# block 1

Figure 1. Signal wires on met2 (block 1).
(2 px per um) Cells faint in the background.
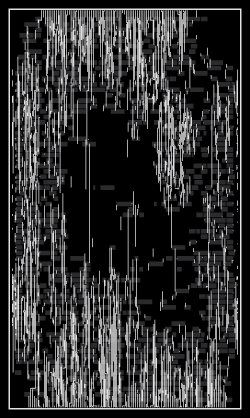
File: src/rtl/id_ex_stage.sv
// id_ex_stage: ID/EX pipeline register with load-use stall, WB bypass, flush and stall counter
module id_ex_stage #(
    parameter int XLEN  = 32,
    parameter int CNT_W = 16
) (
    input  logic             clk,
    input  logic             rst,
    input  logic             id_valid,
    input  logic             flush,
    input  logic [XLEN-1:0]  id_pc,
    input  logic [XLEN-1:0]  id_rs1_data,
    input  logic [XLEN-1:0]  id_rs2_data,
    input  logic [XLEN-1:0]  id_imm,
    input  logic [4:0]       id_rs1,
    input  logic [4:0]       id_rs2,
    input  logic [4:0]       id_rd,
    input  logic             id_uses_rs1,
    input  logic             id_uses_rs2,
    input  logic [2:0]       id_funct3,
    input  logic             id_funct7b5,
    input  logic             id_RegWrite,
    input  logic             id_MemtoReg,
    input  logic             id_MemRead,
    input  logic             id_MemWrite,
    input  logic             id_ALUSrc,
    input  logic             id_Branch,
    input  logic [1:0]       id_ALUOp,
    input  logic             wb_RegWrite,
    input  logic [4:0]       wb_rd,
    input  logic [XLEN-1:0]  wb_data,
    output logic             IDEX_valid,
    output logic [XLEN-1:0]  IDEX_pc,
    output logic [XLEN-1:0]  IDEX_rs1_data,
    output logic [XLEN-1:0]  IDEX_rs2_data,
    output logic [XLEN-1:0]  IDEX_imm,
    output logic [4:0]       IDEX_rs1,
    output logic [4:0]       IDEX_rs2,
    output logic [4:0]       IDEX_rd,
    output logic [2:0]       IDEX_funct3,
    output logic             IDEX_funct7b5,
    output logic             IDEX_RegWrite,
    output logic             IDEX_MemtoReg,
    output logic             IDEX_MemRead,
    output logic             IDEX_MemWrite,
    output logic             IDEX_ALUSrc,
    output logic             IDEX_Branch,
    output logic [1:0]       IDEX_ALUOp,
    output logic             stall,
    output logic [CNT_W-1:0] stall_cnt
);
    logic            bubble;
    logic [XLEN-1:0] rs1_byp;
    logic [XLEN-1:0] rs2_byp;

    // Load-use hazard: a valid load in EX whose nonzero rd is read by the ID instruction
    always_comb begin
        stall  = IDEX_valid & IDEX_MemRead & (IDEX_rd != 5'd0) & id_valid & ~flush &
                 ((id_uses_rs1 & (id_rs1 == IDEX_rd)) | (id_uses_rs2 & (id_rs2 == IDEX_rd)));
        bubble = flush | stall | ~id_valid;
    end

    // Same-cycle WB write bypass; x0 is never bypassed
    always_comb begin
        rs1_byp = (wb_RegWrite && wb_rd != 5'd0 && wb_rd == id_rs1) ? wb_data : id_rs1_data;
        rs2_byp = (wb_RegWrite && wb_rd != 5'd0 && wb_rd == id_rs2) ? wb_data : id_rs2_data;
    end

    // Pipeline register: data always follows ID, control and rd cleared on a bubble
    always_ff @(posedge clk) begin
        if (rst) begin
            IDEX_valid    <= 1'b0;
            IDEX_pc       <= '0;
            IDEX_rs1_data <= '0;
            IDEX_rs2_data <= '0;
            IDEX_imm      <= '0;
            IDEX_rs1      <= 5'd0;
            IDEX_rs2      <= 5'd0;
            IDEX_rd       <= 5'd0;
            IDEX_funct3   <= 3'd0;
            IDEX_funct7b5 <= 1'b0;
            IDEX_RegWrite <= 1'b0;
            IDEX_MemtoReg <= 1'b0;
            IDEX_MemRead  <= 1'b0;
            IDEX_MemWrite <= 1'b0;
            IDEX_ALUSrc   <= 1'b0;
            IDEX_Branch   <= 1'b0;
            IDEX_ALUOp    <= 2'd0;
        end else begin
            IDEX_valid    <= ~bubble;
            IDEX_pc       <= id_pc;
            IDEX_rs1_data <= rs1_byp;
            IDEX_rs2_data <= rs2_byp;
            IDEX_imm      <= id_imm;
            IDEX_rs1      <= id_rs1;
            IDEX_rs2      <= id_rs2;
            IDEX_rd       <= bubble ? 5'd0 : id_rd;
            IDEX_funct3   <= id_funct3;
            IDEX_funct7b5 <= id_funct7b5;
            IDEX_RegWrite <= ~bubble & id_RegWrite;
            IDEX_MemtoReg <= ~bubble & id_MemtoReg;
            IDEX_MemRead  <= ~bubble & id_MemRead;
            IDEX_MemWrite <= ~bubble & id_MemWrite;
            IDEX_ALUSrc   <= ~bubble & id_ALUSrc;
            IDEX_Branch   <= ~bubble & id_Branch;
            IDEX_ALUOp    <= bubble ? 2'd0 : id_ALUOp;
        end
    end

    // Saturating stall-cycle counter, cleared only by reset
    always_ff @(posedge clk) begin
        if (rst)
            stall_cnt <= '0;
        else if (stall && stall_cnt != '1)
            stall_cnt <= stall_cnt + 1'b1;
    end
endmodule

File: config.mk
export PLATFORM = sky130hd
export DESIGN_NAME = id_ex_stage
export DESIGN_NICKNAME = d
export VERILOG_FILES = /design/src/rtl/id_ex_stage.sv
export SDC_FILE = /design/constraint.sdc
export NUM_CORES = 1
export LEC_CHECK = 0
export CAP_MARGIN = 25
export CORE_AREA = 2 2 113 197
export DETAILED_ROUTE_END_ITERATION = 7
export DIE_AREA = 0 0 115 199
export PLACE_DENSITY = 0.66
export SLEW_MARGIN = 40
export SYNTH_ARGS = -nofsm -noshare
export SYNTH_HDL_FRONTEND = slang
export SYNTH_SLANG_ARGS = --single-unit
File: constraint.sdc
create_clock -name clk -period 1.85 [get_ports clk]
set_input_delay 0.37 -clock clk [delete_from_list [all_inputs] [get_ports clk]]
set_output_delay 0.37 -clock clk [all_outputs]
set_load 0.005 [all_outputs]
==> results_dict.tcl <==
# flow metrics
set metrics [dict create \
    synthTopCellsByArea "dfxtp_1 59%, mux2i_1 11%, nor2b_1 8.8%, nor2_1 4.7%, xor2_1 1.8%" \
    nNonClkBuffers 446 \
    setup_ws_ns -0.282 \
    comb_area_share 0.214 \
    syn-num-nets 739 \
    ff_type "dfxtp_1" \
    drt_iter0_drc 192 \
    setup_violations 30 \
    die_h_um 199 \
    logic_gate_count 336 \
    tritoncts "done" \
    grt.busiest_layer "met2" \
    grt_use_met3 0.0555 \
    violations "setup timing" \
    status "finished, violations left" \
    min_from "rst" \
    r2r-end "stall_cnt[5]$_SDFFE_PP0P_" \
    yosys.area.top_type_share 0.585 \
]
Notes on Figure 1 above:
- wire length on this layer: 10700 um
- share of all routed wire: 53%


# block 2

==> config.mk <==
export PLATFORM = sky130hd
export DESIGN_NAME = arb8_sel138
export DESIGN_NICKNAME = d
export VERILOG_FILES = /design/src/rtl/arb8_sel138.sv
export SDC_FILE = /design/constraint.sdc
export NUM_CORES = 1
export LEC_CHECK = 0
export ABC_AREA = 1
export CORE_ASPECT_RATIO = 0.75
export CORE_MARGIN = 3
export CORE_UTILIZATION = 40
export DETAILED_ROUTE_END_ITERATION = 8
export HOLD_SLACK_MARGIN = 0.12
export SETUP_SLACK_MARGIN = 0.5
export SYNTH_ARGS = -nofsm -noshare
export SYNTH_HDL_FRONTEND = slang
export SYNTH_SLANG_ARGS = --single-unit
==> constraint.sdc <==
create_clock -name clk -period 5.7 [get_ports clk]
set_input_delay 1.14 -clock clk [delete_from_list [all_inputs] [get_ports clk]]
set_output_delay 1.14 -clock clk [all_outputs]
set_load 0.02 [all_outputs]
==> src/rtl/arb8_sel138.sv <==
// arb8_sel138: 8-way round-robin arbiter driving a 3-to-8 decoder select/enable set plus a one-hot active-low grant.
module arb8_sel138 #(
  parameter int HOLD_MIN = 1,
  parameter int TIMEOUT = 0,
  parameter int tCO = 0
) (
  input  logic       clk,
  input  logic       clr_,
  input  logic       en_,
  input  logic [7:0] req_,
  output logic       a,
  output logic       b,
  output logic       c,
  output logic       g1,
  output logic       g2a_,
  output logic       g2b_,
  output logic [7:0] gnt_,
  output logic       busy,
  output logic       to
);
  typedef enum logic {IDLE, GRANT} state_t;
  // tCO is a simulation-only output delay, so it contributes nothing to the hold threshold.
  localparam int HOLD = ((HOLD_MIN < 1) ? 1 : HOLD_MIN) + 0 * tCO;
  state_t     state_q, state_d;
  logic [2:0] last_q, last_d, sel_q, sel_d, pick;
  logic [7:0] cnt_q, cnt_d, gnt_q, gnt_d, r;
  logic [8:0] n;
  logic       to_q, to_d, tmo, rel;
  always_comb begin
    r = ~req_;
    pick = last_q;
    // Scan downward so the nearest requester after last overrides farther ones; last itself is scanned first.
    for (int i = 8; i >= 1; i--)
      if (r[last_q + 3'(i)]) pick = last_q + 3'(i);
    n = {1'b0, cnt_q} + 9'd1;
    tmo = (TIMEOUT != 0) && (n == 9'(TIMEOUT));
    rel = (n >= 9'(HOLD)) && req_[sel_q];
    state_d = state_q;
    last_d = last_q;
    sel_d = sel_q;
    cnt_d = cnt_q;
    gnt_d = gnt_q;
    to_d = 1'b0;
    if (state_q == IDLE) begin
      if (!en_ && |r) begin
        state_d = GRANT;
        sel_d = pick;
        gnt_d = ~(8'd1 << pick);
        cnt_d = 8'd0;
      end
    end else if (tmo || rel) begin
      state_d = IDLE;
      last_d = sel_q;
      gnt_d = 8'hFF;
      to_d = tmo;
    end else begin
      cnt_d = &cnt_q ? cnt_q : cnt_q + 8'd1;
    end
  end
  always_ff @(posedge clk or negedge clr_) begin
    if (!clr_) begin
      state_q <= IDLE;
      last_q <= 3'd7;
      sel_q <= 3'd0;
      cnt_q <= 8'd0;
      gnt_q <= 8'hFF;
      to_q <= 1'b0;
    end else begin
      state_q <= state_d;
      last_q <= last_d;
      sel_q <= sel_d;
      cnt_q <= cnt_d;
      gnt_q <= gnt_d;
      to_q <= to_d;
    end
  end
  assign {c, b, a} = sel_q;
  assign busy = (state_q == GRANT);
  assign g1 = busy;
  assign g2a_ = ~busy;
  assign g2b_ = ~busy;
  assign gnt_ = gnt_q;
  assign to = to_q;
endmodule
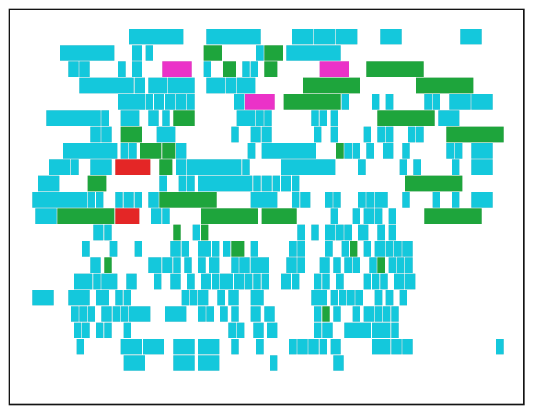
Figure 2: block 2, cells by drive strength.
(6 px per um)
- x3 and x4: red (cells 2)
- x6 and larger: magenta (cells 3)
- x2: green (cells 30)
- x1 and smaller: cyan (cells 276)

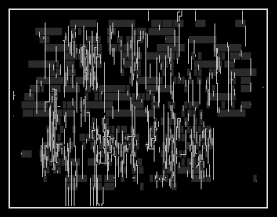
Figure 3: block 2, signal wires on met2.
(3 px per um) Cells faint in the background.
- share of all routed wire: 40%
- longest straight run: 24.5 um

==> results_dict.tcl <==
# flow metrics
set metrics [dict create \
    grt_pass1_wl_um 7690 \
    tapCellCount 57 \
    cts_max_level 1 \
    cpMaxStageDelayCell "clkdlybuf4s50_1" \
    design.seq.count 23 \
    power.leakage_nw 1.05 \
    clkPwrFrac 0.073 \
    numPortBuffers 25 \
    path_class "in -> reg" \
    vias 1767 \
    met1_usage 0.269 \
    clk_share 0.0205 \
    core_area_sq_mm 0.00452 \
    critPathTopFamily "simple AND/OR/NAND/NOR gates" \
    drt_iter0_drc 91 \
    syn2layout_area_growth_pct 15.7 \
    synth-xor-area-share 0.0501 \
    ios 27 \
    simple_gate_share 0.407 \
    first_global_vias 1589 \
    critPathMostFrequentCell "nor2_1" \
    setup.worst_path.end "gnt_[5]$_DFFE_PN1P_" \
    arrival_ns 3.13 \
    status "completed" \
    rsz0062_at_grt "no" \
    clockBufferDepth 2 \
    buf_share 0.114 \
    fillers 479 \
    seqPwrFrac 0.225 \
    clkSlewWorstSetupHoldPaths_ns 0.08 \
    crit_buf_inv 2 \
    wl_met1_um 2460 \
    top_layer "met3" \
    aoi_share 0.0963 \
    worstSetupStartpointType "primary input" \
    dp_cells 364 \
    power_frac_comb 0.702 \
    cp_max_fo 11 \
    dr.pass1.iters 4 \
    fp_util 0.420 \
]

# block 3

<file path="config.mk">
export PLATFORM = sky130hd
export DESIGN_NAME = multicycle_ctrl_v2_flat
export DESIGN_NICKNAME = d
export VERILOG_FILES = /design/src/rtl/multicycle_ctrl_v2_if.sv /design/src/rtl/multicycle_ctrl_v2.sv /design/src/flat_wrapper.sv
export SDC_FILE = /design/constraint.sdc
export NUM_CORES = 1
export LEC_CHECK = 0
export CORE_MARGIN = 3
export CORE_UTILIZATION = 40
export CTS_BUF_LIST = sky130_fd_sc_hd__clkbuf_16
export DETAILED_ROUTE_END_ITERATION = 12
export PLACE_DENSITY = 0.7
export SYNTH_ARGS = -nofsm -noshare
export SYNTH_HDL_FRONTEND = slang
export SYNTH_SLANG_ARGS = --single-unit
</file>
<file path="constraint.sdc">
create_clock -name clk -period 2.3 [get_ports clk]
set_input_delay 0.46 -clock clk [delete_from_list [all_inputs] [get_ports clk]]
set_output_delay 0.46 -clock clk [all_outputs]
set_load 0.1 [all_outputs]
</file>
<file path="src/rtl/multicycle_ctrl_v2_if.sv">
// rtl/multicycle_ctrl_v2_if.sv - opcode/memory-handshake inputs and datapath control outputs of the control FSM
interface multicycle_ctrl_v2_if #(
    parameter int OPW  = 5,
    parameter int ALUW = 3
);
    logic [OPW-1:0]  opcode;
    logic            mem_ready;
    logic            RegWrite;
    logic            ALUSrc;
    logic            MemRead;
    logic            MemWrite;
    logic            MemToReg;
    logic            PCWrite;
    logic            PCSrc;
    logic            ExtSel;
    logic [ALUW-1:0] ALUCtrl;
    logic            IRWrite;
    logic            AddrSel;
    logic            SPInc;
    logic            SPDec;
    logic            LinkWrite;
    logic            halted;
    logic [1:0]      err_code;
    logic [3:0]      state_o;

    modport master (
        input  opcode, mem_ready,
        output RegWrite, ALUSrc, MemRead, MemWrite, MemToReg, PCWrite, PCSrc, ExtSel,
        output ALUCtrl, IRWrite, AddrSel, SPInc, SPDec, LinkWrite, halted, err_code, state_o
    );

    modport slave (
        output opcode, mem_ready,
        input  RegWrite, ALUSrc, MemRead, MemWrite, MemToReg, PCWrite, PCSrc, ExtSel,
        input  ALUCtrl, IRWrite, AddrSel, SPInc, SPDec, LinkWrite, halted, err_code, state_o
    );
endinterface

</file>
<file path="src/rtl/multicycle_ctrl_v2.sv">
// rtl/multicycle_ctrl_v2.sv - multi-cycle control FSM with stack ops, memory-ready watchdog, JAL link and sticky errors
module multicycle_ctrl_v2 #(
    parameter int OPW      = 5,
    parameter int ALUW     = 3,
    parameter int WAIT_MAX = 8
) (
    input  logic                  clk,
    input  logic                  reset_n,
    multicycle_ctrl_v2_if.master  bus
);
    localparam int CW = (WAIT_MAX > 0) ? $clog2(WAIT_MAX + 1) : 1;
    localparam logic [CW-1:0] LIMIT = (WAIT_MAX > 0) ? CW'(WAIT_MAX - 1) : '0;

    typedef enum logic [3:0] {
        S_FETCH       = 4'd0,
        S_DECODE      = 4'd1,
        S_EXECUTE     = 4'd2,
        S_WB_ALU      = 4'd3,
        S_MEM_READ    = 4'd4,
        S_WB_LD       = 4'd5,
        S_MEM_WRITE   = 4'd6,
        S_STACK_DEC   = 4'd7,
        S_STACK_WRITE = 4'd8,
        S_STACK_READ  = 4'd9,
        S_POP_WB      = 4'd10,
        S_JUMP_JAL    = 4'd11,
        S_HALT        = 4'd12,
        S_ERROR       = 4'd13
    } state_t;

    state_t          state, nxt;
    logic [CW-1:0]   cnt;
    logic [1:0]      err, err_nxt;
    logic [4:0]      op;
    logic            hi_bad;
    logic            itype;
    logic            in_wait;
    logic            timeout;

    logic            reg_write, alu_src, mem_read, mem_write, mem_to_reg;
    logic            pc_write, pc_src, ext_sel, ir_write, addr_sel;
    logic            sp_inc, sp_dec, link_write, halted_r;
    logic [ALUW-1:0] alu;

    assign op    = bus.opcode[4:0];
    assign itype = (op[4:2] == 3'b001);

    generate
        if (OPW > 5) begin : g_hi
            assign hi_bad = |bus.opcode[OPW-1:5];
        end else begin : g_no_hi
            assign hi_bad = 1'b0;
        end
    endgenerate

    assign in_wait = (state == S_MEM_READ) || (state == S_MEM_WRITE) ||
                     (state == S_STACK_WRITE) || (state == S_STACK_READ);
    assign timeout = in_wait && !bus.mem_ready && (WAIT_MAX != 0) && (cnt == LIMIT);

    always_ff @(posedge clk or negedge reset_n) begin
        if (!reset_n) begin
            state <= S_FETCH;
            cnt   <= '0;
            err   <= 2'b00;
        end else begin
            state <= nxt;
            err   <= err_nxt;
            // Counter restarts whenever a wait state is entered or left
            if (!in_wait || (nxt != state)) begin
                cnt <= '0;
            end else if (!bus.mem_ready && (cnt != '1)) begin
                cnt <= cnt + 1'b1;
            end
        end
    end

    always_comb begin
        nxt        = S_FETCH;
        err_nxt    = err;
        reg_write  = 1'b0;
        alu_src    = 1'b0;
        mem_read   = 1'b0;
        mem_write  = 1'b0;
        mem_to_reg = 1'b0;
        pc_write   = 1'b0;
        pc_src     = 1'b0;
        ext_sel    = 1'b0;
        ir_write   = 1'b0;
        addr_sel   = 1'b0;
        sp_inc     = 1'b0;
        sp_dec     = 1'b0;
        link_write = 1'b0;
        halted_r   = 1'b0;
        alu        = '0;

        case (state)
            S_FETCH: begin
                ir_write = 1'b1;
                pc_write = 1'b1;
                nxt      = S_DECODE;
            end
            S_DECODE: begin
                casez (op)
                    5'b00???:         nxt = S_EXECUTE;
                    5'b0101?:         nxt = S_JUMP_JAL;
                    5'b01100:         nxt = S_MEM_READ;
                    5'b01101:         nxt = S_MEM_WRITE;
                    5'b01110:         nxt = S_STACK_DEC;
                    5'b01111:         nxt = S_STACK_READ;
                    5'b11111:         nxt = S_HALT;
                    default:          nxt = S_ERROR;
                endcase
                if (hi_bad) begin
                    nxt = S_ERROR;
                end
                if (nxt == S_ERROR) begin
                    err_nxt = 2'b01;
                end
            end
            S_EXECUTE: begin
                alu     = ALUW'(op[2:0]);
                alu_src = itype;
                ext_sel = itype;
                nxt     = S_WB_ALU;
            end
            S_WB_ALU: begin
                alu       = ALUW'(op[2:0]);
                alu_src   = itype;
                ext_sel   = itype;
                reg_write = 1'b1;
                nxt       = S_FETCH;
            end
            S_MEM_READ: begin
                mem_read = 1'b1;
                alu_src  = 1'b1;
                ext_sel  = 1'b1;
                nxt      = bus.mem_ready ? S_WB_LD : S_MEM_READ;
            end
            S_WB_LD: begin
                reg_write  = 1'b1;
                mem_to_reg = 1'b1;
                nxt        = S_FETCH;
            end
            S_MEM_WRITE: begin
                mem_write = 1'b1;
                alu_src   = 1'b1;
                ext_sel   = 1'b1;
                nxt       = bus.mem_ready ? S_FETCH : S_MEM_WRITE;
            end
            S_STACK_DEC: begin
                sp_dec = 1'b1;
                nxt    = S_STACK_WRITE;
            end
            S_STACK_WRITE: begin
                mem_write = 1'b1;
                addr_sel  = 1'b1;
                nxt       = bus.mem_ready ? S_FETCH : S_STACK_WRITE;
            end
            S_STACK_READ: begin
                mem_read = 1'b1;
                addr_sel = 1'b1;
                nxt      = bus.mem_ready ? S_POP_WB : S_STACK_READ;
            end
            S_POP_WB: begin
                reg_write  = 1'b1;
                mem_to_reg = 1'b1;
                sp_inc     = 1'b1;
                nxt        = S_FETCH;
            end
            S_JUMP_JAL: begin
                pc_write = 1'b1;
                pc_src   = 1'b1;
                if (op == 5'b01011) begin
                    reg_write  = 1'b1;
                    link_write = 1'b1;
                end
                nxt = S_FETCH;
            end
            S_HALT: begin
                halted_r = 1'b1;
                nxt      = S_HALT;
            end
            S_ERROR: begin
                halted_r = 1'b1;
                nxt      = S_ERROR;
            end
            default: nxt = S_FETCH;
        endcase

        if (timeout) begin
            nxt     = S_ERROR;
            err_nxt = 2'b10;
        end
    end

    // Reset blanks every output at once so an aborted instruction leaves no partial write
    assign bus.RegWrite  = reset_n & reg_write;
    assign bus.ALUSrc    = reset_n & alu_src;
    assign bus.MemRead   = reset_n & mem_read;
    assign bus.MemWrite  = reset_n & mem_write;
    assign bus.MemToReg  = reset_n & mem_to_reg;
    assign bus.PCWrite   = reset_n & pc_write;
    assign bus.PCSrc     = reset_n & pc_src;
    assign bus.ExtSel    = reset_n & ext_sel;
    assign bus.IRWrite   = reset_n & ir_write;
    assign bus.AddrSel   = reset_n & addr_sel;
    assign bus.SPInc     = reset_n & sp_inc;
    assign bus.SPDec     = reset_n & sp_dec;
    assign bus.LinkWrite = reset_n & link_write;
    assign bus.halted    = reset_n & halted_r;
    assign bus.ALUCtrl   = reset_n ? alu : '0;
    assign bus.err_code  = reset_n ? err : 2'b00;
    assign bus.state_o   = reset_n ? state : 4'd0;
endmodule

</file>
<file path="src/flat_wrapper.sv">
// flat-port wrapper written by rule: the top's interface ports become plain ports
module multicycle_ctrl_v2_flat 
#(
    parameter int OPW      = 5,
    parameter int ALUW     = 3,
    parameter int WAIT_MAX = 8
)
  (clk, reset_n, bus_opcode, bus_mem_ready, bus_RegWrite, bus_ALUSrc, bus_MemRead, bus_MemWrite, bus_MemToReg, bus_PCWrite, bus_PCSrc, bus_ExtSel, bus_ALUCtrl, bus_IRWrite, bus_AddrSel, bus_SPInc, bus_SPDec, bus_LinkWrite, bus_halted, bus_err_code, bus_state_o);
  multicycle_ctrl_v2_if #(.OPW(OPW), .ALUW(ALUW)) bus_i ();
  input  logic clk;
  input  logic reset_n;
  input wire logic [$bits(bus_i.opcode)-1:0] bus_opcode;
  input wire logic [$bits(bus_i.mem_ready)-1:0] bus_mem_ready;
  output wire logic [$bits(bus_i.RegWrite)-1:0] bus_RegWrite;
  output wire logic [$bits(bus_i.ALUSrc)-1:0] bus_ALUSrc;
  output wire logic [$bits(bus_i.MemRead)-1:0] bus_MemRead;
  output wire logic [$bits(bus_i.MemWrite)-1:0] bus_MemWrite;
  output wire logic [$bits(bus_i.MemToReg)-1:0] bus_MemToReg;
  output wire logic [$bits(bus_i.PCWrite)-1:0] bus_PCWrite;
  output wire logic [$bits(bus_i.PCSrc)-1:0] bus_PCSrc;
  output wire logic [$bits(bus_i.ExtSel)-1:0] bus_ExtSel;
  output wire logic [$bits(bus_i.ALUCtrl)-1:0] bus_ALUCtrl;
  output wire logic [$bits(bus_i.IRWrite)-1:0] bus_IRWrite;
  output wire logic [$bits(bus_i.AddrSel)-1:0] bus_AddrSel;
  output wire logic [$bits(bus_i.SPInc)-1:0] bus_SPInc;
  output wire logic [$bits(bus_i.SPDec)-1:0] bus_SPDec;
  output wire logic [$bits(bus_i.LinkWrite)-1:0] bus_LinkWrite;
  output wire logic [$bits(bus_i.halted)-1:0] bus_halted;
  output wire logic [$bits(bus_i.err_code)-1:0] bus_err_code;
  output wire logic [$bits(bus_i.state_o)-1:0] bus_state_o;
  assign bus_i.opcode = bus_opcode;
  assign bus_i.mem_ready = bus_mem_ready;
  assign bus_RegWrite = bus_i.RegWrite;
  assign bus_ALUSrc = bus_i.ALUSrc;
  assign bus_MemRead = bus_i.MemRead;
  assign bus_MemWrite = bus_i.MemWrite;
  assign bus_MemToReg = bus_i.MemToReg;
  assign bus_PCWrite = bus_i.PCWrite;
  assign bus_PCSrc = bus_i.PCSrc;
  assign bus_ExtSel = bus_i.ExtSel;
  assign bus_ALUCtrl = bus_i.ALUCtrl;
  assign bus_IRWrite = bus_i.IRWrite;
  assign bus_AddrSel = bus_i.AddrSel;
  assign bus_SPInc = bus_i.SPInc;
  assign bus_SPDec = bus_i.SPDec;
  assign bus_LinkWrite = bus_i.LinkWrite;
  assign bus_halted = bus_i.halted;
  assign bus_err_code = bus_i.err_code;
  assign bus_state_o = bus_i.state_o;
  multicycle_ctrl_v2 #(.OPW(OPW), .ALUW(ALUW), .WAIT_MAX(WAIT_MAX)) u_core (.clk(clk), .reset_n(reset_n), .bus(bus_i));
endmodule
</file>
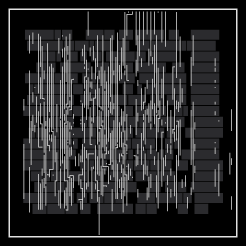
Figure 4: block 3, signal wires on met2.
(4 px per um) Cells faint in the background.
- wire length on this layer: 1740 um
- share of all routed wire: 50%

==> results_dict.tcl <==
# flow metrics
set metrics [dict create \
    top_layer "met4" \
    cpPeakStageDelay_ns 0.51 \
    core_area_sq_mm 0.00232 \
    synthAdderAreaFrac 0.0123 \
    setup_violations 0 \
    antenna_cells 0 \
    critPathMostFrequentCell "buf_4" \
    yosys.stat.seqShare 0.245 \
    drt-total-wl_um 3460 \
    min_from "u_core.err[0]$_DFFE_PN0P_" \
    ys_types 46 \
    r2r-end "u_core.cnt[2]$_DFFE_PN0P_" \
    hold_class "reg -> reg" \
    syn-num-nets 140 \
    maxSlewViolCount 0 \
    status "completed" \
    root_buffer "clkbuf_16" \
    clockBufferDepth 2 \
    placed_area_sq_mm 0.00182 \
    cts_hold_buf 0 \
    crit_start "bus_mem_ready" \
    place_hpwl_um 2480 \
    gr-usage-all-layers 0.205 \
    internal_power_mw 1.14 \
    tapCellCount 28 \
    hold_violations 0 \
]
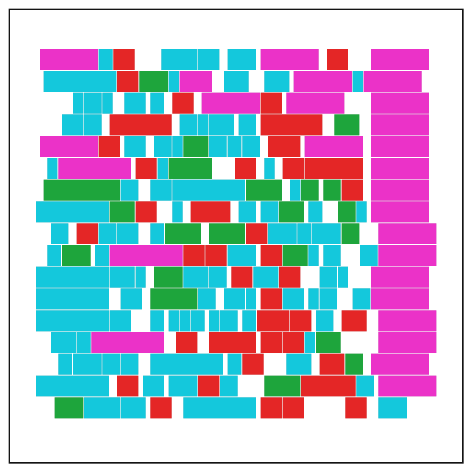
Figure 5: block 3, cells by drive strength.
(8 px per um)
- x2: green (cells 22)
- x1 and smaller: cyan (cells 98)
- x3 and x4: red (cells 40)
- x6 and larger: magenta (cells 27)


# block 4

Figure 6. Cells by drive strength (block 4).
(8 px per um)
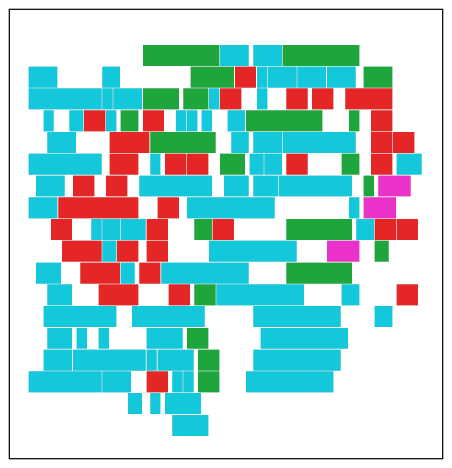
--- config.mk ---
export PLATFORM = sky130hd
export DESIGN_NAME = move_input_queue_flat
export DESIGN_NICKNAME = d
export VERILOG_FILES = /design/src/rtl/move_input_queue_if.sv /design/src/rtl/move_input_queue.sv /design/src/flat_wrapper.sv
export SDC_FILE = /design/constraint.sdc
export NUM_CORES = 1
export LEC_CHECK = 0
export CAP_MARGIN = 20
export CORE_AREA = 2 2 52 54
export CTS_CLUSTER_SIZE = 28
export DETAILED_ROUTE_END_ITERATION = 16
export DIE_AREA = 0 0 54 56
export PLACE_DENSITY = 0.7
export SLEW_MARGIN = 20
export SYNTH_ARGS = -nofsm -noshare
export SYNTH_HDL_FRONTEND = slang
export SYNTH_SLANG_ARGS = --single-unit
--- constraint.sdc ---
create_clock -name clk -period 2.05 [get_ports clk]
set_input_delay 0.41 -clock clk [delete_from_list [all_inputs] [get_ports clk]]
set_output_delay 0.41 -clock clk [all_outputs]
set_load 0.03 [all_outputs]
--- src/rtl/move_input_queue_if.sv ---
// Move request handshake between move_input_queue (master) and the game logic (slave).
interface move_input_queue_if;
  logic       move_valid;
  logic       move_ready;
  logic [1:0] move_dir;
  logic [3:0] move_onehot;

  modport master (output move_valid, output move_dir, output move_onehot, input move_ready);
  modport slave  (input move_valid, input move_dir, input move_onehot, output move_ready);
endinterface

--- src/rtl/move_input_queue.sv ---
// Button levels -> arbitrated move requests -> small FIFO with valid/ready output.
// Define MOVE_REPEAT_EN to add hold-to-repeat; without it only press edges make moves.
module move_input_queue #(
  parameter int DEPTH         = 4,
  parameter int REPEAT_DELAY  = 12500000,
  parameter int REPEAT_PERIOD = 5000000,
  parameter int CNT_W         = 24
) (
  input  logic                     clk,
  input  logic                     reset,
  input  logic                     btn_up,
  input  logic                     btn_down,
  input  logic                     btn_left,
  input  logic                     btn_right,
  input  logic                     enable,
  input  logic                     clear_overflow,
  move_input_queue_if.master       mq,
  output logic [$clog2(DEPTH):0]   queue_count,
  output logic                     overflow
);
  localparam int PTR_W = $clog2(DEPTH);

  logic [3:0] btn;
  logic [3:0] btn_prev;
  logic [3:0] press;

  assign btn   = {btn_right, btn_left, btn_down, btn_up};
  assign press = btn & ~btn_prev;

  // Tracks levels even while disabled, so a press held across enable rising is ignored.
  always_ff @(posedge clk or posedge reset) begin
    if (reset) btn_prev <= '0;
    else       btn_prev <= btn;
  end

  logic       press_event;
  logic [1:0] press_dir;

  always_comb begin
    press_event = enable && (press != 4'b0000);
    press_dir   = 2'd0;
    if      (press[0]) press_dir = 2'd0;
    else if (press[1]) press_dir = 2'd1;
    else if (press[2]) press_dir = 2'd2;
    else if (press[3]) press_dir = 2'd3;
  end

  logic       rep_event;
  logic [1:0] rep_dir;

`ifdef MOVE_REPEAT_EN
  localparam logic [1:0] S_IDLE   = 2'd0;
  localparam logic [1:0] S_DELAY  = 2'd1;
  localparam logic [1:0] S_PERIOD = 2'd2;

  logic [1:0]       rep_state;
  logic [CNT_W-1:0] rep_cnt;

  // One repeat engine for the whole block; a fresh press always retargets it.
  always_ff @(posedge clk or posedge reset) begin
    if (reset) begin
      rep_state <= S_IDLE;
      rep_cnt   <= '0;
      rep_dir   <= 2'd0;
    end else if (!enable) begin
      rep_state <= S_IDLE;
      rep_cnt   <= '0;
    end else if (press_event) begin
      rep_state <= S_DELAY;
      rep_dir   <= press_dir;
      rep_cnt   <= CNT_W'(REPEAT_DELAY - 1);
    end else if (rep_state != S_IDLE) begin
      if (!btn[rep_dir]) begin
        rep_state <= S_IDLE;
      end else if (rep_cnt == '0) begin
        rep_state <= S_PERIOD;
        rep_cnt   <= CNT_W'(REPEAT_PERIOD - 1);
      end else begin
        rep_cnt <= rep_cnt - 1'b1;
      end
    end
  end

  assign rep_event = enable && (rep_state != S_IDLE) && btn[rep_dir] &&
                     (rep_cnt == '0) && !press_event;
`else
  assign rep_event = 1'b0;
  assign rep_dir   = 2'd0;
`endif

  logic       push_req;
  logic [1:0] event_dir;
  logic       full;
  logic       pop;
  logic       push;

  assign push_req  = press_event || rep_event;
  assign event_dir = press_event ? press_dir : rep_dir;
  assign full      = (queue_count == (PTR_W + 1)'(DEPTH));
  assign pop       = mq.move_valid && mq.move_ready;
  assign push      = push_req && (!full || pop);

  logic [1:0]       mem [DEPTH];
  logic [PTR_W-1:0] wr_ptr;
  logic [PTR_W-1:0] rd_ptr;

  // Storage needs no reset: queue_count gates everything read from it.
  always_ff @(posedge clk) begin
    if (push) mem[wr_ptr] <= event_dir;
  end

  always_ff @(posedge clk or posedge reset) begin
    if (reset) begin
      wr_ptr      <= '0;
      rd_ptr      <= '0;
      queue_count <= '0;
    end else if (!enable) begin
      wr_ptr      <= '0;
      rd_ptr      <= '0;
      queue_count <= '0;
    end else begin
      if (push) wr_ptr <= wr_ptr + 1'b1;
      if (pop)  rd_ptr <= rd_ptr + 1'b1;
      case ({push, pop})
        2'b10:   queue_count <= queue_count + 1'b1;
        2'b01:   queue_count <= queue_count - 1'b1;
        default: queue_count <= queue_count;
      endcase
    end
  end

  always_ff @(posedge clk or posedge reset) begin
    if (reset)                         overflow <= 1'b0;
    else if (clear_overflow)           overflow <= 1'b0;
    else if (push_req && full && !pop) overflow <= 1'b1;
  end

  assign mq.move_valid  = (queue_count != '0);
  assign mq.move_dir    = mq.move_valid ? mem[rd_ptr] : 2'd0;
  assign mq.move_onehot = mq.move_valid ? (4'b0001 << mq.move_dir) : 4'b0000;
endmodule
--- src/flat_wrapper.sv ---
// flat-port wrapper written by rule: the top's interface ports become plain ports
module move_input_queue_flat 
#(
  parameter int DEPTH         = 4,
  parameter int REPEAT_DELAY  = 12500000,
  parameter int REPEAT_PERIOD = 5000000,
  parameter int CNT_W         = 24
)
  (clk, reset, btn_up, btn_down, btn_left, btn_right, enable, clear_overflow, queue_count, overflow, mq_move_valid, mq_move_dir, mq_move_onehot, mq_move_ready);
  move_input_queue_if mq_i ();
  input  logic clk;
  input  logic reset;
  input  logic btn_up;
  input  logic btn_down;
  input  logic btn_left;
  input  logic btn_right;
  input  logic enable;
  input  logic clear_overflow;
  output logic [$clog2(DEPTH):0] queue_count;
  output logic overflow;
  output wire logic [$bits(mq_i.move_valid)-1:0] mq_move_valid;
  output wire logic [$bits(mq_i.move_dir)-1:0] mq_move_dir;
  output wire logic [$bits(mq_i.move_onehot)-1:0] mq_move_onehot;
  input wire logic [$bits(mq_i.move_ready)-1:0] mq_move_ready;
  assign mq_move_valid = mq_i.move_valid;
  assign mq_move_dir = mq_i.move_dir;
  assign mq_move_onehot = mq_i.move_onehot;
  assign mq_i.move_ready = mq_move_ready;
  move_input_queue #(.DEPTH(DEPTH), .REPEAT_DELAY(REPEAT_DELAY), .REPEAT_PERIOD(REPEAT_PERIOD), .CNT_W(CNT_W)) u_core (.clk(clk), .reset(reset), .btn_up(btn_up), .btn_down(btn_down), .btn_left(btn_left), .btn_right(btn_right), .enable(enable), .clear_overflow(clear_overflow), .mq(mq_i), .queue_count(queue_count), .overflow(overflow));
endmodule
==> results_dict.tcl <==
# flow metrics
set metrics [dict create \
    p_clk_mw 0.184 \
    nClkBuffers 3 \
    seq_share 0.364 \
    arrival_ns 1.75 \
    power.density_mw_per_mm2 1120 \
    ys_top_logic_family "simple AND/OR/NAND/NOR gates" \
    regMostFlops "u_core.mem" \
    cp_max_fo 3 \
    clkSlewWorstSetupHoldPaths_ns 0.12 \
    gr-usage-all-layers 0.148 \
    top_power_group "combinational cells" \
    min_from "btn_right" \
    setup_ws_ns -0.112 \
    netlist_area_sq_mm 0.00105 \
    top_regs "u_core.mem x8, u_core.btn_prev x4, u_core.queue_count x3" \
    die_w_um 54 \
    syn2layout_area_growth_pct 42.4 \
    cts_buffers 3 \
    die_area_sq_mm 0.00302 \
    ir_worst_vdd_mv 0.936 \
    synthAdderAreaFrac 0.0667 \
    violations "setup timing" \
    logic_gate_count 56 \
    status "finished, violations left" \
    tritoncts "done" \
    r2r_start "u_core.queue_count[1]$_DFFE_PP0P_" \
    simple_gate_share 0.219 \
    yosys_cells 86 \
    core_area_sq_mm 0.00243 \
    final.min_clock_period_ns 2.16 \
    mostFrequentLayoutCell "buf_4" \
    post_cts_resized 33 \
    layout_top_cells "24 x buf_4, 9 x clkdlybuf4s50_1, 9 x dfrtp_1" \
    yosys_area_sq_mm 0.00105 \
    setup_violations 5 \
]
## Picture notes: Figure 6
- x6 and larger: magenta (cells 3)
- x3 and x4: red (cells 34)
- x2: green (cells 21)
- x1 and smaller: cyan (cells 72)


# block 5

**config.mk**
```make
export PLATFORM = sky130hd
export DESIGN_NAME = axa3_sub16_pipe
export DESIGN_NICKNAME = d
export VERILOG_FILES = /design/src/rtl/axa_pkg.sv /design/src/rtl/axa_sub_chain.sv /design/src/rtl/axa3_sub16_pipe.sv
export SDC_FILE = /design/constraint.sdc
export NUM_CORES = 1
export LEC_CHECK = 0
export CAP_MARGIN = 40
export CORE_ASPECT_RATIO = 0.9
export CORE_MARGIN = 2
export CORE_UTILIZATION = 35
export CTS_BUF_LIST = sky130_fd_sc_hd__clkbuf_2 sky130_fd_sc_hd__clkbuf_4 sky130_fd_sc_hd__clkbuf_8
export DETAILED_ROUTE_END_ITERATION = 6
export GPL_TIMING_DRIVEN = 0
export PLACE_DENSITY = 0.72
export SYNTH_ARGS = -nofsm -noshare
export SYNTH_HDL_FRONTEND = slang
export SYNTH_SLANG_ARGS = --single-unit
```
**constraint.sdc**
```tcl
create_clock -name clk -period 7.49 [get_ports clk]
set_clock_uncertainty 0.05 [all_clocks]
set_input_delay 2.247 -clock clk [delete_from_list [all_inputs] [get_ports clk]]
set_output_delay 2.247 -clock clk [all_outputs]
set_load 0.005 [all_outputs]
```
**src/rtl/axa_pkg.sv**
```systemverilog
// Shared AXA3 approximate-cell and exact full-adder primitives for the approximate adder and
// subtractor chains.
package axa_pkg;

    localparam int unsigned AXA_MAX_W = 32;

    // b is the already-conditioned operand bit (~b for subtraction); returns {cout, sum}.
    function automatic logic [1:0] axa3_cell(input logic a, input logic b, input logic cin);
        logic x;
        x = ~(a ^ b);
        return {(x ? a : cin), (x & cin)};
    endfunction

    function automatic logic [1:0] fa_cell(input logic a, input logic b, input logic cin);
        return {((a & b) | (a & cin) | (b & cin)), (a ^ b ^ cin)};
    endfunction

endpackage

```
**src/rtl/axa_sub_chain.sv**
```systemverilog
// Combinational ripple segment covering absolute bit positions [HI:LO]; positions below
// APPROX_LSBS use the AXA3 cell, the rest exact full adders.
module axa_sub_chain
    import axa_pkg::*;
#(
    parameter int unsigned LO          = 0,
    parameter int unsigned HI          = 7,
    parameter int unsigned APPROX_LSBS = 4
) (
    input  logic [HI-LO:0] i_a,
    input  logic [HI-LO:0] i_bn,
    input  logic           i_cin,
    output logic [HI-LO:0] o_sum,
    output logic           o_cout
);

    logic [1:0] w_cell;
    logic       w_carry;

    always_comb begin
        o_sum   = '0;
        w_cell  = '0;
        w_carry = i_cin;
        for (int unsigned i = 0; i <= HI - LO; i++) begin
            if ((LO + i) < APPROX_LSBS) begin
                w_cell = axa3_cell(i_a[i], i_bn[i], w_carry);
            end else begin
                w_cell = fa_cell(i_a[i], i_bn[i], w_carry);
            end
            o_sum[i] = w_cell[0];
            w_carry  = w_cell[1];
        end
        o_cout = w_carry;
    end

endmodule

```
**src/rtl/axa3_sub16_pipe.sv**
```systemverilog
// Two-stage pipelined approximate subtractor A - B = A + ~B + 1, chain split at bit W/2,
// with valid/ready handshakes on both sides.
module axa3_sub16_pipe
    import axa_pkg::*;
#(
    parameter int unsigned W           = 16,
    parameter int unsigned APPROX_LSBS = 4
) (
    input  logic         clk,
    input  logic         rst,
    input  logic         in_valid,
    output logic         in_ready,
    input  logic [W-1:0] in_a,
    input  logic [W-1:0] in_b,
    output logic         out_valid,
    input  logic         out_ready,
    output logic [W-1:0] out_diff,
    output logic         out_borrow
);

    localparam int unsigned H = W / 2;

    logic [H-1:0] w_bn_lo;
    logic [H-1:0] w_lo_sum;
    logic         w_lo_cout;
    logic [H-1:0] w_hi_sum;
    logic         w_hi_cout;
    logic         w_s2_ready;

    logic         r_s1_valid;
    logic [H-1:0] r_s1_lo_sum;
    logic         r_s1_carry;
    logic [H-1:0] r_s1_a_hi;
    logic [H-1:0] r_s1_bn_hi;
    logic         r_s2_valid;
    logic [W-1:0] r_diff;
    logic         r_borrow;

    assign w_bn_lo = ~in_b[H-1:0];

    axa_sub_chain #(
        .LO          (0),
        .HI          (H - 1),
        .APPROX_LSBS (APPROX_LSBS)
    ) u_chain_lo (
        .i_a    (in_a[H-1:0]),
        .i_bn   (w_bn_lo),
        .i_cin  (1'b1),
        .o_sum  (w_lo_sum),
        .o_cout (w_lo_cout)
    );

    axa_sub_chain #(
        .LO          (H),
        .HI          (W - 1),
        .APPROX_LSBS (APPROX_LSBS)
    ) u_chain_hi (
        .i_a    (r_s1_a_hi),
        .i_bn   (r_s1_bn_hi),
        .i_cin  (r_s1_carry),
        .o_sum  (w_hi_sum),
        .o_cout (w_hi_cout)
    );

    // A stage may refill in the same cycle its contents move downstream.
    assign w_s2_ready = ~r_s2_valid | out_ready;
    assign in_ready   = ~r_s1_valid | w_s2_ready;

    always_ff @(posedge clk) begin
        if (rst) begin
            r_s1_valid  <= 1'b0;
            r_s1_lo_sum <= '0;
            r_s1_carry  <= 1'b0;
            r_s1_a_hi   <= '0;
            r_s1_bn_hi  <= '0;
            r_s2_valid  <= 1'b0;
            r_diff      <= '0;
            r_borrow    <= 1'b0;
        end else begin
            if (w_s2_ready) begin
                r_s2_valid <= r_s1_valid;
                if (r_s1_valid) begin
                    r_diff   <= {w_hi_sum, r_s1_lo_sum};
                    r_borrow <= ~w_hi_cout;
                end
            end
            if (in_ready) begin
                r_s1_valid <= in_valid;
                if (in_valid) begin
                    r_s1_lo_sum <= w_lo_sum;
                    r_s1_carry  <= w_lo_cout;
                    r_s1_a_hi   <= in_a[W-1:H];
                    r_s1_bn_hi  <= ~in_b[W-1:H];
                end
            end
        end
    end

    assign out_valid  = r_s2_valid;
    assign out_diff   = r_diff;
    assign out_borrow = r_borrow;

endmodule

```
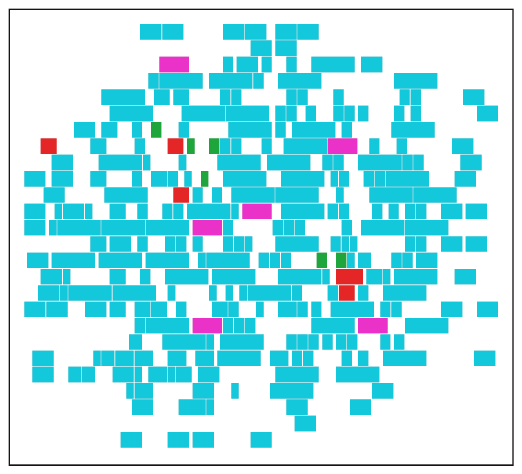
Figure 7: block 5, cells by drive strength.
(6 px per um)
- x1 and smaller: cyan (cells 263)
- x3 and x4: red (cells 5)
- x6 and larger: magenta (cells 6)
- x2: green (cells 6)

==> results_dict.tcl <==
# flow metrics
set metrics [dict create \
    place_congestion 0.850 \
    buf_share 0.223 \
    synthTopCellsByArea "dfxtp_1 44%, fa_1 12%, a21oi_1 11%, o21ai_0 6.8%, nand3_1 6.3%" \
    grt_use_met2 0.252 \
    grt_use_met3 0.0466 \
    pg_comb_mw 0.0818 \
    yosys_warnings 0 \
    holdWs_ns 0.428 \
    simple_gate_share 0.0976 \
    yosys_area_sq_mm 0.00200 \
    placed_area_sq_mm 0.00261 \
    status "completed" \
    seqCellArea_sq_um 881 \
    cts_max_level 2 \
    hold_depth 2 \
    hold_path_end "out_diff[7]$_SDFFE_PP0P_" \
    vias_per_cell 5.03 \
    antenna_cells 0 \
    edf_count 0 \
]

# block 6

Figure 8. The metal 3 layer (block 6).
(3 px per um)
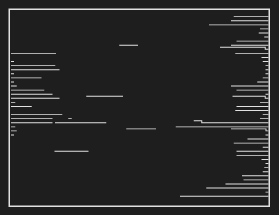
`src/rtl/cache_fill_arbiter_pkg.sv`:
```
// Shared types for the cache fill arbiter: FSM states, fill ownership and
// the block-offset width helper.
package cache_fill_arbiter_pkg;

   typedef enum logic [1:0] {
      IDLE  = 2'd0,
      ISSUE = 2'd1,
      DRAIN = 2'd2
   } state_t;

   typedef enum logic [1:0] {
      OWN_NONE = 2'd0,
      OWN_I    = 2'd1,
      OWN_D    = 2'd2
   } owner_t;

   localparam int WORDS_DEFAULT = 8;

   // Byte-offset bits inside one block of 16-bit words.
   function automatic int blk_off_w(input int words);
      return $clog2(words * 2);
   endfunction

endpackage

```
`src/rtl/cache_fill_arbiter_fill_counter.sv`:
```
// Word-index up-counter used for both the issue and the return side of a fill.
module fill_counter #(
   parameter int IDX_W = 3
) (
   input  logic             clk,
   input  logic             rst_n,
   input  logic             clr,
   input  logic             inc,
   output logic [IDX_W-1:0] count,
   output logic             last
);

   always_ff @(posedge clk or negedge rst_n) begin
      if (!rst_n) begin
         count <= '0;
      end else if (clr) begin
         count <= '0;
      end else if (inc) begin
         count <= count + 1'b1;
      end
   end

   assign last = &count;

endmodule

```
`src/rtl/cache_fill_arbiter.sv`:
```
// Arbitrates the shared main-memory port between I-cache fills, D-cache fills
// and D-cache write-through stores; fills are issued back-to-back and returns
// are steered to the owning cache.
module cache_fill_arbiter
   import cache_fill_arbiter_pkg::*;
#(
   parameter int ADDR_W = 16,
   parameter int DATA_W = 16,
   parameter int WORDS  = WORDS_DEFAULT
) (
   input  logic                       clk,
   input  logic                       rst_n,
   input  logic                       i_miss,
   input  logic [ADDR_W-1:0]          i_miss_addr,
   input  logic                       d_miss,
   input  logic [ADDR_W-1:0]          d_miss_addr,
   input  logic                       d_wr_req,
   input  logic [ADDR_W-1:0]          d_wr_addr,
   input  logic [DATA_W-1:0]          d_wr_data,
   input  logic                       mem_rvalid,
   input  logic [DATA_W-1:0]          mem_rdata,
   output logic                       mem_en,
   output logic                       mem_wr,
   output logic [ADDR_W-1:0]          mem_addr,
   output logic [DATA_W-1:0]          mem_wdata,
   output logic [DATA_W-1:0]          fill_data,
   output logic [$clog2(WORDS)-1:0]   fill_idx,
   output logic                       i_fill_we,
   output logic                       d_fill_we,
   output logic                       i_tag_we,
   output logic                       d_tag_we,
   output logic                       i_stall,
   output logic                       d_stall,
   output logic                       busy
);

   localparam int IDX_W = $clog2(WORDS);
   localparam int OFF_W = blk_off_w(WORDS);
   localparam logic [ADDR_W-1:0] BLK_MASK = {{(ADDR_W-OFF_W){1'b1}}, {OFF_W{1'b0}}};

   state_t            state, state_next;
   owner_t            owner, owner_next;
   logic [ADDR_W-1:0] base, base_next;

   logic              iss_clr, iss_inc, iss_last;
   logic              ret_clr, ret_inc, ret_last;
   logic [IDX_W-1:0]  iss_cnt, ret_cnt;
   logic              ret_hit;

   fill_counter #(.IDX_W(IDX_W)) u_iss_cnt (
      .clk   (clk),
      .rst_n (rst_n),
      .clr   (iss_clr),
      .inc   (iss_inc),
      .count (iss_cnt),
      .last  (iss_last)
   );

   fill_counter #(.IDX_W(IDX_W)) u_ret_cnt (
      .clk   (clk),
      .rst_n (rst_n),
      .clr   (ret_clr),
      .inc   (ret_inc),
      .count (ret_cnt),
      .last  (ret_last)
   );

   always_ff @(posedge clk or negedge rst_n) begin
      if (!rst_n) begin
         state <= IDLE;
         owner <= OWN_NONE;
         base  <= '0;
      end else begin
         state <= state_next;
         owner <= owner_next;
         base  <= base_next;
      end
   end

   // Returns with no owner are stale (e.g. from before a reset) and ignored.
   assign ret_hit = mem_rvalid && (owner != OWN_NONE);

   always_comb begin
      state_next = state;
      owner_next = owner;
      base_next  = base;
      iss_clr    = 1'b0;
      iss_inc    = 1'b0;
      ret_clr    = 1'b0;
      ret_inc    = 1'b0;
      mem_en     = 1'b0;
      mem_wr     = 1'b0;
      mem_addr   = '0;
      mem_wdata  = '0;
      fill_data  = '0;
      i_fill_we  = 1'b0;
      d_fill_we  = 1'b0;
      i_tag_we   = 1'b0;
      d_tag_we   = 1'b0;

      case (state)
         IDLE: begin
            if (d_miss) begin
               owner_next = OWN_D;
               base_next  = d_miss_addr & BLK_MASK;
               state_next = ISSUE;
               iss_clr    = 1'b1;
               ret_clr    = 1'b1;
            end else if (d_wr_req) begin
               mem_en    = 1'b1;
               mem_wr    = 1'b1;
               mem_addr  = d_wr_addr;
               mem_wdata = d_wr_data;
            end else if (i_miss) begin
               owner_next = OWN_I;
               base_next  = i_miss_addr & BLK_MASK;
               state_next = ISSUE;
               iss_clr    = 1'b1;
               ret_clr    = 1'b1;
            end
         end
         ISSUE: begin
            mem_en   = 1'b1;
            mem_addr = base + ADDR_W'({iss_cnt, 1'b0});
            iss_inc  = 1'b1;
            if (iss_last) begin
               state_next = DRAIN;
            end
         end
         DRAIN: begin
            state_next = DRAIN;
         end
         default: begin
            state_next = IDLE;
         end
      endcase

      // Return steering overrides the issue-side next state on the final word.
      if (ret_hit) begin
         fill_data = mem_rdata;
         ret_inc   = 1'b1;
         i_fill_we = (owner == OWN_I);
         d_fill_we = (owner == OWN_D);
         if (ret_last) begin
            i_tag_we   = (owner == OWN_I);
            d_tag_we   = (owner == OWN_D);
            state_next = IDLE;
            owner_next = OWN_NONE;
         end
      end
   end

   assign fill_idx = ret_cnt;
   assign busy     = (state != IDLE);
   assign i_stall  = i_miss;
   assign d_stall  = d_miss | (d_wr_req & (busy | d_miss));

endmodule

```
`config.mk`:
```
export PLATFORM = sky130hd
export DESIGN_NAME = cache_fill_arbiter
export DESIGN_NICKNAME = d
export VERILOG_FILES = /design/src/rtl/cache_fill_arbiter_pkg.sv /design/src/rtl/cache_fill_arbiter_fill_counter.sv /design/src/rtl/cache_fill_arbiter.sv
export SDC_FILE = /design/constraint.sdc
export NUM_CORES = 1
export LEC_CHECK = 0
export CORE_ASPECT_RATIO = 0.7
export CORE_MARGIN = 8
export CORE_UTILIZATION = 45
export DETAILED_ROUTE_END_ITERATION = 10
export DONT_BUFFER_PORTS = 1
export PLACE_DENSITY = 0.65
export SYNTH_ARGS = -nofsm -noshare
export SYNTH_HDL_FRONTEND = slang
export SYNTH_SLANG_ARGS = --single-unit
```
`constraint.sdc`:
```
create_clock -name clk -period 1.9 [get_ports clk]
set_clock_uncertainty 0.1 [all_clocks]
set_input_delay 0.38 -clock clk [delete_from_list [all_inputs] [get_ports clk]]
set_output_delay 0.38 -clock clk [all_outputs]
set_load 0.05 [all_outputs]
```
==> results_dict.tcl <==
# flow metrics
set metrics [dict create \
    clk_share 0.0150 \
    cp-end-kind "output pin" \
    ir_worst_vdd_mv 1.66 \
    cpMaxStageDelayCell "dfrtp_2" \
    yosys_cells 148 \
    drive_gt1_frac 0.647 \
    gr-usage-all-layers 0.192 \
    reg2reg_slack_ns 0.21 \
    route.met2.wl_um 3030 \
    grt_use_met2 0.351 \
    die_w_um 86.2 \
    final.setup.tns_ns -2.51 \
    numPortBuffers 0 \
    status "finished, violations left" \
    ys_sh_mux 0.207 \
    rsz0062_at_grt "yes" \
    fillers 192 \
    first_global_vias 1440 \
    top_area_cell "dfrtp_1" \
    violations "setup timing" \
    core_area_sq_mm 0.00340 \
    synthCells 148 \
    crit_start "state[0]$_DFF_PN0_" \
    grt.busiest_layer "met2" \
    cts_max_level 1 \
    r2r-end "base[14]$_DFFE_PN0P_" \
    netlist_area_sq_mm 0.00155 \
    openroad.warnings 36 \
    setup_ws_ns -0.114 \
    setup_violations 29 \
    r2r_start "state[0]$_DFF_PN0_" \
    cts_buffers 3 \
    clockBufferDepth 2 \
    die_area_sq_mm 0.00561 \
    path_class "reg -> out" \
    rows 18 \
    p_clk_mw 0.288 \
]
## Picture notes: Figure 8
- longest straight run: 30.6 um
- nets with wire on the layer: 69
- wire length on this layer: 581 um
- share of all routed wire: 10%
- main direction: horizontal


# block 7

Figure 9. Routing congestion (block 7).
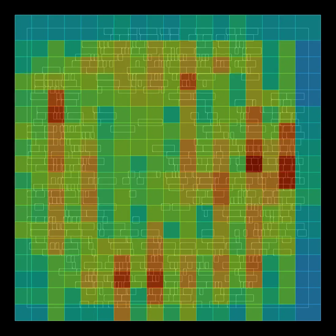
### config.mk
export PLATFORM = sky130hd
export DESIGN_NAME = regfile_wb_arbiter
export DESIGN_NICKNAME = d
export VERILOG_FILES = /design/src/rtl/cpu_types_pkg.sv /design/src/rtl/wb_slot.sv /design/src/rtl/regfile_wb_arbiter.sv
export SDC_FILE = /design/constraint.sdc
export NUM_CORES = 1
export LEC_CHECK = 0
export CORE_MARGIN = 5
export CORE_UTILIZATION = 25
export CTS_CLUSTER_SIZE = 8
export DETAILED_ROUTE_END_ITERATION = 8
export SLEW_MARGIN = 10
export SYNTH_ARGS = -nofsm -noshare
export SYNTH_HDL_FRONTEND = slang
export SYNTH_SLANG_ARGS = --single-unit
### constraint.sdc
create_clock -name clk -period 2.9 [get_ports clk]
set_clock_uncertainty 0.1 [all_clocks]
set_input_delay 0.87 -clock clk [delete_from_list [all_inputs] [get_ports clk]]
set_output_delay 0.87 -clock clk [all_outputs]
set_load 0.05 [all_outputs]
### src/rtl/cpu_types_pkg.sv
// ----------------------------------------------------------------------------
// cpu_types_pkg
// Shared CPU datapath types: machine word, register-select width and the
// number of register-file writeback requesters.
// ----------------------------------------------------------------------------
package cpu_types_pkg;

   localparam int unsigned WORD_W  = 32;
   localparam int unsigned REGSEL_W = 5;
   localparam int unsigned NREQ    = 2;

   typedef logic [WORD_W-1:0]   word_t;
   typedef logic [REGSEL_W-1:0] regbits_t;

endpackage : cpu_types_pkg

### src/rtl/wb_slot.sv
// ----------------------------------------------------------------------------
// wb_slot
// One writeback buffer entry: holds a destination select, a data word, a
// full flag and an age bit (1 = this entry is older than the other one).
//
// Ports
//   clk, rst             clock, synchronous active-high reset
//   load                 capture load_wsel/load_wdat, mark full, mark young
//   clear                entry drained this cycle (ignored when load is high)
//   set_old              other entry was loaded while this one stays full
//   load_wsel, load_wdat incoming write
//   full, age            entry state
//   wsel, wdat           buffered write
// ----------------------------------------------------------------------------
module wb_slot
   import cpu_types_pkg::*;
(
   input  logic     clk,
   input  logic     rst,
   input  logic     load,
   input  logic     clear,
   input  logic     set_old,
   input  regbits_t load_wsel,
   input  word_t    load_wdat,
   output logic     full,
   output logic     age,
   output regbits_t wsel,
   output word_t    wdat
);

   // Load wins over clear so a drained entry can be refilled in the same cycle.
   always_ff @(posedge clk) begin
      if (rst) begin
         full <= 1'b0;
         age  <= 1'b0;
         wsel <= '0;
         wdat <= '0;
      end else if (load) begin
         full <= 1'b1;
         age  <= 1'b0;
         wsel <= load_wsel;
         wdat <= load_wdat;
      end else if (clear) begin
         full <= 1'b0;
         age  <= 1'b0;
      end else if (set_old) begin
         age  <= 1'b1;
      end
   end

endmodule : wb_slot

### src/rtl/regfile_wb_arbiter.sv
// ----------------------------------------------------------------------------
// regfile_wb_arbiter
// Buffers one register-file write per requester and drains one buffered
// write per cycle onto the register-file write port. Older entries win;
// simultaneous loads are broken by a round-robin pointer. Also flags decode
// read selects that name a still-pending write.
//
// Ports
//   clk, rst                  clock, synchronous active-high reset
//   req_valid/wsel/wdat       per-requester write offer
//   req_ready                 per-requester accept (empty or draining now)
//   rf_wen/rf_wsel/rf_wdat    register-file write port (combinational)
//   rsel_1, rsel_2            decode read selects
//   hazard_1, hazard_2        read select matches a pending non-r0 write
//   busy                      at least one buffer entry is full
// Only NREQ = 2 is supported.
// ----------------------------------------------------------------------------
module regfile_wb_arbiter
   import cpu_types_pkg::*;
#(
   parameter int unsigned NREQ = cpu_types_pkg::NREQ
) (
   input  logic            clk,
   input  logic            rst,
   input  logic [NREQ-1:0] req_valid,
   input  regbits_t        req_wsel [NREQ],
   input  word_t           req_wdat [NREQ],
   output logic [NREQ-1:0] req_ready,
   output logic            rf_wen,
   output regbits_t        rf_wsel,
   output word_t           rf_wdat,
   input  regbits_t        rsel_1,
   input  regbits_t        rsel_2,
   output logic            hazard_1,
   output logic            hazard_2,
   output logic            busy
);

   logic [NREQ-1:0] full;
   logic [NREQ-1:0] age;
   logic [NREQ-1:0] grant;
   logic [NREQ-1:0] load;
   logic [NREQ-1:0] set_old;
   regbits_t        slot_wsel [NREQ];
   word_t           slot_wdat [NREQ];
   logic            tie;
   logic            rr_ptr;

   // Buffer entries
   for (genvar i = 0; i < NREQ; i++) begin : g_slot
      wb_slot u_slot (
         .clk       (clk),
         .rst       (rst),
         .load      (load[i]),
         .clear     (grant[i]),
         .set_old   (set_old[i]),
         .load_wsel (req_wsel[i]),
         .load_wdat (req_wdat[i]),
         .full      (full[i]),
         .age       (age[i]),
         .wsel      (slot_wsel[i]),
         .wdat      (slot_wdat[i])
      );
   end

   // Grant: lone full entry, else the older one, else the round-robin pointer
   always_comb begin
      grant = '0;
      tie   = 1'b0;
      if (full[0] && !full[1]) begin
         grant[0] = 1'b1;
      end else if (full[1] && !full[0]) begin
         grant[1] = 1'b1;
      end else if (full[0] && full[1]) begin
         if (age[0] && !age[1]) begin
            grant[0] = 1'b1;
         end else if (age[1] && !age[0]) begin
            grant[1] = 1'b1;
         end else begin
            tie           = 1'b1;
            grant[rr_ptr] = 1'b1;
         end
      end
   end

   // Handshake, and ageing of an entry that stays full while the other loads
   always_comb begin
      req_ready = ~full | grant;
      load      = req_valid & req_ready;
      set_old   = '0;
      for (int i = 0; i < NREQ; i++) begin
         for (int j = 0; j < NREQ; j++) begin
            if (j != i && load[j] && full[i] && !grant[i]) begin
               set_old[i] = 1'b1;
            end
         end
      end
   end

   // Write port mux; writes to r0 are drained silently
   always_comb begin
      rf_wsel = '0;
      rf_wdat = '0;
      for (int i = 0; i < NREQ; i++) begin
         if (grant[i]) begin
            rf_wsel = slot_wsel[i];
            rf_wdat = slot_wdat[i];
         end
      end
      rf_wen = (|grant) && (rf_wsel != '0);
   end

   // Hazards include the entry being granted this cycle
   always_comb begin
      hazard_1 = 1'b0;
      hazard_2 = 1'b0;
      for (int i = 0; i < NREQ; i++) begin
         if (full[i] && slot_wsel[i] != '0) begin
            if (slot_wsel[i] == rsel_1) hazard_1 = 1'b1;
            if (slot_wsel[i] == rsel_2) hazard_2 = 1'b1;
         end
      end
      busy = |full;
   end

   // Round-robin pointer moves only after a tie is resolved
   always_ff @(posedge clk) begin
      if (rst) begin
         rr_ptr <= 1'b0;
      end else if (tie) begin
         rr_ptr <= ~rr_ptr;
      end
   end

endmodule : regfile_wb_arbiter

==> results_dict.tcl <==
# flow metrics
set metrics [dict create \
    vias_per_cell 4.68 \
    buf_share 0.324 \
    clkSlewWorstSetupHoldPaths_ns 0.06 \
    status "completed" \
    final.min_clock_period_ns 2.90 \
    dp_slack_ns -0.274 \
    setup_violations 0 \
    crit_start "g_slot[0].u_slot.age$_SDFFE_PP0P_" \
    yosys_cells 440 \
    cts_hold_buf 0 \
    nClkBuffers 11 \
    synthTopCellsByArea "dfxtp_1 46%, nand2_1 16%, a21oi_1 11%, a22o_1 9.3%, xor2_1 3.3%" \
    ir_worst_vdd_mv 0.261 \
    pg_comb_mw 0.649 \
    rsz0062_at_grt "yes" \
    place_congestion 0.944 \
    comb_area_share 0.332 \
    maxCapViolCount 0 \
    top_layer "met4" \
    die_h_um 128 \
    hold_depth 2 \
    mi_logic_area_sq_mm 0.00206 \
    post_cts.repair.setup_buffers 9 \
    grt_max_degree 39 \
    total_power_mw 2.99 \
    tritoncts "done" \
    route.met2.wl_um 5980 \
    syn2layout_area_growth_pct 78.3 \
    simple_gate_share 0.197 \
    min_from "g_slot[1].u_slot.wdat[27]$_SDFFE_PP0P_" \
    hold_path_end "g_slot[1].u_slot.wdat[27]$_SDFFE_PP0P_" \
    clkPwrFrac 0.382 \
    reg2reg_depth 7 \
    largest_register_ffs 64 \
    fp_util 0.252 \
    root_buffer "clkbuf_16" \
    n_all_inverters 4 \
    antenna_found_initial 0 \
    grt_use_met2 0.253 \
    critPathTopFamily "AND-OR/OR-AND gates" \
    grt_pass1_wl_um 19800 \
    dp_cells 728 \
    drt-total-wl_um 12400 \
    gr-total-overflow 0 \
    mostFrequentLayoutCell "nand2_1" \
]
About Figure 9:
M1 GR Usage: 0.194
WL per Instance: 16.4 um
Top Usage Layer GRT: met2


# block 8

Figure 10. Signal wires on met2 (block 8).
(2 px per um) Cells faint in the background.
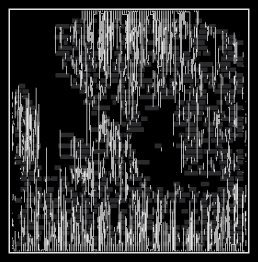
Figure 11. The metal 3 layer (block 8).
(2 px per um)
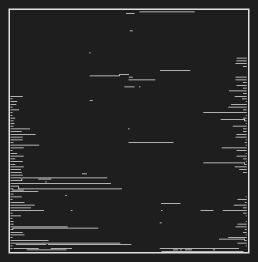
`config.mk`:
```
export PLATFORM = sky130hd
export DESIGN_NAME = dmem_arbiter
export DESIGN_NICKNAME = d
export VERILOG_FILES = /design/src/rtl/dmem_arbiter.sv
export SDC_FILE = /design/constraint.sdc
export NUM_CORES = 1
export LEC_CHECK = 0
export CAP_MARGIN = 20
export CORE_AREA = 2 2 117 119
export DETAILED_ROUTE_END_ITERATION = 10
export DIE_AREA = 0 0 119 121
export PLACE_DENSITY = 0.72
export SYNTH_ARGS = -nofsm -noshare
export SYNTH_HDL_FRONTEND = slang
export SYNTH_SLANG_ARGS = --single-unit
```
`constraint.sdc`:
```
create_clock -name clk -period 3.66 [get_ports clk]
set_clock_uncertainty 0.2 [all_clocks]
set_input_delay 0.366 -clock clk [delete_from_list [all_inputs] [get_ports clk]]
set_output_delay 0.366 -clock clk [all_outputs]
set_load 0.005 [all_outputs]
```
`src/rtl/dmem_arbiter.sv`:
```
// Data-memory arbiter between the pipeline memory stage and the host port.
// Adds starvation-bounded host access and a halt mode that gives the host exclusive ownership.

// Per-port read return: a one-cycle rvalid, with rdata passing memory data through and holding it afterwards.
module dmem_rd_port #(
  parameter int DATA_W = 32
) (
  input  logic              clk,
  input  logic              reset,
  input  logic              ret,
  input  logic [DATA_W-1:0] mem_rdata,
  output logic              rvalid,
  output logic [DATA_W-1:0] rdata
);
  logic [DATA_W-1:0] held;

  // A return that lines up with reset is dropped, not delivered.
  assign rvalid = ret && !reset;
  assign rdata  = rvalid ? mem_rdata : held;

  always_ff @(posedge clk) begin
    if (reset)       held <= '0;
    else if (rvalid) held <= mem_rdata;
  end
endmodule

module dmem_arbiter #(
  parameter int ADDR_W     = 32,
  parameter int DATA_W     = 32,
  parameter int STARVE_MAX = 4
) (
  input  logic              clk,
  input  logic              reset,
  input  logic              cpu_req,
  input  logic              cpu_we,
  input  logic [ADDR_W-1:0] cpu_addr,
  input  logic [DATA_W-1:0] cpu_wdata,
  output logic              cpu_stall,
  output logic [DATA_W-1:0] cpu_rdata,
  output logic              cpu_rvalid,
  input  logic              host_req,
  input  logic              host_we,
  input  logic [ADDR_W-1:0] host_addr,
  input  logic [DATA_W-1:0] host_wdata,
  output logic              host_gnt,
  output logic [DATA_W-1:0] host_rdata,
  output logic              host_rvalid,
  input  logic              host_halt,
  output logic              host_halted,
  output logic              mem_we,
  output logic [ADDR_W-1:0] mem_addr,
  output logic [DATA_W-1:0] mem_wdata,
  input  logic [DATA_W-1:0] mem_rdata
);
  localparam int NUM_PORTS = 2;  // 0 = CPU, 1 = host

  typedef enum logic [1:0] {SHARE, DRAIN, HALTED} state_t;
  typedef enum logic [1:0] {OWN_NONE, OWN_CPU, OWN_HOST} owner_t;

  state_t state, state_nxt, arb_state;
  owner_t rd_owner, rd_owner_nxt;
  logic [3:0] wait_cnt, wait_nxt, arb_wait;
  logic       starved;
  logic       cpu_granted, host_granted;

  logic [NUM_PORTS-1:0]             ret;
  logic [NUM_PORTS-1:0]             rvalid_v;
  logic [NUM_PORTS-1:0][DATA_W-1:0] rdata_v;

  // While reset is held, arbitrate as if already in SHARE with an empty wait count.
  assign arb_state = reset ? SHARE : state;
  assign arb_wait  = reset ? 4'd0 : wait_cnt;
  assign starved   = (arb_wait == 4'(STARVE_MAX));

  always_ff @(posedge clk) begin
    if (reset) state <= SHARE;
    else       state <= state_nxt;
  end

  always_comb begin
    state_nxt = state;
    case (state)
      SHARE:   if (host_halt) state_nxt = DRAIN;
      DRAIN:   state_nxt = HALTED;
      HALTED:  if (!host_halt) state_nxt = SHARE;
      default: state_nxt = SHARE;
    endcase
  end

  always_comb begin
    cpu_granted  = 1'b0;
    host_granted = 1'b0;
    host_halted  = 1'b0;
    case (arb_state)
      SHARE: begin
        cpu_granted  = cpu_req && !(host_req && starved);
        host_granted = host_req && !cpu_granted;
      end
      DRAIN: host_granted = host_req;
      HALTED: begin
        host_granted = host_req;
        host_halted  = 1'b1;
      end
      default: ;
    endcase
  end

  assign cpu_stall = cpu_req && !cpu_granted;
  assign host_gnt  = host_req && host_granted;

  // The CPU drives the memory bus whenever the host is not granted.
  always_comb begin
    if (host_granted) begin
      mem_we    = host_we;
      mem_addr  = host_addr;
      mem_wdata = host_wdata;
    end else begin
      mem_we    = cpu_granted && cpu_we;
      mem_addr  = cpu_addr;
      mem_wdata = cpu_wdata;
    end
  end

  // Counts only losing host cycles in SHARE; any grant, idle host or other state zeroes it.
  always_comb begin
    wait_nxt = 4'd0;
    if (arb_state == SHARE && host_req && !host_granted)
      wait_nxt = starved ? arb_wait : arb_wait + 4'd1;
  end

  always_ff @(posedge clk) begin
    if (reset) wait_cnt <= 4'd0;
    else       wait_cnt <= wait_nxt;
  end

  always_comb begin
    rd_owner_nxt = OWN_NONE;
    if (cpu_granted && !cpu_we)        rd_owner_nxt = OWN_CPU;
    else if (host_granted && !host_we) rd_owner_nxt = OWN_HOST;
  end

  always_ff @(posedge clk) begin
    if (reset) rd_owner <= OWN_NONE;
    else       rd_owner <= rd_owner_nxt;
  end

  assign ret[0] = (rd_owner == OWN_CPU);
  assign ret[1] = (rd_owner == OWN_HOST);

  for (genvar p = 0; p < NUM_PORTS; p++) begin : g_port
    dmem_rd_port #(.DATA_W(DATA_W)) u_rd (
      .clk       (clk),
      .reset     (reset),
      .ret       (ret[p]),
      .mem_rdata (mem_rdata),
      .rvalid    (rvalid_v[p]),
      .rdata     (rdata_v[p])
    );
  end

  assign cpu_rvalid  = rvalid_v[0];
  assign cpu_rdata   = rdata_v[0];
  assign host_rvalid = rvalid_v[1];
  assign host_rdata  = rdata_v[1];
endmodule

```
==> results_dict.tcl <==
# flow metrics
set metrics [dict create \
    hold_violations 0 \
    cp_max_fo 20 \
    r2r-end "wait_cnt[3]$_SDFF_PP0_" \
    die_area_sq_mm 0.0144 \
    final_area_sq_mm 0.00766 \
    status "completed" \
    hold_class "reg -> reg" \
    core_area_sq_mm 0.0131 \
    syn-num-nets 513 \
    post_cts_resized 3 \
    crit_required_ns 3.09 \
    drt_iter0_drc 111 \
    path_class "in -> out" \
    post_cts.repair.setup_buffers 4 \
    gr-usage-all-layers 0.191 \
    critPathTopFamily "buffers and inverters" \
    grt_use_met3 0.0677 \
]
## Picture notes: Figure 10
- wire length on this layer: 7070 um
- share of all routed wire: 49%

## Picture notes: Figure 11
- main direction: horizontal
- nets with wire on the layer: 130


# block 9

Figure 12. Logic cells by family (block 9).
(3 px per um)
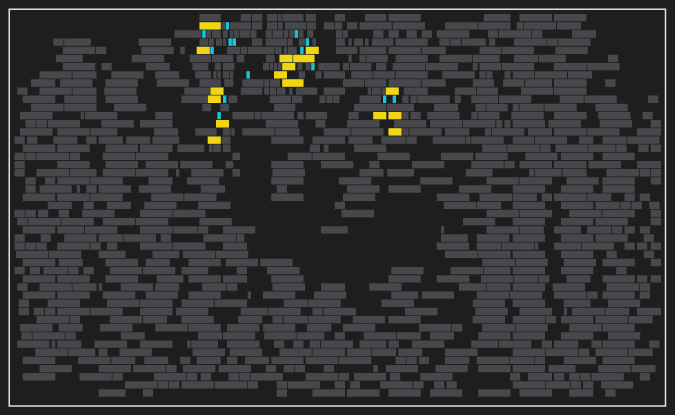
Figure 13. The metal 3 layer (block 9).
(1.5 px per um)
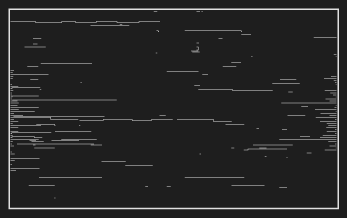
<file path="src/rtl/toy_st_mem_resp_pkg.sv">
// Shared types for the store-queue memory responder: request payload, bus opcodes,
// and the internal FIFO/pipe entry layouts.
package toy_pack;

  localparam int ADDR_WIDTH = 32;
  localparam int DATA_WIDTH = 32;
  localparam int STRB_WIDTH = DATA_WIDTH / 8;

  typedef enum logic [1:0] {
    TOY_BUS_READ   = 2'd0,
    TOY_BUS_WRITE  = 2'd1,
    TOY_BUS_ATOMIC = 2'd2
  } toy_bus_op_e;

  typedef logic [7:0] mem_req_sideband_t;

  localparam int SB_WIDTH = $bits(mem_req_sideband_t);

  typedef struct packed {
    toy_bus_op_e              opcode;
    logic [ADDR_WIDTH-1:0]    mem_req_addr;
    logic [DATA_WIDTH-1:0]    mem_req_data;
    logic [STRB_WIDTH-1:0]    mem_req_strb;
    mem_req_sideband_t        mem_req_sideband;
  } agu_pkg;

  typedef struct packed {
    logic                     err;
    mem_req_sideband_t        sideband;
    logic [ADDR_WIDTH-1:0]    addr;
    logic [DATA_WIDTH-1:0]    data;
    logic [STRB_WIDTH-1:0]    strb;
  } req_ent_t;

  typedef struct packed {
    logic                     err;
    mem_req_sideband_t        sideband;
  } rsp_ent_t;

  typedef struct packed {
    logic                     vld;
    logic                     err;
    mem_req_sideband_t        sideband;
  } pipe_stage_t;

  function automatic logic is_err_op(input toy_bus_op_e op);
    return op != TOY_BUS_WRITE;
  endfunction

endpackage

</file>
<file path="src/rtl/toy_sync_fifo.sv">
// Synchronous FIFO with occupancy count; DEPTH must be a power of two so the
// pointers wrap naturally.
module toy_sync_fifo #(
  parameter int WIDTH = 8,
  parameter int DEPTH = 4
) (
  input  logic                         clk,
  input  logic                         rst,
  input  logic                         push_i,
  input  logic [WIDTH-1:0]             wdata_i,
  input  logic                         pop_i,
  output logic [WIDTH-1:0]             rdata_o,
  output logic                         full_o,
  output logic                         empty_o,
  output logic [$clog2(DEPTH+1)-1:0]   cnt_o
);

  localparam int PW = $clog2(DEPTH);
  localparam int CW = $clog2(DEPTH + 1);

  logic [WIDTH-1:0] mem_q [DEPTH];
  logic [PW-1:0]    wr_ptr_q, wr_ptr_d;
  logic [PW-1:0]    rd_ptr_q, rd_ptr_d;
  logic [CW-1:0]    cnt_q, cnt_d;

  always_comb begin
    wr_ptr_d = wr_ptr_q;
    rd_ptr_d = rd_ptr_q;
    cnt_d    = cnt_q;
    if (push_i) wr_ptr_d = wr_ptr_q + PW'(1);
    if (pop_i)  rd_ptr_d = rd_ptr_q + PW'(1);
    case ({push_i, pop_i})
      2'b10:   cnt_d = cnt_q + CW'(1);
      2'b01:   cnt_d = cnt_q - CW'(1);
      default: cnt_d = cnt_q;
    endcase
  end

  always_ff @(posedge clk) begin
    if (rst) begin
      wr_ptr_q <= '0;
      rd_ptr_q <= '0;
      cnt_q    <= '0;
    end else begin
      wr_ptr_q <= wr_ptr_d;
      rd_ptr_q <= rd_ptr_d;
      cnt_q    <= cnt_d;
    end
  end

  always_ff @(posedge clk) begin
    if (push_i) mem_q[wr_ptr_q] <= wdata_i;
  end

  assign rdata_o = mem_q[rd_ptr_q];
  assign full_o  = (cnt_q == CW'(DEPTH));
  assign empty_o = (cnt_q == '0);
  assign cnt_o   = cnt_q;

  a_no_push_full: assert property (@(posedge clk) disable iff (rst) push_i |-> !full_o);
  a_no_pop_empty: assert property (@(posedge clk) disable iff (rst) pop_i |-> !empty_o);

endmodule

</file>
<file path="src/rtl/toy_st_mem_resp.sv">
// Memory-side responder for store-queue writes: buffers requests, drives a
// byte-strobed SRAM write port, and returns in-order responses under a credit limit.
module toy_st_mem_resp
  import toy_pack::*;
#(
  parameter int REQ_DEPTH = 4,
  parameter int RSP_DEPTH = 4,
  parameter int MEM_LAT   = 2
) (
  input  logic                             clk,
  input  logic                             rst,
  input  logic                             s_mem_req_vld,
  output logic                             s_mem_req_rdy,
  input  agu_pkg                           s_mem_req_pld,
  output logic                             sram_wr_en,
  input  logic                             sram_wr_rdy,
  output logic [ADDR_WIDTH-1:0]            sram_wr_addr,
  output logic [DATA_WIDTH-1:0]            sram_wr_data,
  output logic [DATA_WIDTH/8-1:0]          sram_wr_strb,
  output logic                             s_mem_rsp_vld,
  input  logic                             s_mem_rsp_rdy,
  output logic [SB_WIDTH-1:0]              s_mem_rsp_sideband,
  output logic                             s_mem_rsp_err,
  output logic [$clog2(REQ_DEPTH+1)-1:0]   req_cnt,
  output logic                             idle
);

  localparam int FW = $clog2(RSP_DEPTH + 1);

  req_ent_t    req_wdata, req_head;
  logic        req_push, req_pop, req_full, req_empty;

  rsp_ent_t    rsp_wdata, rsp_head;
  logic        rsp_push, rsp_pop, rsp_full, rsp_empty;
  logic [FW-1:0] rsp_cnt;

  logic [FW-1:0] in_flight_q, in_flight_d;
  logic [FW:0]   outstanding;
  logic          credit_ok, issue, err_pop, pipe_out;

  pipe_stage_t              pipe_in;
  pipe_stage_t [MEM_LAT-1:0] pipe_q, pipe_d;

  // Ready depends only on registered occupancy, never on the incoming valid.
  assign s_mem_req_rdy = ~rst & ~req_full;
  assign req_push      = s_mem_req_vld & s_mem_req_rdy;

  always_comb begin
    req_wdata          = '0;
    req_wdata.err      = is_err_op(s_mem_req_pld.opcode);
    req_wdata.sideband = s_mem_req_pld.mem_req_sideband;
    req_wdata.addr     = s_mem_req_pld.mem_req_addr;
    req_wdata.data     = s_mem_req_pld.mem_req_data;
    req_wdata.strb     = s_mem_req_pld.mem_req_strb;
  end

  toy_sync_fifo #(
    .WIDTH ($bits(req_ent_t)),
    .DEPTH (REQ_DEPTH)
  ) u_req_fifo (
    .clk     (clk),
    .rst     (rst),
    .push_i  (req_push),
    .wdata_i (req_wdata),
    .pop_i   (req_pop),
    .rdata_o (req_head),
    .full_o  (req_full),
    .empty_o (req_empty),
    .cnt_o   (req_cnt)
  );

  // A credit is held from issue until the response leaves, so the pipe never
  // needs to stall and the response FIFO can always absorb its output.
  assign outstanding = {1'b0, in_flight_q} + {1'b0, rsp_cnt};
  assign credit_ok   = outstanding < (FW+1)'(RSP_DEPTH);

  assign sram_wr_en   = ~req_empty & credit_ok & ~req_head.err;
  assign sram_wr_addr = req_head.addr;
  assign sram_wr_data = req_head.data;
  assign sram_wr_strb = req_head.strb;

  assign issue   = sram_wr_en & sram_wr_rdy;
  assign err_pop = ~req_empty & credit_ok & req_head.err;
  assign req_pop = issue | err_pop;

  always_comb begin
    pipe_in          = '0;
    pipe_in.vld      = req_pop;
    pipe_in.err      = req_head.err;
    pipe_in.sideband = req_head.sideband;
  end

  if (MEM_LAT == 1) begin : g_pipe_one
    assign pipe_d = pipe_in;
  end else begin : g_pipe_many
    assign pipe_d = {pipe_q[MEM_LAT-2:0], pipe_in};
  end

  assign pipe_out = pipe_q[MEM_LAT-1].vld;

  always_comb begin
    in_flight_d = in_flight_q;
    case ({req_pop, pipe_out})
      2'b10:   in_flight_d = in_flight_q + FW'(1);
      2'b01:   in_flight_d = in_flight_q - FW'(1);
      default: in_flight_d = in_flight_q;
    endcase
  end

  always_ff @(posedge clk) begin
    if (rst) begin
      pipe_q      <= '0;
      in_flight_q <= '0;
    end else begin
      pipe_q      <= pipe_d;
      in_flight_q <= in_flight_d;
    end
  end

  always_comb begin
    rsp_wdata          = '0;
    rsp_wdata.err      = pipe_q[MEM_LAT-1].err;
    rsp_wdata.sideband = pipe_q[MEM_LAT-1].sideband;
  end

  assign rsp_push = pipe_out;
  assign rsp_pop  = s_mem_rsp_vld & s_mem_rsp_rdy;

  toy_sync_fifo #(
    .WIDTH ($bits(rsp_ent_t)),
    .DEPTH (RSP_DEPTH)
  ) u_rsp_fifo (
    .clk     (clk),
    .rst     (rst),
    .push_i  (rsp_push),
    .wdata_i (rsp_wdata),
    .pop_i   (rsp_pop),
    .rdata_o (rsp_head),
    .full_o  (rsp_full),
    .empty_o (rsp_empty),
    .cnt_o   (rsp_cnt)
  );

  assign s_mem_rsp_vld      = ~rsp_empty;
  assign s_mem_rsp_sideband = rsp_head.sideband;
  assign s_mem_rsp_err      = rsp_head.err;

  assign idle = req_empty & (in_flight_q == '0) & rsp_empty;

  a_req_no_push_full: assert property (@(posedge clk) disable iff (rst)
    req_push |-> !req_full);
  a_pipe_rsp_room: assert property (@(posedge clk) disable iff (rst)
    pipe_out |-> !rsp_full);
  a_credit_bound: assert property (@(posedge clk) disable iff (rst)
    outstanding <= (FW+1)'(RSP_DEPTH));
  a_sram_hold: assert property (@(posedge clk) disable iff (rst)
    (sram_wr_en && !sram_wr_rdy) |=> (sram_wr_en && $stable(sram_wr_addr)
                                      && $stable(sram_wr_data) && $stable(sram_wr_strb)));

endmodule
</file>
<file path="config.mk">
export PLATFORM = sky130hd
export DESIGN_NAME = toy_st_mem_resp
export DESIGN_NICKNAME = d
export VERILOG_FILES = /design/src/rtl/toy_st_mem_resp_pkg.sv /design/src/rtl/toy_sync_fifo.sv /design/src/rtl/toy_st_mem_resp.sv
export SDC_FILE = /design/constraint.sdc
export NUM_CORES = 1
export LEC_CHECK = 0
export CAP_MARGIN = 20
export CORE_ASPECT_RATIO = 0.6
export CORE_UTILIZATION = 50
export DETAILED_ROUTE_END_ITERATION = 12
export PLACE_DENSITY = 0.73
export RECOVER_POWER = 25
export SETUP_SLACK_MARGIN = 0.3
export SLEW_MARGIN = 20
export SYNTH_ARGS = -nofsm -noshare
export SYNTH_HDL_FRONTEND = slang
export SYNTH_SLANG_ARGS = --single-unit
</file>
<file path="constraint.sdc">
create_clock -name clk -period 9.09 [get_ports clk]
set_input_delay 1.818 -clock clk [delete_from_list [all_inputs] [get_ports clk]]
set_output_delay 1.818 -clock clk [all_outputs]
set_load 0.03 [all_outputs]
</file>
==> results_dict.tcl <==
# flow metrics
set metrics [dict create \
    status "completed" \
    holdWs_ns 0.428 \
    maxSlewViolCount 0 \
    grt_max_degree 47 \
    cts_hold_buf 0 \
    seqPwrFrac 0.449 \
    regMostFlops "u_req_fifo.mem_q" \
    place_congestion 0.733 \
    arrival_ns 3.43 \
    mi_logic_area_sq_mm 0.00274 \
    gr-usage-all-layers 0.187 \
    largest_register_ffs 308 \
    power.leakage_nw 5.59 \
    grt_use_met3 0.0468 \
    path_class "reg -> out" \
    logic_gate_count 193 \
    seq_share 0.642 \
    slew_headroom 0.383 \
    post_cts.repair.setup_buffers 0 \
    critPathTopFamily "buffers and inverters" \
    largest_class "flip-flops and latches" \
    numPortBuffers 166 \
    hold_violations 0 \
    setup.worst_path.end "sram_wr_addr[1]" \
    ir_worst_vdd_mv 0.176 \
    drt_iter0_drc 478 \
    syn2layout_area_growth_pct 23.9 \
    yosys.stat.seqShare 0.795 \
    ios 167 \
    top_area_cell "edfxtp_1" \
]
Notes on Figure 12 above:
- fa/ha/maj cells: yellow (cells 16; where top center)
- inv cells: cyan (cells 14)

Notes on Figure 13 above:
- nets with wire on the layer: 117
- wire length on this layer: 1660 um
- longest straight run: 69.5 um
- share of all routed wire: 6.4%
- main direction: horizontal


# block 10

Figure 14. Cells by drive strength (block 10).
(2 px per um)
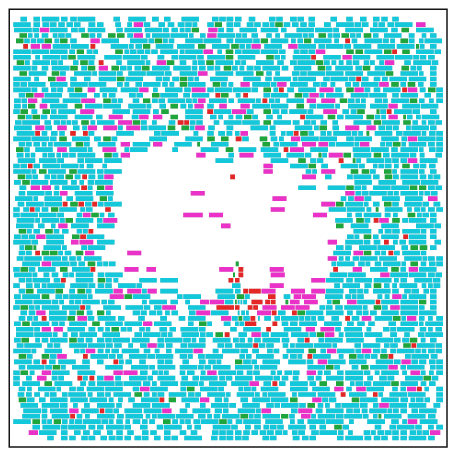
Figure 15. Logic cells by family (block 10).
(2 px per um)
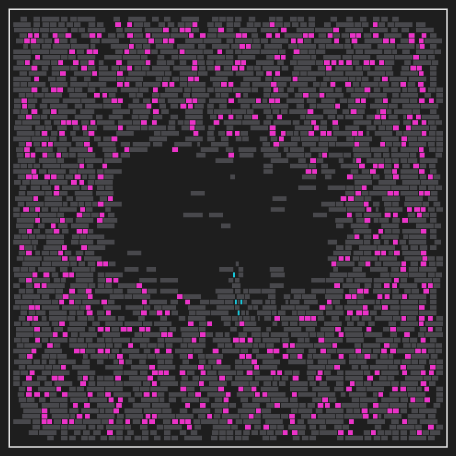
**src/rtl/id_ex_skid_reg.sv**
```systemverilog
// ============================================================================
// Module  : id_ex_skid_reg
// Brief   : Decode->execute pipeline register with a 2-entry skid buffer,
//           valid/ready handshakes on both sides and a synchronous flush.
// Revision: 1.0
// ============================================================================
`default_nettype none

module id_ex_skid_reg #(
  parameter int WORD    = 64,
  parameter int OPC_LEN = 11,
  parameter int CTRL_W  = 8
) (
  input  logic               clk,
  input  logic               reset,
  input  logic               flush,
  input  logic               in_valid,
  output logic               in_ready,
  input  logic [CTRL_W-1:0]  in_ctrl,
  input  logic [WORD-1:0]    in_pc,
  input  logic [WORD-1:0]    in_rd1,
  input  logic [WORD-1:0]    in_rd2,
  input  logic [WORD-1:0]    in_sext,
  input  logic [OPC_LEN-1:0] in_opcode,
  output logic               out_valid,
  input  logic               out_ready,
  output logic [CTRL_W-1:0]  out_ctrl,
  output logic [WORD-1:0]    out_pc,
  output logic [WORD-1:0]    out_rd1,
  output logic [WORD-1:0]    out_rd2,
  output logic [WORD-1:0]    out_sext,
  output logic [OPC_LEN-1:0] out_opcode
);

  localparam int BUNDLE_W = CTRL_W + 4 * WORD + OPC_LEN;

  localparam logic [1:0] EMPTY = 2'd0;
  localparam logic [1:0] ONE   = 2'd1;
  localparam logic [1:0] FULL  = 2'd2;

  logic [1:0]          state;
  logic [1:0]          state_nxt;
  logic                main_valid;
  logic                skid_valid;
  logic                in_fire;
  logic                out_fire;
  logic                load_main_in;
  logic                load_main_skid;
  logic                load_skid;
  logic [BUNDLE_W-1:0] in_bundle;
  logic [BUNDLE_W-1:0] main_q;
  logic [BUNDLE_W-1:0] skid_q;
  logic [CTRL_W-1:0]   main_ctrl;

  assign in_bundle = {in_ctrl, in_pc, in_rd1, in_rd2, in_sext, in_opcode};
  assign in_fire   = in_valid & in_ready;
  assign out_fire  = out_valid & out_ready;

  always_ff @(posedge clk or negedge reset) begin
    if (!reset) begin
      state <= EMPTY;
    end else begin
      state <= state_nxt;
    end
  end

  always_comb begin
    state_nxt = state;
    case (state)
      EMPTY: if (in_fire) state_nxt = ONE;
      ONE: begin
        if (in_fire && !out_fire)      state_nxt = FULL;
        else if (!in_fire && out_fire) state_nxt = EMPTY;
      end
      FULL:    if (out_fire) state_nxt = ONE;
      default: state_nxt = EMPTY;
    endcase
    // Flush outranks every handshake; a consumed entry is simply gone.
    if (flush) state_nxt = EMPTY;
  end

  always_comb begin
    main_valid     = (state == ONE) || (state == FULL);
    skid_valid     = (state == FULL);
    load_main_in   = 1'b0;
    load_main_skid = 1'b0;
    load_skid      = 1'b0;
    if (!flush) begin
      load_main_in   = in_fire && ((state == EMPTY) || ((state == ONE) && out_fire));
      load_skid      = in_fire && (state == ONE) && !out_fire;
      load_main_skid = (state == FULL) && out_fire;
    end
  end

  always_ff @(posedge clk or negedge reset) begin
    if (!reset) begin
      main_q <= '0;
      skid_q <= '0;
    end else begin
      if (load_main_in)        main_q <= in_bundle;
      else if (load_main_skid) main_q <= skid_q;
      if (load_skid)           skid_q <= in_bundle;
    end
  end

  // in_ready depends only on registered state, never on out_ready.
  assign in_ready  = ~skid_valid;
  assign out_valid = main_valid;

  assign {main_ctrl, out_pc, out_rd1, out_rd2, out_sext, out_opcode} = main_q;
  assign out_ctrl = main_ctrl & {CTRL_W{main_valid}};

endmodule

`default_nettype wire

```
**config.mk**
```make
export PLATFORM = sky130hd
export DESIGN_NAME = id_ex_skid_reg
export DESIGN_NICKNAME = d
export VERILOG_FILES = /design/src/rtl/id_ex_skid_reg.sv
export SDC_FILE = /design/constraint.sdc
export NUM_CORES = 1
export LEC_CHECK = 0
export CAP_MARGIN = 25
export CORE_UTILIZATION = 52
export CTS_BUF_LIST = sky130_fd_sc_hd__clkbuf_4 sky130_fd_sc_hd__clkbuf_8
export DETAILED_ROUTE_END_ITERATION = 12
export GPL_TIMING_DRIVEN = 1
export HOLD_SLACK_MARGIN = 0.08
export PLACE_DENSITY = 0.78
export SLEW_MARGIN = 20
export SYNTH_ARGS = -nofsm -noshare
export SYNTH_HDL_FRONTEND = slang
export SYNTH_SLANG_ARGS = --single-unit
```
**constraint.sdc**
```tcl
create_clock -name clk -period 2.5 [get_ports clk]
set_clock_uncertainty 0.1 [all_clocks]
set_input_delay 0.5 -clock clk [delete_from_list [all_inputs] [get_ports clk]]
set_output_delay 0.5 -clock clk [all_outputs]
set_load 0.02 [all_outputs]
```
==> results_dict.tcl <==
# flow metrics
set metrics [dict create \
    placed_area_sq_mm 0.0292 \
    grt_use_met2 0.412 \
    seqCellArea_sq_mm 0.0138 \
    switching_share 0.330 \
    fp_util 0.532 \
    cts_max_level 3 \
    grt_pass1_wl_um 92600 \
    status "completed" \
    die_area_sq_mm 0.0476 \
    ff_type "dfrtp_1" \
    hold_class "in -> async" \
    ios 557 \
    top_layer "met4" \
    final.min_clock_period_ns 2.46 \
    post_cts_resized 74 \
    critical_path_depth 5 \
    yosys_cells 1798 \
    r2r_start "state[1]$_DFFE_PN0P_" \
]
About Figure 14:
- x3 and x4: red (cells 85)
- x6 and larger: magenta (cells 182)
- x2: green (cells 218)
- x1 and smaller: cyan (cells 1736)

About Figure 15:
- inv cells: cyan (cells 4)
- non-inverting ao/oa cells: magenta (cells 550; where all over the die)


# block 11

Figure 16. Signal wires on met2 (block 11).
(2 px per um) Cells faint in the background.
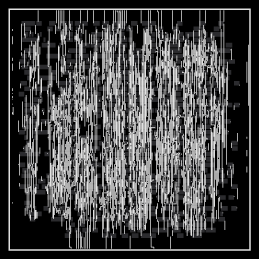
Figure 17. Cells by drive strength (block 11).
(4 px per um)
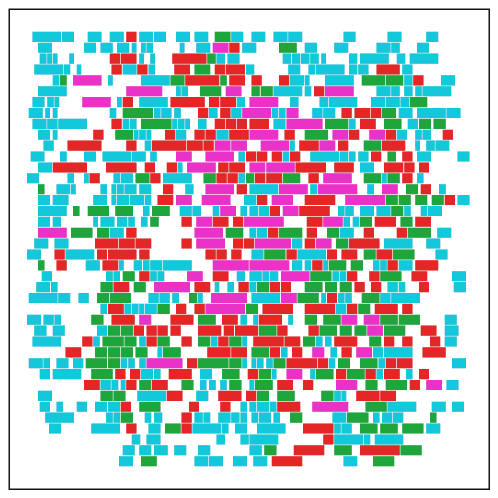
[src/rtl/gecko_shift_sequencer.sv]
// Iterative 32-bit shifter for the gecko execute stage: one power-of-two stride per cycle,
// with valid/ready handshakes on both the command and the result side.
module gecko_shift_sequencer #(
  parameter bit SKIP_ZERO_STEPS = 1'b1
) (
  input  logic        clk,
  input  logic        rst,
  input  logic        cmd_valid,
  output logic        cmd_ready,
  input  logic [31:0] cmd_value,
  input  logic [1:0]  cmd_shift_type,
  input  logic [4:0]  cmd_shift,
  input  logic [4:0]  cmd_reg_addr,
  output logic        result_valid,
  input  logic        result_ready,
  output logic [31:0] result_value,
  output logic [4:0]  result_reg_addr,
  output logic        busy
);

  typedef enum logic [1:0] {IDLE, SHIFT, DONE} state_t;

  localparam logic [1:0] TYPE_LL = 2'd0;
  localparam logic [1:0] TYPE_RA = 2'd2;

  state_t      r_state, w_nextState;
  logic [31:0] r_value;
  logic [4:0]  r_remaining;
  logic [1:0]  r_type;
  logic        r_sign;
  logic [4:0]  r_tag;
  logic [2:0]  r_step;

  logic        w_accept;
  logic [2:0]  w_msb;
  logic [2:0]  w_k;
  logic        w_doShift;
  logic        w_lastStep;
  logic [4:0]  w_remainingNext;
  logic [31:0] w_stepped;

  // Each stride is a fixed wiring choice, so only a 5:1 mux sits in front of r_value.
  function automatic logic [31:0] strideShift(input logic [31:0] v, input logic [1:0] t,
                                              input logic s, input logic [2:0] k);
    logic [31:0] fill;
    logic        left;
    logic [31:0] res;
    fill = (t == TYPE_RA && s) ? 32'hFFFF_FFFF : 32'h0;
    left = (t == TYPE_LL);
    res  = v;
    case (k)
      3'd4: res = left ? {v[15:0], 16'h0} : {fill[15:0], v[31:16]};
      3'd3: res = left ? {v[23:0], 8'h0}  : {fill[7:0],  v[31:8]};
      3'd2: res = left ? {v[27:0], 4'h0}  : {fill[3:0],  v[31:4]};
      3'd1: res = left ? {v[29:0], 2'h0}  : {fill[1:0],  v[31:2]};
      3'd0: res = left ? {v[30:0], 1'b0}  : {fill[0],    v[31:1]};
      default: res = v;
    endcase
    return res;
  endfunction

  always_comb begin
    w_msb = 3'd0;
    for (int i = 0; i < 5; i++) begin
      if (r_remaining[i]) w_msb = 3'(i);
    end
  end

  always_comb begin
    w_k             = r_step;
    w_doShift       = r_remaining[r_step];
    w_lastStep      = (r_step == 3'd0);
    w_remainingNext = r_remaining;
    if (SKIP_ZERO_STEPS) begin
      w_k             = w_msb;
      w_doShift       = 1'b1;
      w_remainingNext = r_remaining & ~(5'd1 << w_msb);
      w_lastStep      = (w_remainingNext == 5'd0);
    end
    w_stepped = strideShift(r_value, r_type, r_sign, w_k);
  end

  assign cmd_ready       = (r_state == IDLE) || (r_state == DONE && result_ready);
  assign w_accept        = cmd_valid && cmd_ready;
  assign result_valid    = (r_state == DONE);
  assign busy            = (r_state != IDLE);
  assign result_value    = r_value;
  assign result_reg_addr = r_tag;

  // A result handshake and a new accept may share the DONE cycle.
  always_comb begin
    w_nextState = r_state;
    case (r_state)
      IDLE:  if (w_accept) w_nextState = (SKIP_ZERO_STEPS && cmd_shift == 5'd0) ? DONE : SHIFT;
      SHIFT: if (w_lastStep) w_nextState = DONE;
      DONE: begin
        if (result_ready) begin
          if (w_accept) w_nextState = (SKIP_ZERO_STEPS && cmd_shift == 5'd0) ? DONE : SHIFT;
          else          w_nextState = IDLE;
        end
      end
      default: w_nextState = IDLE;
    endcase
  end

  always_ff @(posedge clk) begin
    if (rst) begin
      r_state     <= IDLE;
      r_value     <= 32'h0;
      r_remaining <= 5'd0;
      r_type      <= TYPE_LL;
      r_sign      <= 1'b0;
      r_tag       <= 5'd0;
      r_step      <= 3'd0;
    end else begin
      r_state <= w_nextState;
      if (w_accept) begin
        r_value     <= cmd_value;
        r_type      <= (cmd_shift_type == 2'd3) ? TYPE_LL : cmd_shift_type;
        r_sign      <= cmd_value[31];
        r_tag       <= cmd_reg_addr;
        r_remaining <= cmd_shift;
        r_step      <= 3'd4;
      end else if (r_state == SHIFT) begin
        if (w_doShift) r_value <= w_stepped;
        r_remaining <= w_remainingNext;
        r_step      <= r_step - 3'd1;
      end
    end
  end

endmodule
[config.mk]
export PLATFORM = sky130hd
export DESIGN_NAME = gecko_shift_sequencer
export DESIGN_NICKNAME = d
export VERILOG_FILES = /design/src/rtl/gecko_shift_sequencer.sv
export SDC_FILE = /design/constraint.sdc
export NUM_CORES = 1
export LEC_CHECK = 0
export CELL_PAD_IN_SITES_DETAIL_PLACEMENT = 0
export CELL_PAD_IN_SITES_GLOBAL_PLACEMENT = 1
export CORE_MARGIN = 4
export CORE_UTILIZATION = 34
export CTS_CLUSTER_SIZE = 28
export DETAILED_ROUTE_END_ITERATION = 6
export PLACE_DENSITY_LB_ADDON = 0.1
export REMOVE_ABC_BUFFERS = 1
export SETUP_SLACK_MARGIN = 0.1
export SYNTH_ARGS = -nofsm -noshare
export SYNTH_HDL_FRONTEND = slang
export SYNTH_SLANG_ARGS = --single-unit
[constraint.sdc]
create_clock -name clk -period 1.7 [get_ports clk]
set_clock_uncertainty 0.05 [all_clocks]
set_input_delay 0.34 -clock clk [delete_from_list [all_inputs] [get_ports clk]]
set_output_delay 0.34 -clock clk [all_outputs]
set_load 0.03 [all_outputs]
==> results_dict.tcl <==
# flow metrics
set metrics [dict create \
    mostFrequentLayoutCell "buf_4" \
    cp_cell_sequence "buf_12 > buf_16 > nand3b_1 > buf_12 > buf_12 > a31oi_4 > a211oi_2 > a21oi_1" \
    die_w_um 120 \
    dp_cells 910 \
    antenna_found_initial 0 \
    vias_per_cell 6.51 \
    synthAdderAreaFrac 0.00236 \
    yosys_warnings 0 \
    yosys_cells 587 \
    synthCells 587 \
    cp_max_fo 8 \
    r2r_start "r_type[0]$_SDFFE_PP0P_" \
    reg2reg_depth 8 \
    synthTopCellsByArea "dfxtp_1 22%, a21oi_1 15%, o21ai_0 5.7%, or3b_2 5.6%, a211oi_1 4.6%" \
    crit_start "r_type[0]$_SDFFE_PP0P_" \
    maxCapViolCount 0 \
    edf_count 0 \
    grt_use_met2 0.489 \
    violations "setup timing" \
    seqCellArea_sq_um 967 \
    ios 88 \
    fin_nets 841 \
    root_buffer "clkbuf_16" \
    die_h_um 120 \
    syn2layout_area_growth_pct 90.2 \
    setup_violations 15 \
    status "finished, violations left" \
    setup_ws_ns -0.101 \
    power_frac_comb 0.496 \
    gr-usage-all-layers 0.308 \
    grt.busiest_layer "met2" \
    logic_gate_count 473 \
    tritoncts "done" \
]
Notes on Figure 16 above:
- longest straight run: 51.0 um
- share of all routed wire: 46%
- nets with wire on the layer: 767
- wire length on this layer: 10800 um

Notes on Figure 17 above:
- x2: green (cells 138)
- x6 and larger: magenta (cells 60)
- x3 and x4: red (cells 207)
- x1 and smaller: cyan (cells 389)


# block 12

$ cat config.mk
export PLATFORM = sky130hd
export DESIGN_NAME = inst_fetch_mem
export DESIGN_NICKNAME = d
export VERILOG_FILES = /design/src/rtl/inst_fetch_mem.sv
export SDC_FILE = /design/constraint.sdc
export NUM_CORES = 2
export LEC_CHECK = 0
export CELL_PAD_IN_SITES_DETAIL_PLACEMENT = 0
export CELL_PAD_IN_SITES_GLOBAL_PLACEMENT = 1
export CORE_ASPECT_RATIO = 0.8
export CORE_UTILIZATION = 50
export CTS_BUF_LIST = sky130_fd_sc_hd__clkbuf_8
export DETAILED_ROUTE_END_ITERATION = 10
export MAX_ROUTING_LAYER = met4
export PLACE_DENSITY = 0.81
export SETUP_SLACK_MARGIN = 0.15
export SLEW_MARGIN = 20
export SYNTH_ARGS = -nofsm -noshare
export SYNTH_HDL_FRONTEND = slang
export SYNTH_SLANG_ARGS = --single-unit
$ cat constraint.sdc
create_clock -name Clk -period 4 [get_ports Clk]
set_input_delay 0.8 -clock Clk [delete_from_list [all_inputs] [get_ports Clk]]
set_output_delay 0.8 -clock Clk [all_outputs]
set_load 0.03 [all_outputs]
$ cat src/rtl/inst_fetch_mem.sv
// Clocked instruction memory for the fetch stage: 1-cycle read, req/valid/hold handshake,
// runtime program-load port and address-fault flag. Define INSTMEM_PARITY_EN for per-word parity and ParErr.
module inst_fetch_mem #(
    parameter int          ADDR_W    = 32,
    parameter int          DEPTH     = 64,
    parameter              INIT_FILE = "",
    parameter logic [31:0] NOP       = 32'h0,
    localparam int         IDX_W     = $clog2(DEPTH)
) (
    input  logic              Clk,
    input  logic              Rst,
    input  logic              Req,
    input  logic [ADDR_W-1:0] Addr,
    output logic              Ready,
    output logic              Valid,
    output logic [31:0]       Inst,
    output logic              Fault,
`ifdef INSTMEM_PARITY_EN
    output logic              ParErr,
`endif
    input  logic              Hold,
    input  logic              LdWe,
    input  logic [IDX_W-1:0]  LdAddr,
    input  logic [31:0]       LdData
);

    typedef enum logic [1:0] {IDLE, RESP, STALL} state_t;

    state_t            state_q, state_d;
    logic [31:0]       inst_q, inst_d;
    logic              fault_q, fault_d;
    logic [31:0]       mem [DEPTH];
    logic [IDX_W-1:0]  idx;
    logic              misaligned, out_of_range, accept, valid;

    initial begin
        for (int i = 0; i < DEPTH; i++) mem[i] = 32'h0;
    end

    assign idx          = Addr[IDX_W+1:2];
    assign misaligned   = |Addr[1:0];
    // Any address bit above the word-index field means the word lies past the end; no wrap.
    assign out_of_range = |(Addr >> (IDX_W + 2));
    assign valid        = (state_q != IDLE);
    assign Ready        = ~Rst & ~LdWe & ~(valid & Hold);
    assign accept       = Req & Ready;

    always_comb begin
        state_d = state_q;
        inst_d  = inst_q;
        fault_d = fault_q;
        case (state_q)
            IDLE: begin
                if (accept) state_d = RESP;
            end
            RESP, STALL: begin
                if (Hold)        state_d = STALL;
                else if (accept) state_d = RESP;
                else             state_d = IDLE;
            end
            default: state_d = IDLE;
        endcase
        if (accept) begin
            fault_d = misaligned | out_of_range;
            inst_d  = fault_d ? NOP : mem[idx];
        end
    end

    always_ff @(posedge Clk) begin
        if (Rst) begin
            state_q <= IDLE;
            inst_q  <= 32'h0;
            fault_q <= 1'b0;
        end else begin
            state_q <= state_d;
            inst_q  <= inst_d;
            fault_q <= fault_d;
        end
    end

    // Loads are independent of Rst so a program can be written while the core is held in reset.
    always_ff @(posedge Clk) begin
        if (LdWe) mem[LdAddr] <= LdData;
    end

    assign Valid = valid;
    assign Inst  = inst_q;
    assign Fault = fault_q;

`ifdef INSTMEM_PARITY_EN
    logic par_mem [DEPTH];
    logic par_err_q, par_err_d;

    initial begin
        for (int i = 0; i < DEPTH; i++) par_mem[i] = ^mem[i];
    end

    always @(posedge Clk) begin
        if (LdWe) par_mem[LdAddr] <= ^LdData;
    end

    always_comb begin
        par_err_d = par_err_q;
        if (accept) par_err_d = ~(misaligned | out_of_range) & (par_mem[idx] != ^mem[idx]);
    end

    always_ff @(posedge Clk) begin
        if (Rst) par_err_q <= 1'b0;
        else     par_err_q <= par_err_d;
    end

    assign ParErr = par_err_q;

    // Corrupts the stored parity of one word so ParErr can be exercised.
    task flip_parity(input logic [IDX_W-1:0] i);
        par_mem[i] = ~par_mem[i];
    endtask
`endif

endmodule
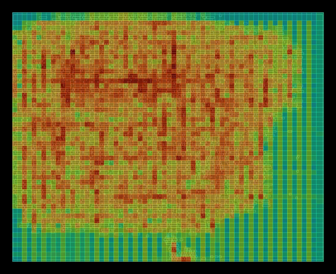
Figure 18: block 12, routing congestion.
M1 GR Usage: 0.353
WL per Instance: 31.6 um
Final Util: 0.579
met3 usage: 0.0608

==> results_dict.tcl <==
# flow metrics
set metrics [dict create \
    antenna_found_initial 19 \
    yosys_area_sq_mm 0.0786 \
    ys_sh_mux 0.156 \
    tightest_slew_ns 1.13 \
    worstSetupStartpointType "flop" \
    ff_type "edfxtp_1" \
    cpMaxStageDelayCell "clkdlybuf4s50_1" \
    die_w_um 445 \
    synth-seq-cells 2083 \
    syn2layout_area_growth_pct 14.4 \
    place_hpwl_um 110000 \
    rows 129 \
    setup_violations 0 \
    power.density_mw_per_mm2 466 \
    hold_violations 0 \
    rsz0062_at_grt "no" \
    maxSlewViolCount 0 \
    final.min_clock_period_ns 3.37 \
    clkPwrFrac 0.376 \
    status "completed" \
    fillers 10800 \
    pg_comb_mw 1.99 \
    top_power_group "registers" \
    gr-total-overflow 0 \
    seqCellArea_sq_mm 0.0622 \
    nClkBuffers 333 \
    comb_area_share 0.178 \
    tapCellCount 2096 \
    post_cts.repair.setup_buffers 0 \
    reg2reg_slack_ns 1.09 \
    final.setup.tns_ns 0 \
    cp_cell_sequence "inv_1 > ha_1 > nor2b_1 > nor3_1 > clkdlybuf4s50_1" \
    edf_count 2048 \
    final_cells 6118 \
    synth-xor-area-share 0 \
    hold_path_end "mem[51][15]$_DFFE_PP_" \
    clock_latency_ns 1.03 \
    fp_util 0.506 \
    drt_iter0_drc 5709 \
]
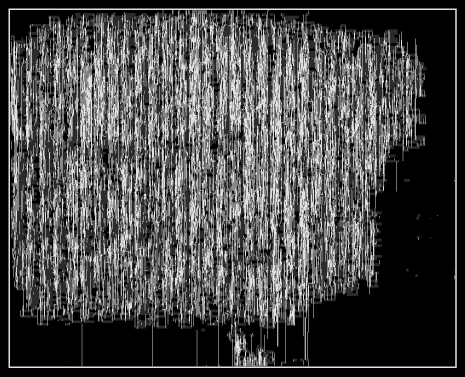
Figure 19: block 12, signal wires on met2.
(1 px per um) Cells faint in the background.
- longest straight run: 143 um
- main direction: vertical
- nets with wire on the layer: 3498


# block 13

$ cat src/rtl/wallace_mac_accumulator_if.sv
// wallace_mac_accumulator_if: product input, flush and frame-result handshake bundle
interface wallace_mac_accumulator_if #(parameter int PROD_W = 8, parameter int ACC_W = 16);
    logic              flush;
    logic              in_valid;
    logic              in_ready;
    logic [PROD_W-1:0] prod;
    logic              out_valid;
    logic              out_ready;
    logic [ACC_W-1:0]  acc_out;
    logic              overflow;
    logic [7:0]        count;
    modport master (
        output flush, in_valid, prod, out_ready,
        input  in_ready, out_valid, acc_out, overflow, count
    );
    modport slave (
        input  flush, in_valid, prod, out_ready,
        output in_ready, out_valid, acc_out, overflow, count
    );
endinterface

$ cat src/rtl/wallace_mac_accumulator.sv
// wallace_mac_accumulator: LEN-product dot-product accumulator; WALLACE_MAC_SATURATE_EN clamps instead of wrapping
module wallace_mac_accumulator #(
    parameter int PROD_W = 8,
    parameter int ACC_W  = 16,
    parameter int LEN    = 4
) (
    input logic clk,
    input logic rst,
    wallace_mac_accumulator_if.slave bus
);
    typedef enum logic {ACCUM, HOLD} state_t;
    state_t           state_q, state_d;
    logic [ACC_W-1:0] acc_q, acc_d, out_q, out_d, acc_nx;
    logic [ACC_W:0]   sum;
    logic [7:0]       cnt_q, cnt_d, cnt_inc;
    logic             ovf_q, ovf_d;
    always_comb begin
        sum = {1'b0, acc_q} + {{(ACC_W+1-PROD_W){1'b0}}, bus.prod};
`ifdef WALLACE_MAC_SATURATE_EN
        acc_nx = sum[ACC_W] ? {ACC_W{1'b1}} : sum[ACC_W-1:0];
`else
        acc_nx = sum[ACC_W-1:0];
`endif
        cnt_inc = cnt_q + 8'd1;
        state_d = state_q;
        acc_d   = acc_q;
        out_d   = out_q;
        cnt_d   = cnt_q;
        ovf_d   = ovf_q;
        if (state_q == ACCUM) begin
            if (bus.flush) begin
                acc_d = '0;
                cnt_d = '0;
                ovf_d = 1'b0;
            end else if (bus.in_valid) begin
                acc_d = acc_nx;
                ovf_d = ovf_q | sum[ACC_W];
                cnt_d = cnt_inc;
                if (cnt_inc == 8'(LEN)) begin
                    out_d   = acc_nx;
                    cnt_d   = '0;
                    state_d = HOLD;
                end
            end
        end else if (bus.out_ready) begin
            acc_d   = '0;
            ovf_d   = 1'b0;
            state_d = ACCUM;
        end
    end
    always_ff @(posedge clk) begin
        if (rst) begin
            state_q <= ACCUM;
            acc_q   <= '0;
            out_q   <= '0;
            cnt_q   <= '0;
            ovf_q   <= 1'b0;
        end else begin
            state_q <= state_d;
            acc_q   <= acc_d;
            out_q   <= out_d;
            cnt_q   <= cnt_d;
            ovf_q   <= ovf_d;
        end
    end
    assign bus.in_ready  = state_q == ACCUM;
    assign bus.out_valid = state_q == HOLD;
    assign bus.acc_out   = out_q;
    assign bus.overflow  = ovf_q;
    assign bus.count     = cnt_q;
endmodule

$ cat src/flat_wrapper.sv
// flat-port wrapper written by rule: the top's interface ports become plain ports
module wallace_mac_accumulator_flat 
#(
    parameter int PROD_W = 8,
    parameter int ACC_W  = 16,
    parameter int LEN    = 4
)
  (clk, rst, bus_flush, bus_in_valid, bus_prod, bus_out_ready, bus_in_ready, bus_out_valid, bus_acc_out, bus_overflow, bus_count);
  wallace_mac_accumulator_if #(.PROD_W(PROD_W), .ACC_W(ACC_W)) bus_i ();
  input logic clk;
  input logic rst;
  input wire logic [$bits(bus_i.flush)-1:0] bus_flush;
  input wire logic [$bits(bus_i.in_valid)-1:0] bus_in_valid;
  input wire logic [$bits(bus_i.prod)-1:0] bus_prod;
  input wire logic [$bits(bus_i.out_ready)-1:0] bus_out_ready;
  output wire logic [$bits(bus_i.in_ready)-1:0] bus_in_ready;
  output wire logic [$bits(bus_i.out_valid)-1:0] bus_out_valid;
  output wire logic [$bits(bus_i.acc_out)-1:0] bus_acc_out;
  output wire logic [$bits(bus_i.overflow)-1:0] bus_overflow;
  output wire logic [$bits(bus_i.count)-1:0] bus_count;
  assign bus_i.flush = bus_flush;
  assign bus_i.in_valid = bus_in_valid;
  assign bus_i.prod = bus_prod;
  assign bus_i.out_ready = bus_out_ready;
  assign bus_in_ready = bus_i.in_ready;
  assign bus_out_valid = bus_i.out_valid;
  assign bus_acc_out = bus_i.acc_out;
  assign bus_overflow = bus_i.overflow;
  assign bus_count = bus_i.count;
  wallace_mac_accumulator #(.PROD_W(PROD_W), .ACC_W(ACC_W), .LEN(LEN)) u_core (.clk(clk), .rst(rst), .bus(bus_i));
endmodule
$ cat config.mk
export PLATFORM = sky130hd
export DESIGN_NAME = wallace_mac_accumulator_flat
export DESIGN_NICKNAME = d
export VERILOG_FILES = /design/src/rtl/wallace_mac_accumulator_if.sv /design/src/rtl/wallace_mac_accumulator.sv /design/src/flat_wrapper.sv
export SDC_FILE = /design/constraint.sdc
export NUM_CORES = 1
export LEC_CHECK = 0
export CAP_MARGIN = 40
export CORE_ASPECT_RATIO = 0.9
export CORE_MARGIN = 8
export CORE_UTILIZATION = 55
export DETAILED_ROUTE_END_ITERATION = 6
export GPL_TIMING_DRIVEN = 0
export HOLD_SLACK_MARGIN = 0.1
export PLACE_DENSITY = 0.8
export REMOVE_ABC_BUFFERS = 1
export SYNTH_ARGS = -nofsm -noshare
export SYNTH_HDL_FRONTEND = slang
export SYNTH_SLANG_ARGS = --single-unit
$ cat constraint.sdc
create_clock -name clk -period 3.3 [get_ports clk]
set_input_delay 0.66 -clock clk [delete_from_list [all_inputs] [get_ports clk]]
set_output_delay 0.66 -clock clk [all_outputs]
set_load 0.02 [all_outputs]
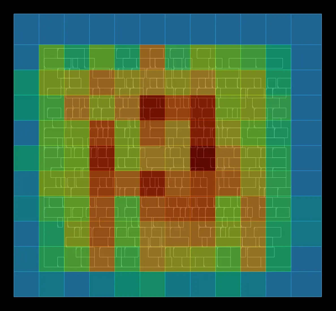
Figure 20: block 13, routing congestion.
met2 Use GR: 0.284
Top Usage Layer GRT: met2
gr usage total: 0.166
M1 GR Usage: 0.195
WL per Instance: 15.1 um

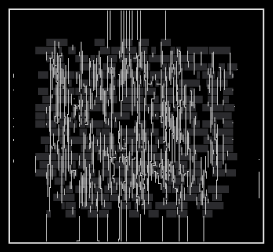
Figure 21: block 13, signal wires on met2.
(3 px per um) Cells faint in the background.
- wire length on this layer: 2580 um
- nets with wire on the layer: 267
- share of all routed wire: 48%
- longest straight run: 43.2 um
- main direction: vertical

==> results_dict.tcl <==
# flow metrics
set metrics [dict create \
    fin_nets 329 \
    post_cts_resized 0 \
    pg_comb_mw 0.109 \
    root_buffer "clkbuf_8" \
    post_cts.repair.setup_buffers 0 \
    dr.pass1.iters 4 \
    seqPwrFrac 0.529 \
    critical_path_depth 8 \
    hold_depth 2 \
    setup_ws_ns 0.480 \
    reg2reg_slack_ns 0.78 \
    edf_count 0 \
    ant_nets 0 \
    worstSetupStartpointType "primary input" \
    fp_util 0.570 \
    top_area_cell "dfxtp_1" \
    grt_max_degree 42 \
    numPortBuffers 39 \
    switching_share 0.254 \
    crit_start "bus_prod[7]" \
    slew_headroom 0.415 \
    synthTopCellsByCount "42 x dfxtp_1, 38 x nor2_1, 23 x a21oi_1, 19 x nand2_1, 12 x mux2i_1" \
    nNonClkBuffers 40 \
    route.met2.wl_um 2580 \
    setup_violations 0 \
    top_power_group "registers" \
    avgSynthCellArea_sq_um 8.48 \
    gr-total-overflow 0 \
    internal_power_mw 0.730 \
    comb_area_share 0.495 \
    clkPwrFrac 0.360 \
    async_reset_ff_frac 0 \
    final.min_clock_period_ns 2.82 \
    rsz0062_at_grt "no" \
    status "completed" \
    yosys_warnings 0 \
]

# block 14

Figure 22. Signal wires on met2 (block 14).
(3 px per um) Cells faint in the background.
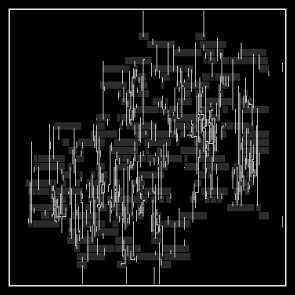
Figure 23. Cells by drive strength (block 14).
(4 px per um)
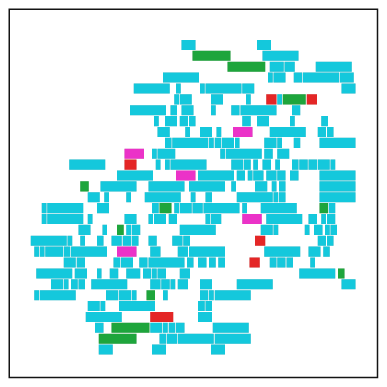
File: src/rtl/key_debouncer.sv
// key_debouncer: synchronizes and debounces active-low pushbuttons.
// Ports:
//   clk, rst_n - clock and async active-low reset
//   key_n      - raw active-low keys (asynchronous)
//   key_level  - debounced active-high key state
//   key_press  - one-cycle strobe on an accepted press
//   key_release- one-cycle strobe on an accepted release
module key_debouncer #(
    parameter int N_KEYS          = 2,
    parameter int DEBOUNCE_CYCLES = 500000,
    parameter int CNT_W           = 20
) (
    input  logic              clk,
    input  logic              rst_n,
    input  logic [N_KEYS-1:0] key_n,
    output logic [N_KEYS-1:0] key_level,
    output logic [N_KEYS-1:0] key_press,
    output logic [N_KEYS-1:0] key_release
);

    localparam logic [CNT_W-1:0] CNT_MAX = CNT_W'(DEBOUNCE_CYCLES - 1);
    localparam logic [CNT_W-1:0] CNT_ONE = CNT_W'(1);

    logic [N_KEYS-1:0]            s1_q, s1_d;
    logic [N_KEYS-1:0]            s2_q, s2_d;
    logic [N_KEYS-1:0]            stable_q, stable_d;
    logic [N_KEYS-1:0]            press_q, press_d;
    logic [N_KEYS-1:0]            release_q, release_d;
    logic [N_KEYS-1:0][CNT_W-1:0] cnt_q, cnt_d;
    logic [N_KEYS-1:0]            cand;

    // Active-high view of the synchronized key.
    assign cand = ~s2_q;

    always_comb begin
        s1_d      = key_n;
        s2_d      = s1_q;
        stable_d  = stable_q;
        cnt_d     = cnt_q;
        press_d   = '0;
        release_d = '0;
        for (int i = 0; i < N_KEYS; i++) begin
            if (cand[i] == stable_q[i]) begin
                // Any return to the accepted level restarts the count.
                cnt_d[i] = '0;
            end else if (cnt_q[i] == CNT_MAX) begin
                stable_d[i]  = cand[i];
                cnt_d[i]     = '0;
                press_d[i]   = cand[i];
                release_d[i] = ~cand[i];
            end else begin
                cnt_d[i] = cnt_q[i] + CNT_ONE;
            end
        end
    end

    always_ff @(posedge clk or negedge rst_n) begin
        if (!rst_n) begin
            s1_q      <= '1;
            s2_q      <= '1;
            stable_q  <= '0;
            press_q   <= '0;
            release_q <= '0;
            cnt_q     <= '0;
        end else begin
            s1_q      <= s1_d;
            s2_q      <= s2_d;
            stable_q  <= stable_d;
            press_q   <= press_d;
            release_q <= release_d;
            cnt_q     <= cnt_d;
        end
    end

    assign key_level   = stable_q;
    assign key_press   = press_q;
    assign key_release = release_q;

endmodule

File: config.mk
export PLATFORM = sky130hd
export DESIGN_NAME = key_debouncer
export DESIGN_NICKNAME = d
export VERILOG_FILES = /design/src/rtl/key_debouncer.sv
export SDC_FILE = /design/constraint.sdc
export NUM_CORES = 1
export LEC_CHECK = 0
export CORE_MARGIN = 5
export CORE_UTILIZATION = 35
export CTS_CLUSTER_SIZE = 8
export DETAILED_ROUTE_END_ITERATION = 12
export PLACE_DENSITY = 0.57
export SYNTH_ARGS = -nofsm -noshare
export SYNTH_HDL_FRONTEND = slang
export SYNTH_SLANG_ARGS = --single-unit
File: constraint.sdc
create_clock -name clk -period 2.85 [get_ports clk]
set_clock_uncertainty 0.15 [all_clocks]
set_input_delay 0.57 -clock clk [delete_from_list [all_inputs] [get_ports clk]]
set_output_delay 0.57 -clock clk [all_outputs]
set_load 0.005 [all_outputs]
==> results_dict.tcl <==
# flow metrics
set metrics [dict create \
    nClkBuffers 6 \
    path_class "reg -> reg" \
    clkPwrFrac 0.342 \
    clkSinkCount 50 \
    n_all_inverters 8 \
    openroad.warnings 26 \
    root_buffer "clkbuf_8" \
    avgSynthCellArea_sq_um 10.2 \
    drt_iter0_drc 79 \
    placed_area_sq_mm 0.00252 \
    top_area_cell "dfrtp_1" \
    gr-usage-all-layers 0.113 \
    place_hpwl_um 3120 \
    ys_types 34 \
    finalCritPeriodShare 0.866 \
    cpMaxStageDelayCell "or4_1" \
    core_area_sq_mm 0.00642 \
    fp_util 0.364 \
    crit_start "cnt_q[11]$_DFF_PN0_" \
    cts_max_level 2 \
    max_clock_freq_mhz 405 \
    place_congestion 0.784 \
    synthAdderAreaFrac 0.0107 \
    status "completed" \
    clockBufferDepth 2 \
    cp-end-kind "flop" \
    grt_use_met3 0.0270 \
    setup_violations 0 \
]
About Figure 22:
- share of all routed wire: 45%
- wire length on this layer: 1950 um
- main direction: vertical
- longest straight run: 33.0 um

About Figure 23:
- x2: green (cells 11)
- x6 and larger: magenta (cells 5)
- x3 and x4: red (cells 6)
- x1 and smaller: cyan (cells 225)


# block 15

==> config.mk <==
export PLATFORM = sky130hd
export DESIGN_NAME = regfile_access_arbiter
export DESIGN_NICKNAME = d
export VERILOG_FILES = /design/src/rtl/regfile_access_arbiter.sv
export SDC_FILE = /design/constraint.sdc
export NUM_CORES = 1
export LEC_CHECK = 0
export CAP_MARGIN = 5
export CORE_MARGIN = 5
export CORE_UTILIZATION = 30
export DETAILED_ROUTE_END_ITERATION = 10
export GPL_ROUTABILITY_DRIVEN = 0
export GPL_TIMING_DRIVEN = 0
export PLACE_DENSITY_LB_ADDON = 0.3
export REMOVE_ABC_BUFFERS = 1
export SLEW_MARGIN = 20
export SYNTH_ARGS = -nofsm -noshare
export SYNTH_HDL_FRONTEND = slang
export SYNTH_SLANG_ARGS = --single-unit
==> constraint.sdc <==
create_clock -name clk -period 1.2 [get_ports clk]
set_input_delay 0.24 -clock clk [delete_from_list [all_inputs] [get_ports clk]]
set_output_delay 0.24 -clock clk [all_outputs]
set_load 0.02 [all_outputs]
==> src/rtl/regfile_access_arbiter.sv <==
// Two-requester round-robin arbiter and init sequencer in front of a 1W/1R register file.
// Define REGFILE_ARB_INIT_EN to zero every register with an INIT sweep after each reset.
module regfile_access_arbiter #(
   parameter int unsigned DEPTH = 8,
   parameter int unsigned WIDTH = 8,
   localparam int unsigned AW = $clog2(DEPTH)
) (
   input  logic             clk,
   input  logic             rst,
   input  logic             req_a,
   input  logic             req_b,
   input  logic             we_a,
   input  logic             we_b,
   input  logic [AW-1:0]    addr_a,
   input  logic [AW-1:0]    addr_b,
   input  logic [WIDTH-1:0] wdata_a,
   input  logic [WIDTH-1:0] wdata_b,
   output logic             ack_a,
   output logic             ack_b,
   output logic [WIDTH-1:0] rdata_a,
   output logic [WIDTH-1:0] rdata_b,
   output logic             rvalid_a,
   output logic             rvalid_b,
   output logic             busy,
   output logic             rf_enable,
   output logic             rf_write_en,
   output logic [AW-1:0]    rf_write_addr,
   output logic [WIDTH-1:0] rf_write_data,
   output logic [AW-1:0]    rf_read_addr,
   input  logic [WIDTH-1:0] rf_read_data
);

`ifdef REGFILE_ARB_INIT_EN
   localparam logic [1:0] StInit  = 2'd0;
`endif
   localparam logic [1:0] StIdle  = 2'd1;
   localparam logic [1:0] StIssue = 2'd2;

`ifdef REGFILE_ARB_INIT_EN
   localparam logic [1:0] StReset = StInit;
   localparam logic [AW-1:0] InitLast = AW'(DEPTH - 1);
   logic [AW-1:0] init_cnt;
   logic          busy_q;
   assign busy = busy_q;
`else
   localparam logic [1:0] StReset = StIdle;
   assign busy = 1'b0;
`endif

   logic [1:0] state;
   logic       last_grant_b;  // 1: B was granted last, so A wins the next tie
   logic       issue_b;
   logic       issue_we;
   logic       grant_b;

   assign grant_b = req_b & (~req_a | ~last_grant_b);

   always_ff @(posedge clk) begin
      if (!rst) begin
         state         <= StReset;
         last_grant_b  <= 1'b1;
         issue_b       <= 1'b0;
         issue_we      <= 1'b0;
         ack_a         <= 1'b0;
         ack_b         <= 1'b0;
         rvalid_a      <= 1'b0;
         rvalid_b      <= 1'b0;
         rdata_a       <= '0;
         rdata_b       <= '0;
         rf_enable     <= 1'b0;
         rf_write_en   <= 1'b0;
         rf_write_addr <= '0;
         rf_write_data <= '0;
         rf_read_addr  <= '0;
`ifdef REGFILE_ARB_INIT_EN
         busy_q        <= 1'b0;
         init_cnt      <= '0;
`endif
      end else begin
         ack_a    <= 1'b0;
         ack_b    <= 1'b0;
         rvalid_a <= 1'b0;
         rvalid_b <= 1'b0;
         case (state)
`ifdef REGFILE_ARB_INIT_EN
            StInit: begin
               rf_enable     <= 1'b1;
               rf_write_en   <= 1'b1;
               rf_write_addr <= init_cnt;
               rf_write_data <= '0;
               busy_q        <= 1'b1;
               init_cnt      <= init_cnt + 1'b1;
               if (init_cnt == InitLast) begin
                  state <= StIdle;
               end
            end
`endif
            StIdle: begin
               rf_enable   <= 1'b1;
               rf_write_en <= 1'b0;
`ifdef REGFILE_ARB_INIT_EN
               busy_q      <= 1'b0;
`endif
               if (req_a || req_b) begin
                  issue_b       <= grant_b;
                  last_grant_b  <= grant_b;
                  issue_we      <= grant_b ? we_b : we_a;
                  rf_write_en   <= grant_b ? we_b : we_a;
                  rf_write_addr <= grant_b ? addr_b : addr_a;
                  rf_read_addr  <= grant_b ? addr_b : addr_a;
                  rf_write_data <= grant_b ? wdata_b : wdata_a;
                  ack_a         <= ~grant_b;
                  ack_b         <= grant_b;
                  state         <= StIssue;
               end
            end
            StIssue: begin
               rf_write_en <= 1'b0;
               // Read data is combinational from rf_read_addr, so capture it as ISSUE ends.
               if (!issue_we) begin
                  if (issue_b) begin
                     rdata_b  <= rf_read_data;
                     rvalid_b <= 1'b1;
                  end else begin
                     rdata_a  <= rf_read_data;
                     rvalid_a <= 1'b1;
                  end
               end
               state <= StIdle;
            end
            default: state <= StIdle;
         endcase
      end
   end

endmodule

==> results_dict.tcl <==
# flow metrics
set metrics [dict create \
    status "finished, violations left" \
    violations "setup timing" \
    grt_max_degree 21 \
    antenna_found_initial 0 \
    yosys_warnings 0 \
    synthAdderAreaFrac 0.0166 \
    ys_types 31 \
    numPortBuffers 71 \
    final.min_clock_period_ns 1.29 \
    critPathTopFamily "flip-flops" \
    cp_cell_sequence "inv_4 > ha_4 > nor3b_4 > buf_6 > mux2i_1 > nor2_1" \
    p_clk_mw 0.919 \
    grt_use_met2 0.223 \
    seqPwrFrac 0.454 \
    setup_ws_ns -0.0889 \
    clkSlewWorstSetupHoldPaths_ns 0.08 \
    cts_buffers 5 \
    simple_gate_share 0.114 \
    aoi_share 0.186 \
    setup_violations 14 \
    drt_iter0_drc 83 \
    power.leakage_nw 1.05 \
    ff_type "dfxtp_1" \
    avgSynthCellArea_sq_um 9.27 \
    post_cts.repair.setup_buffers 7 \
    netlist_area_sq_mm 0.00151 \
    reg2reg_depth 6 \
    ys_sh_mux 0.106 \
    tapCellCount 67 \
    clock_latency_ns 0.28 \
    place_hpwl_um 2840 \
    maxSlewViolCount 0 \
    design.seq.count 38 \
    final.setup.tns_ns -0.627 \
    drc_errors 0 \
    hold_depth 2 \
    fin_nets 281 \
    top_area_cell "dfxtp_1" \
    placed_area_sq_mm 0.00222 \
    pg_comb_mw 0.785 \
    internal_power_mw 2.20 \
    vias_per_cell 4.55 \
    most_common_cell "dfxtp_1" \
]
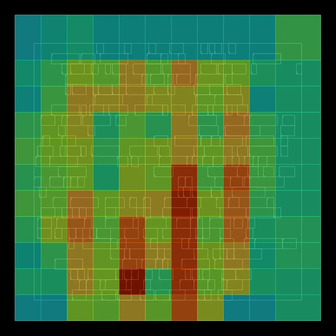
Figure 24: block 15, routing congestion.
Final Util: 0.501
gr usage total: 0.143
WL per Instance: 14.2 um
met3 usage: 0.0421
M1 GR Usage: 0.186

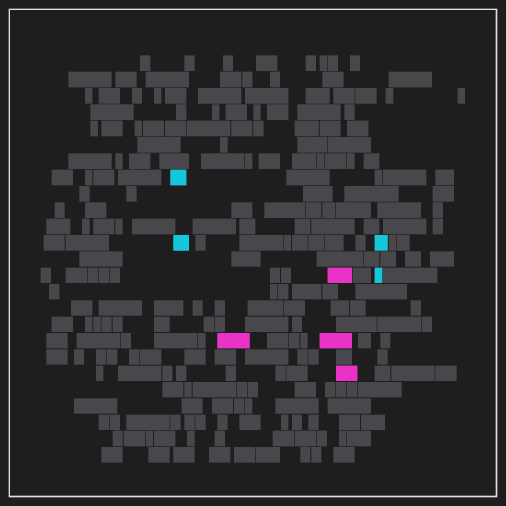
Figure 25: block 15, logic cells by family.
(6 px per um)
- inv cells: cyan (cells 4)
- non-inverting ao/oa cells: magenta (cells 4)

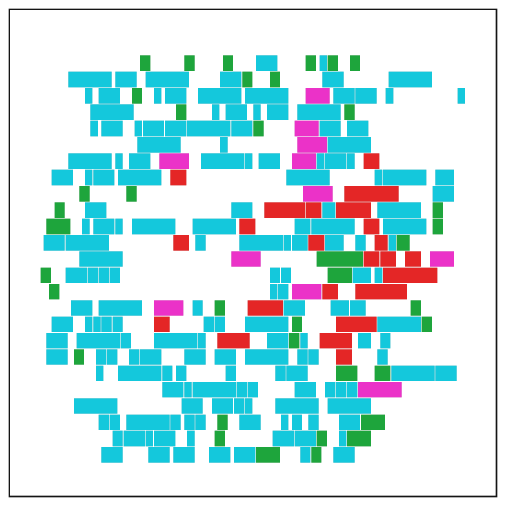
Figure 26: block 15, cells by drive strength.
(6 px per um)
- x6 and larger: magenta (cells 11)
- x1 and smaller: cyan (cells 172)
- x3 and x4: red (cells 23)
- x2: green (cells 38)



## Gallery

Logic cells by family.
picture 1
(8 px per um)
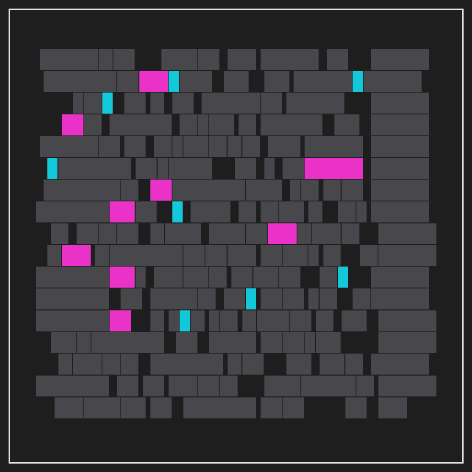
picture 2
(3 px per um)
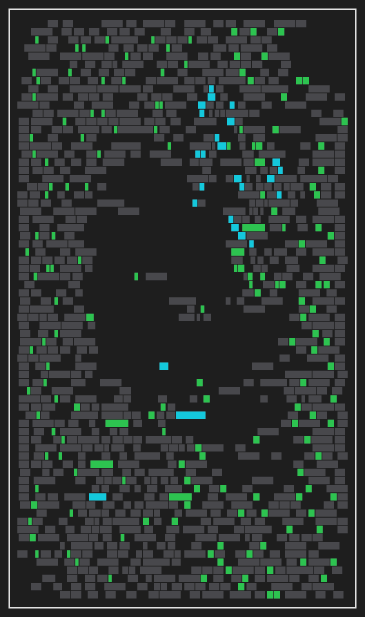
picture 3
(6 px per um)
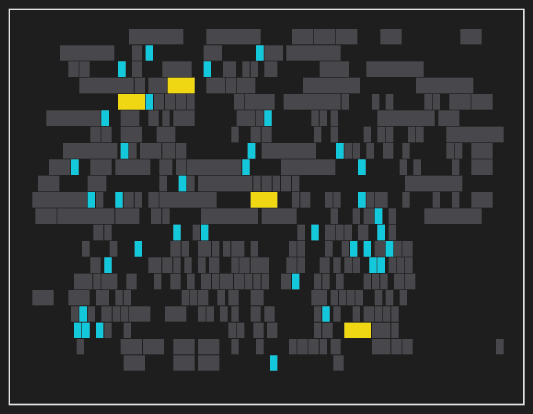
picture 4
(6 px per um)
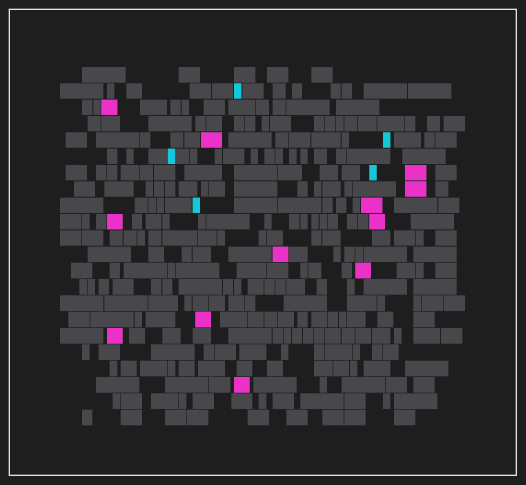
picture 5
(4 px per um)
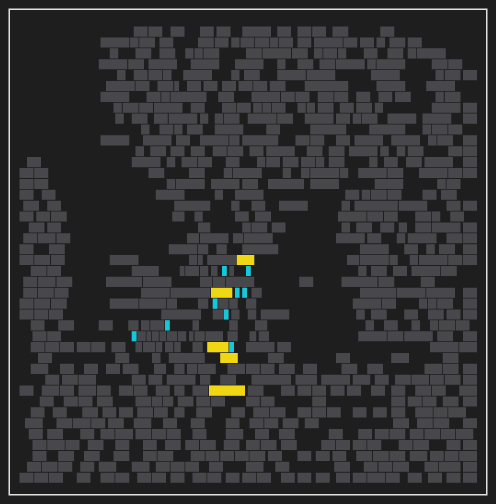
picture 6
(4 px per um)
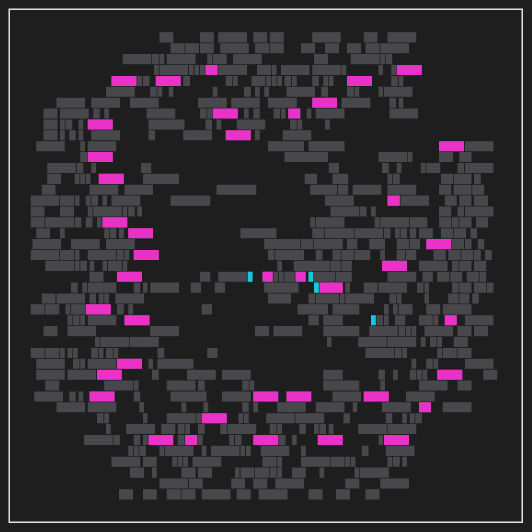
Of these, most cells: picture 2
block 7: picture 6
block 3: picture 1
block 13: picture 4
block 1: picture 2
block 8: picture 5
block 2: picture 3

Key to picture 4:
- inv cells: cyan (cells 5)
- non-inverting ao/oa cells: magenta (cells 12)


==> notes/layouts.md <==
Pictures saved along the way, in no particular order.

The metal 3 layer.
panel A
(3 px per um)
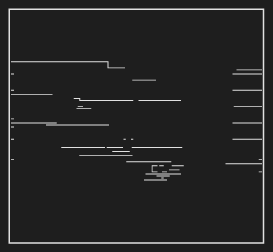
panel B
(4 px per um)
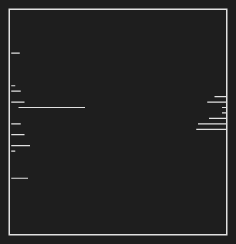
panel C
(1 px per um)
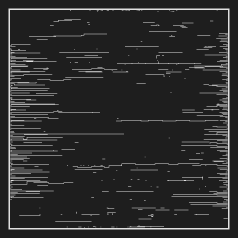
panel D
(3 px per um)
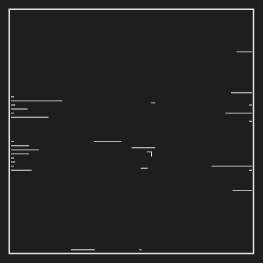
panel E
(3 px per um)
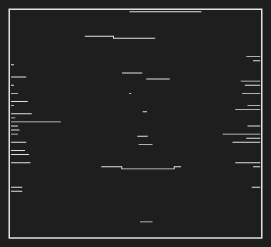
panel F
(1 px per um)
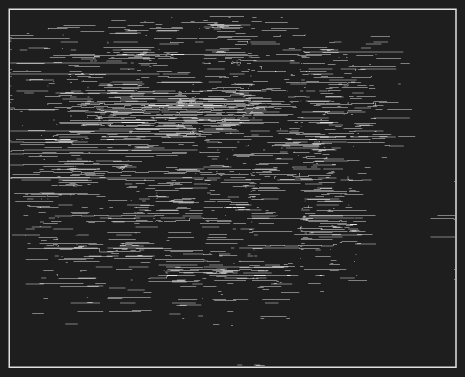
block 13: panel A
block 10: panel C
block 5: panel E
block 12: panel F
block 15: panel D
block 4: panel B
- largest die: panel F
- smallest die: panel B

Key to panel B:
- share of all routed wire: 3.3%
- wire length on this layer: 63.9 um
- longest straight run: 16.3 um

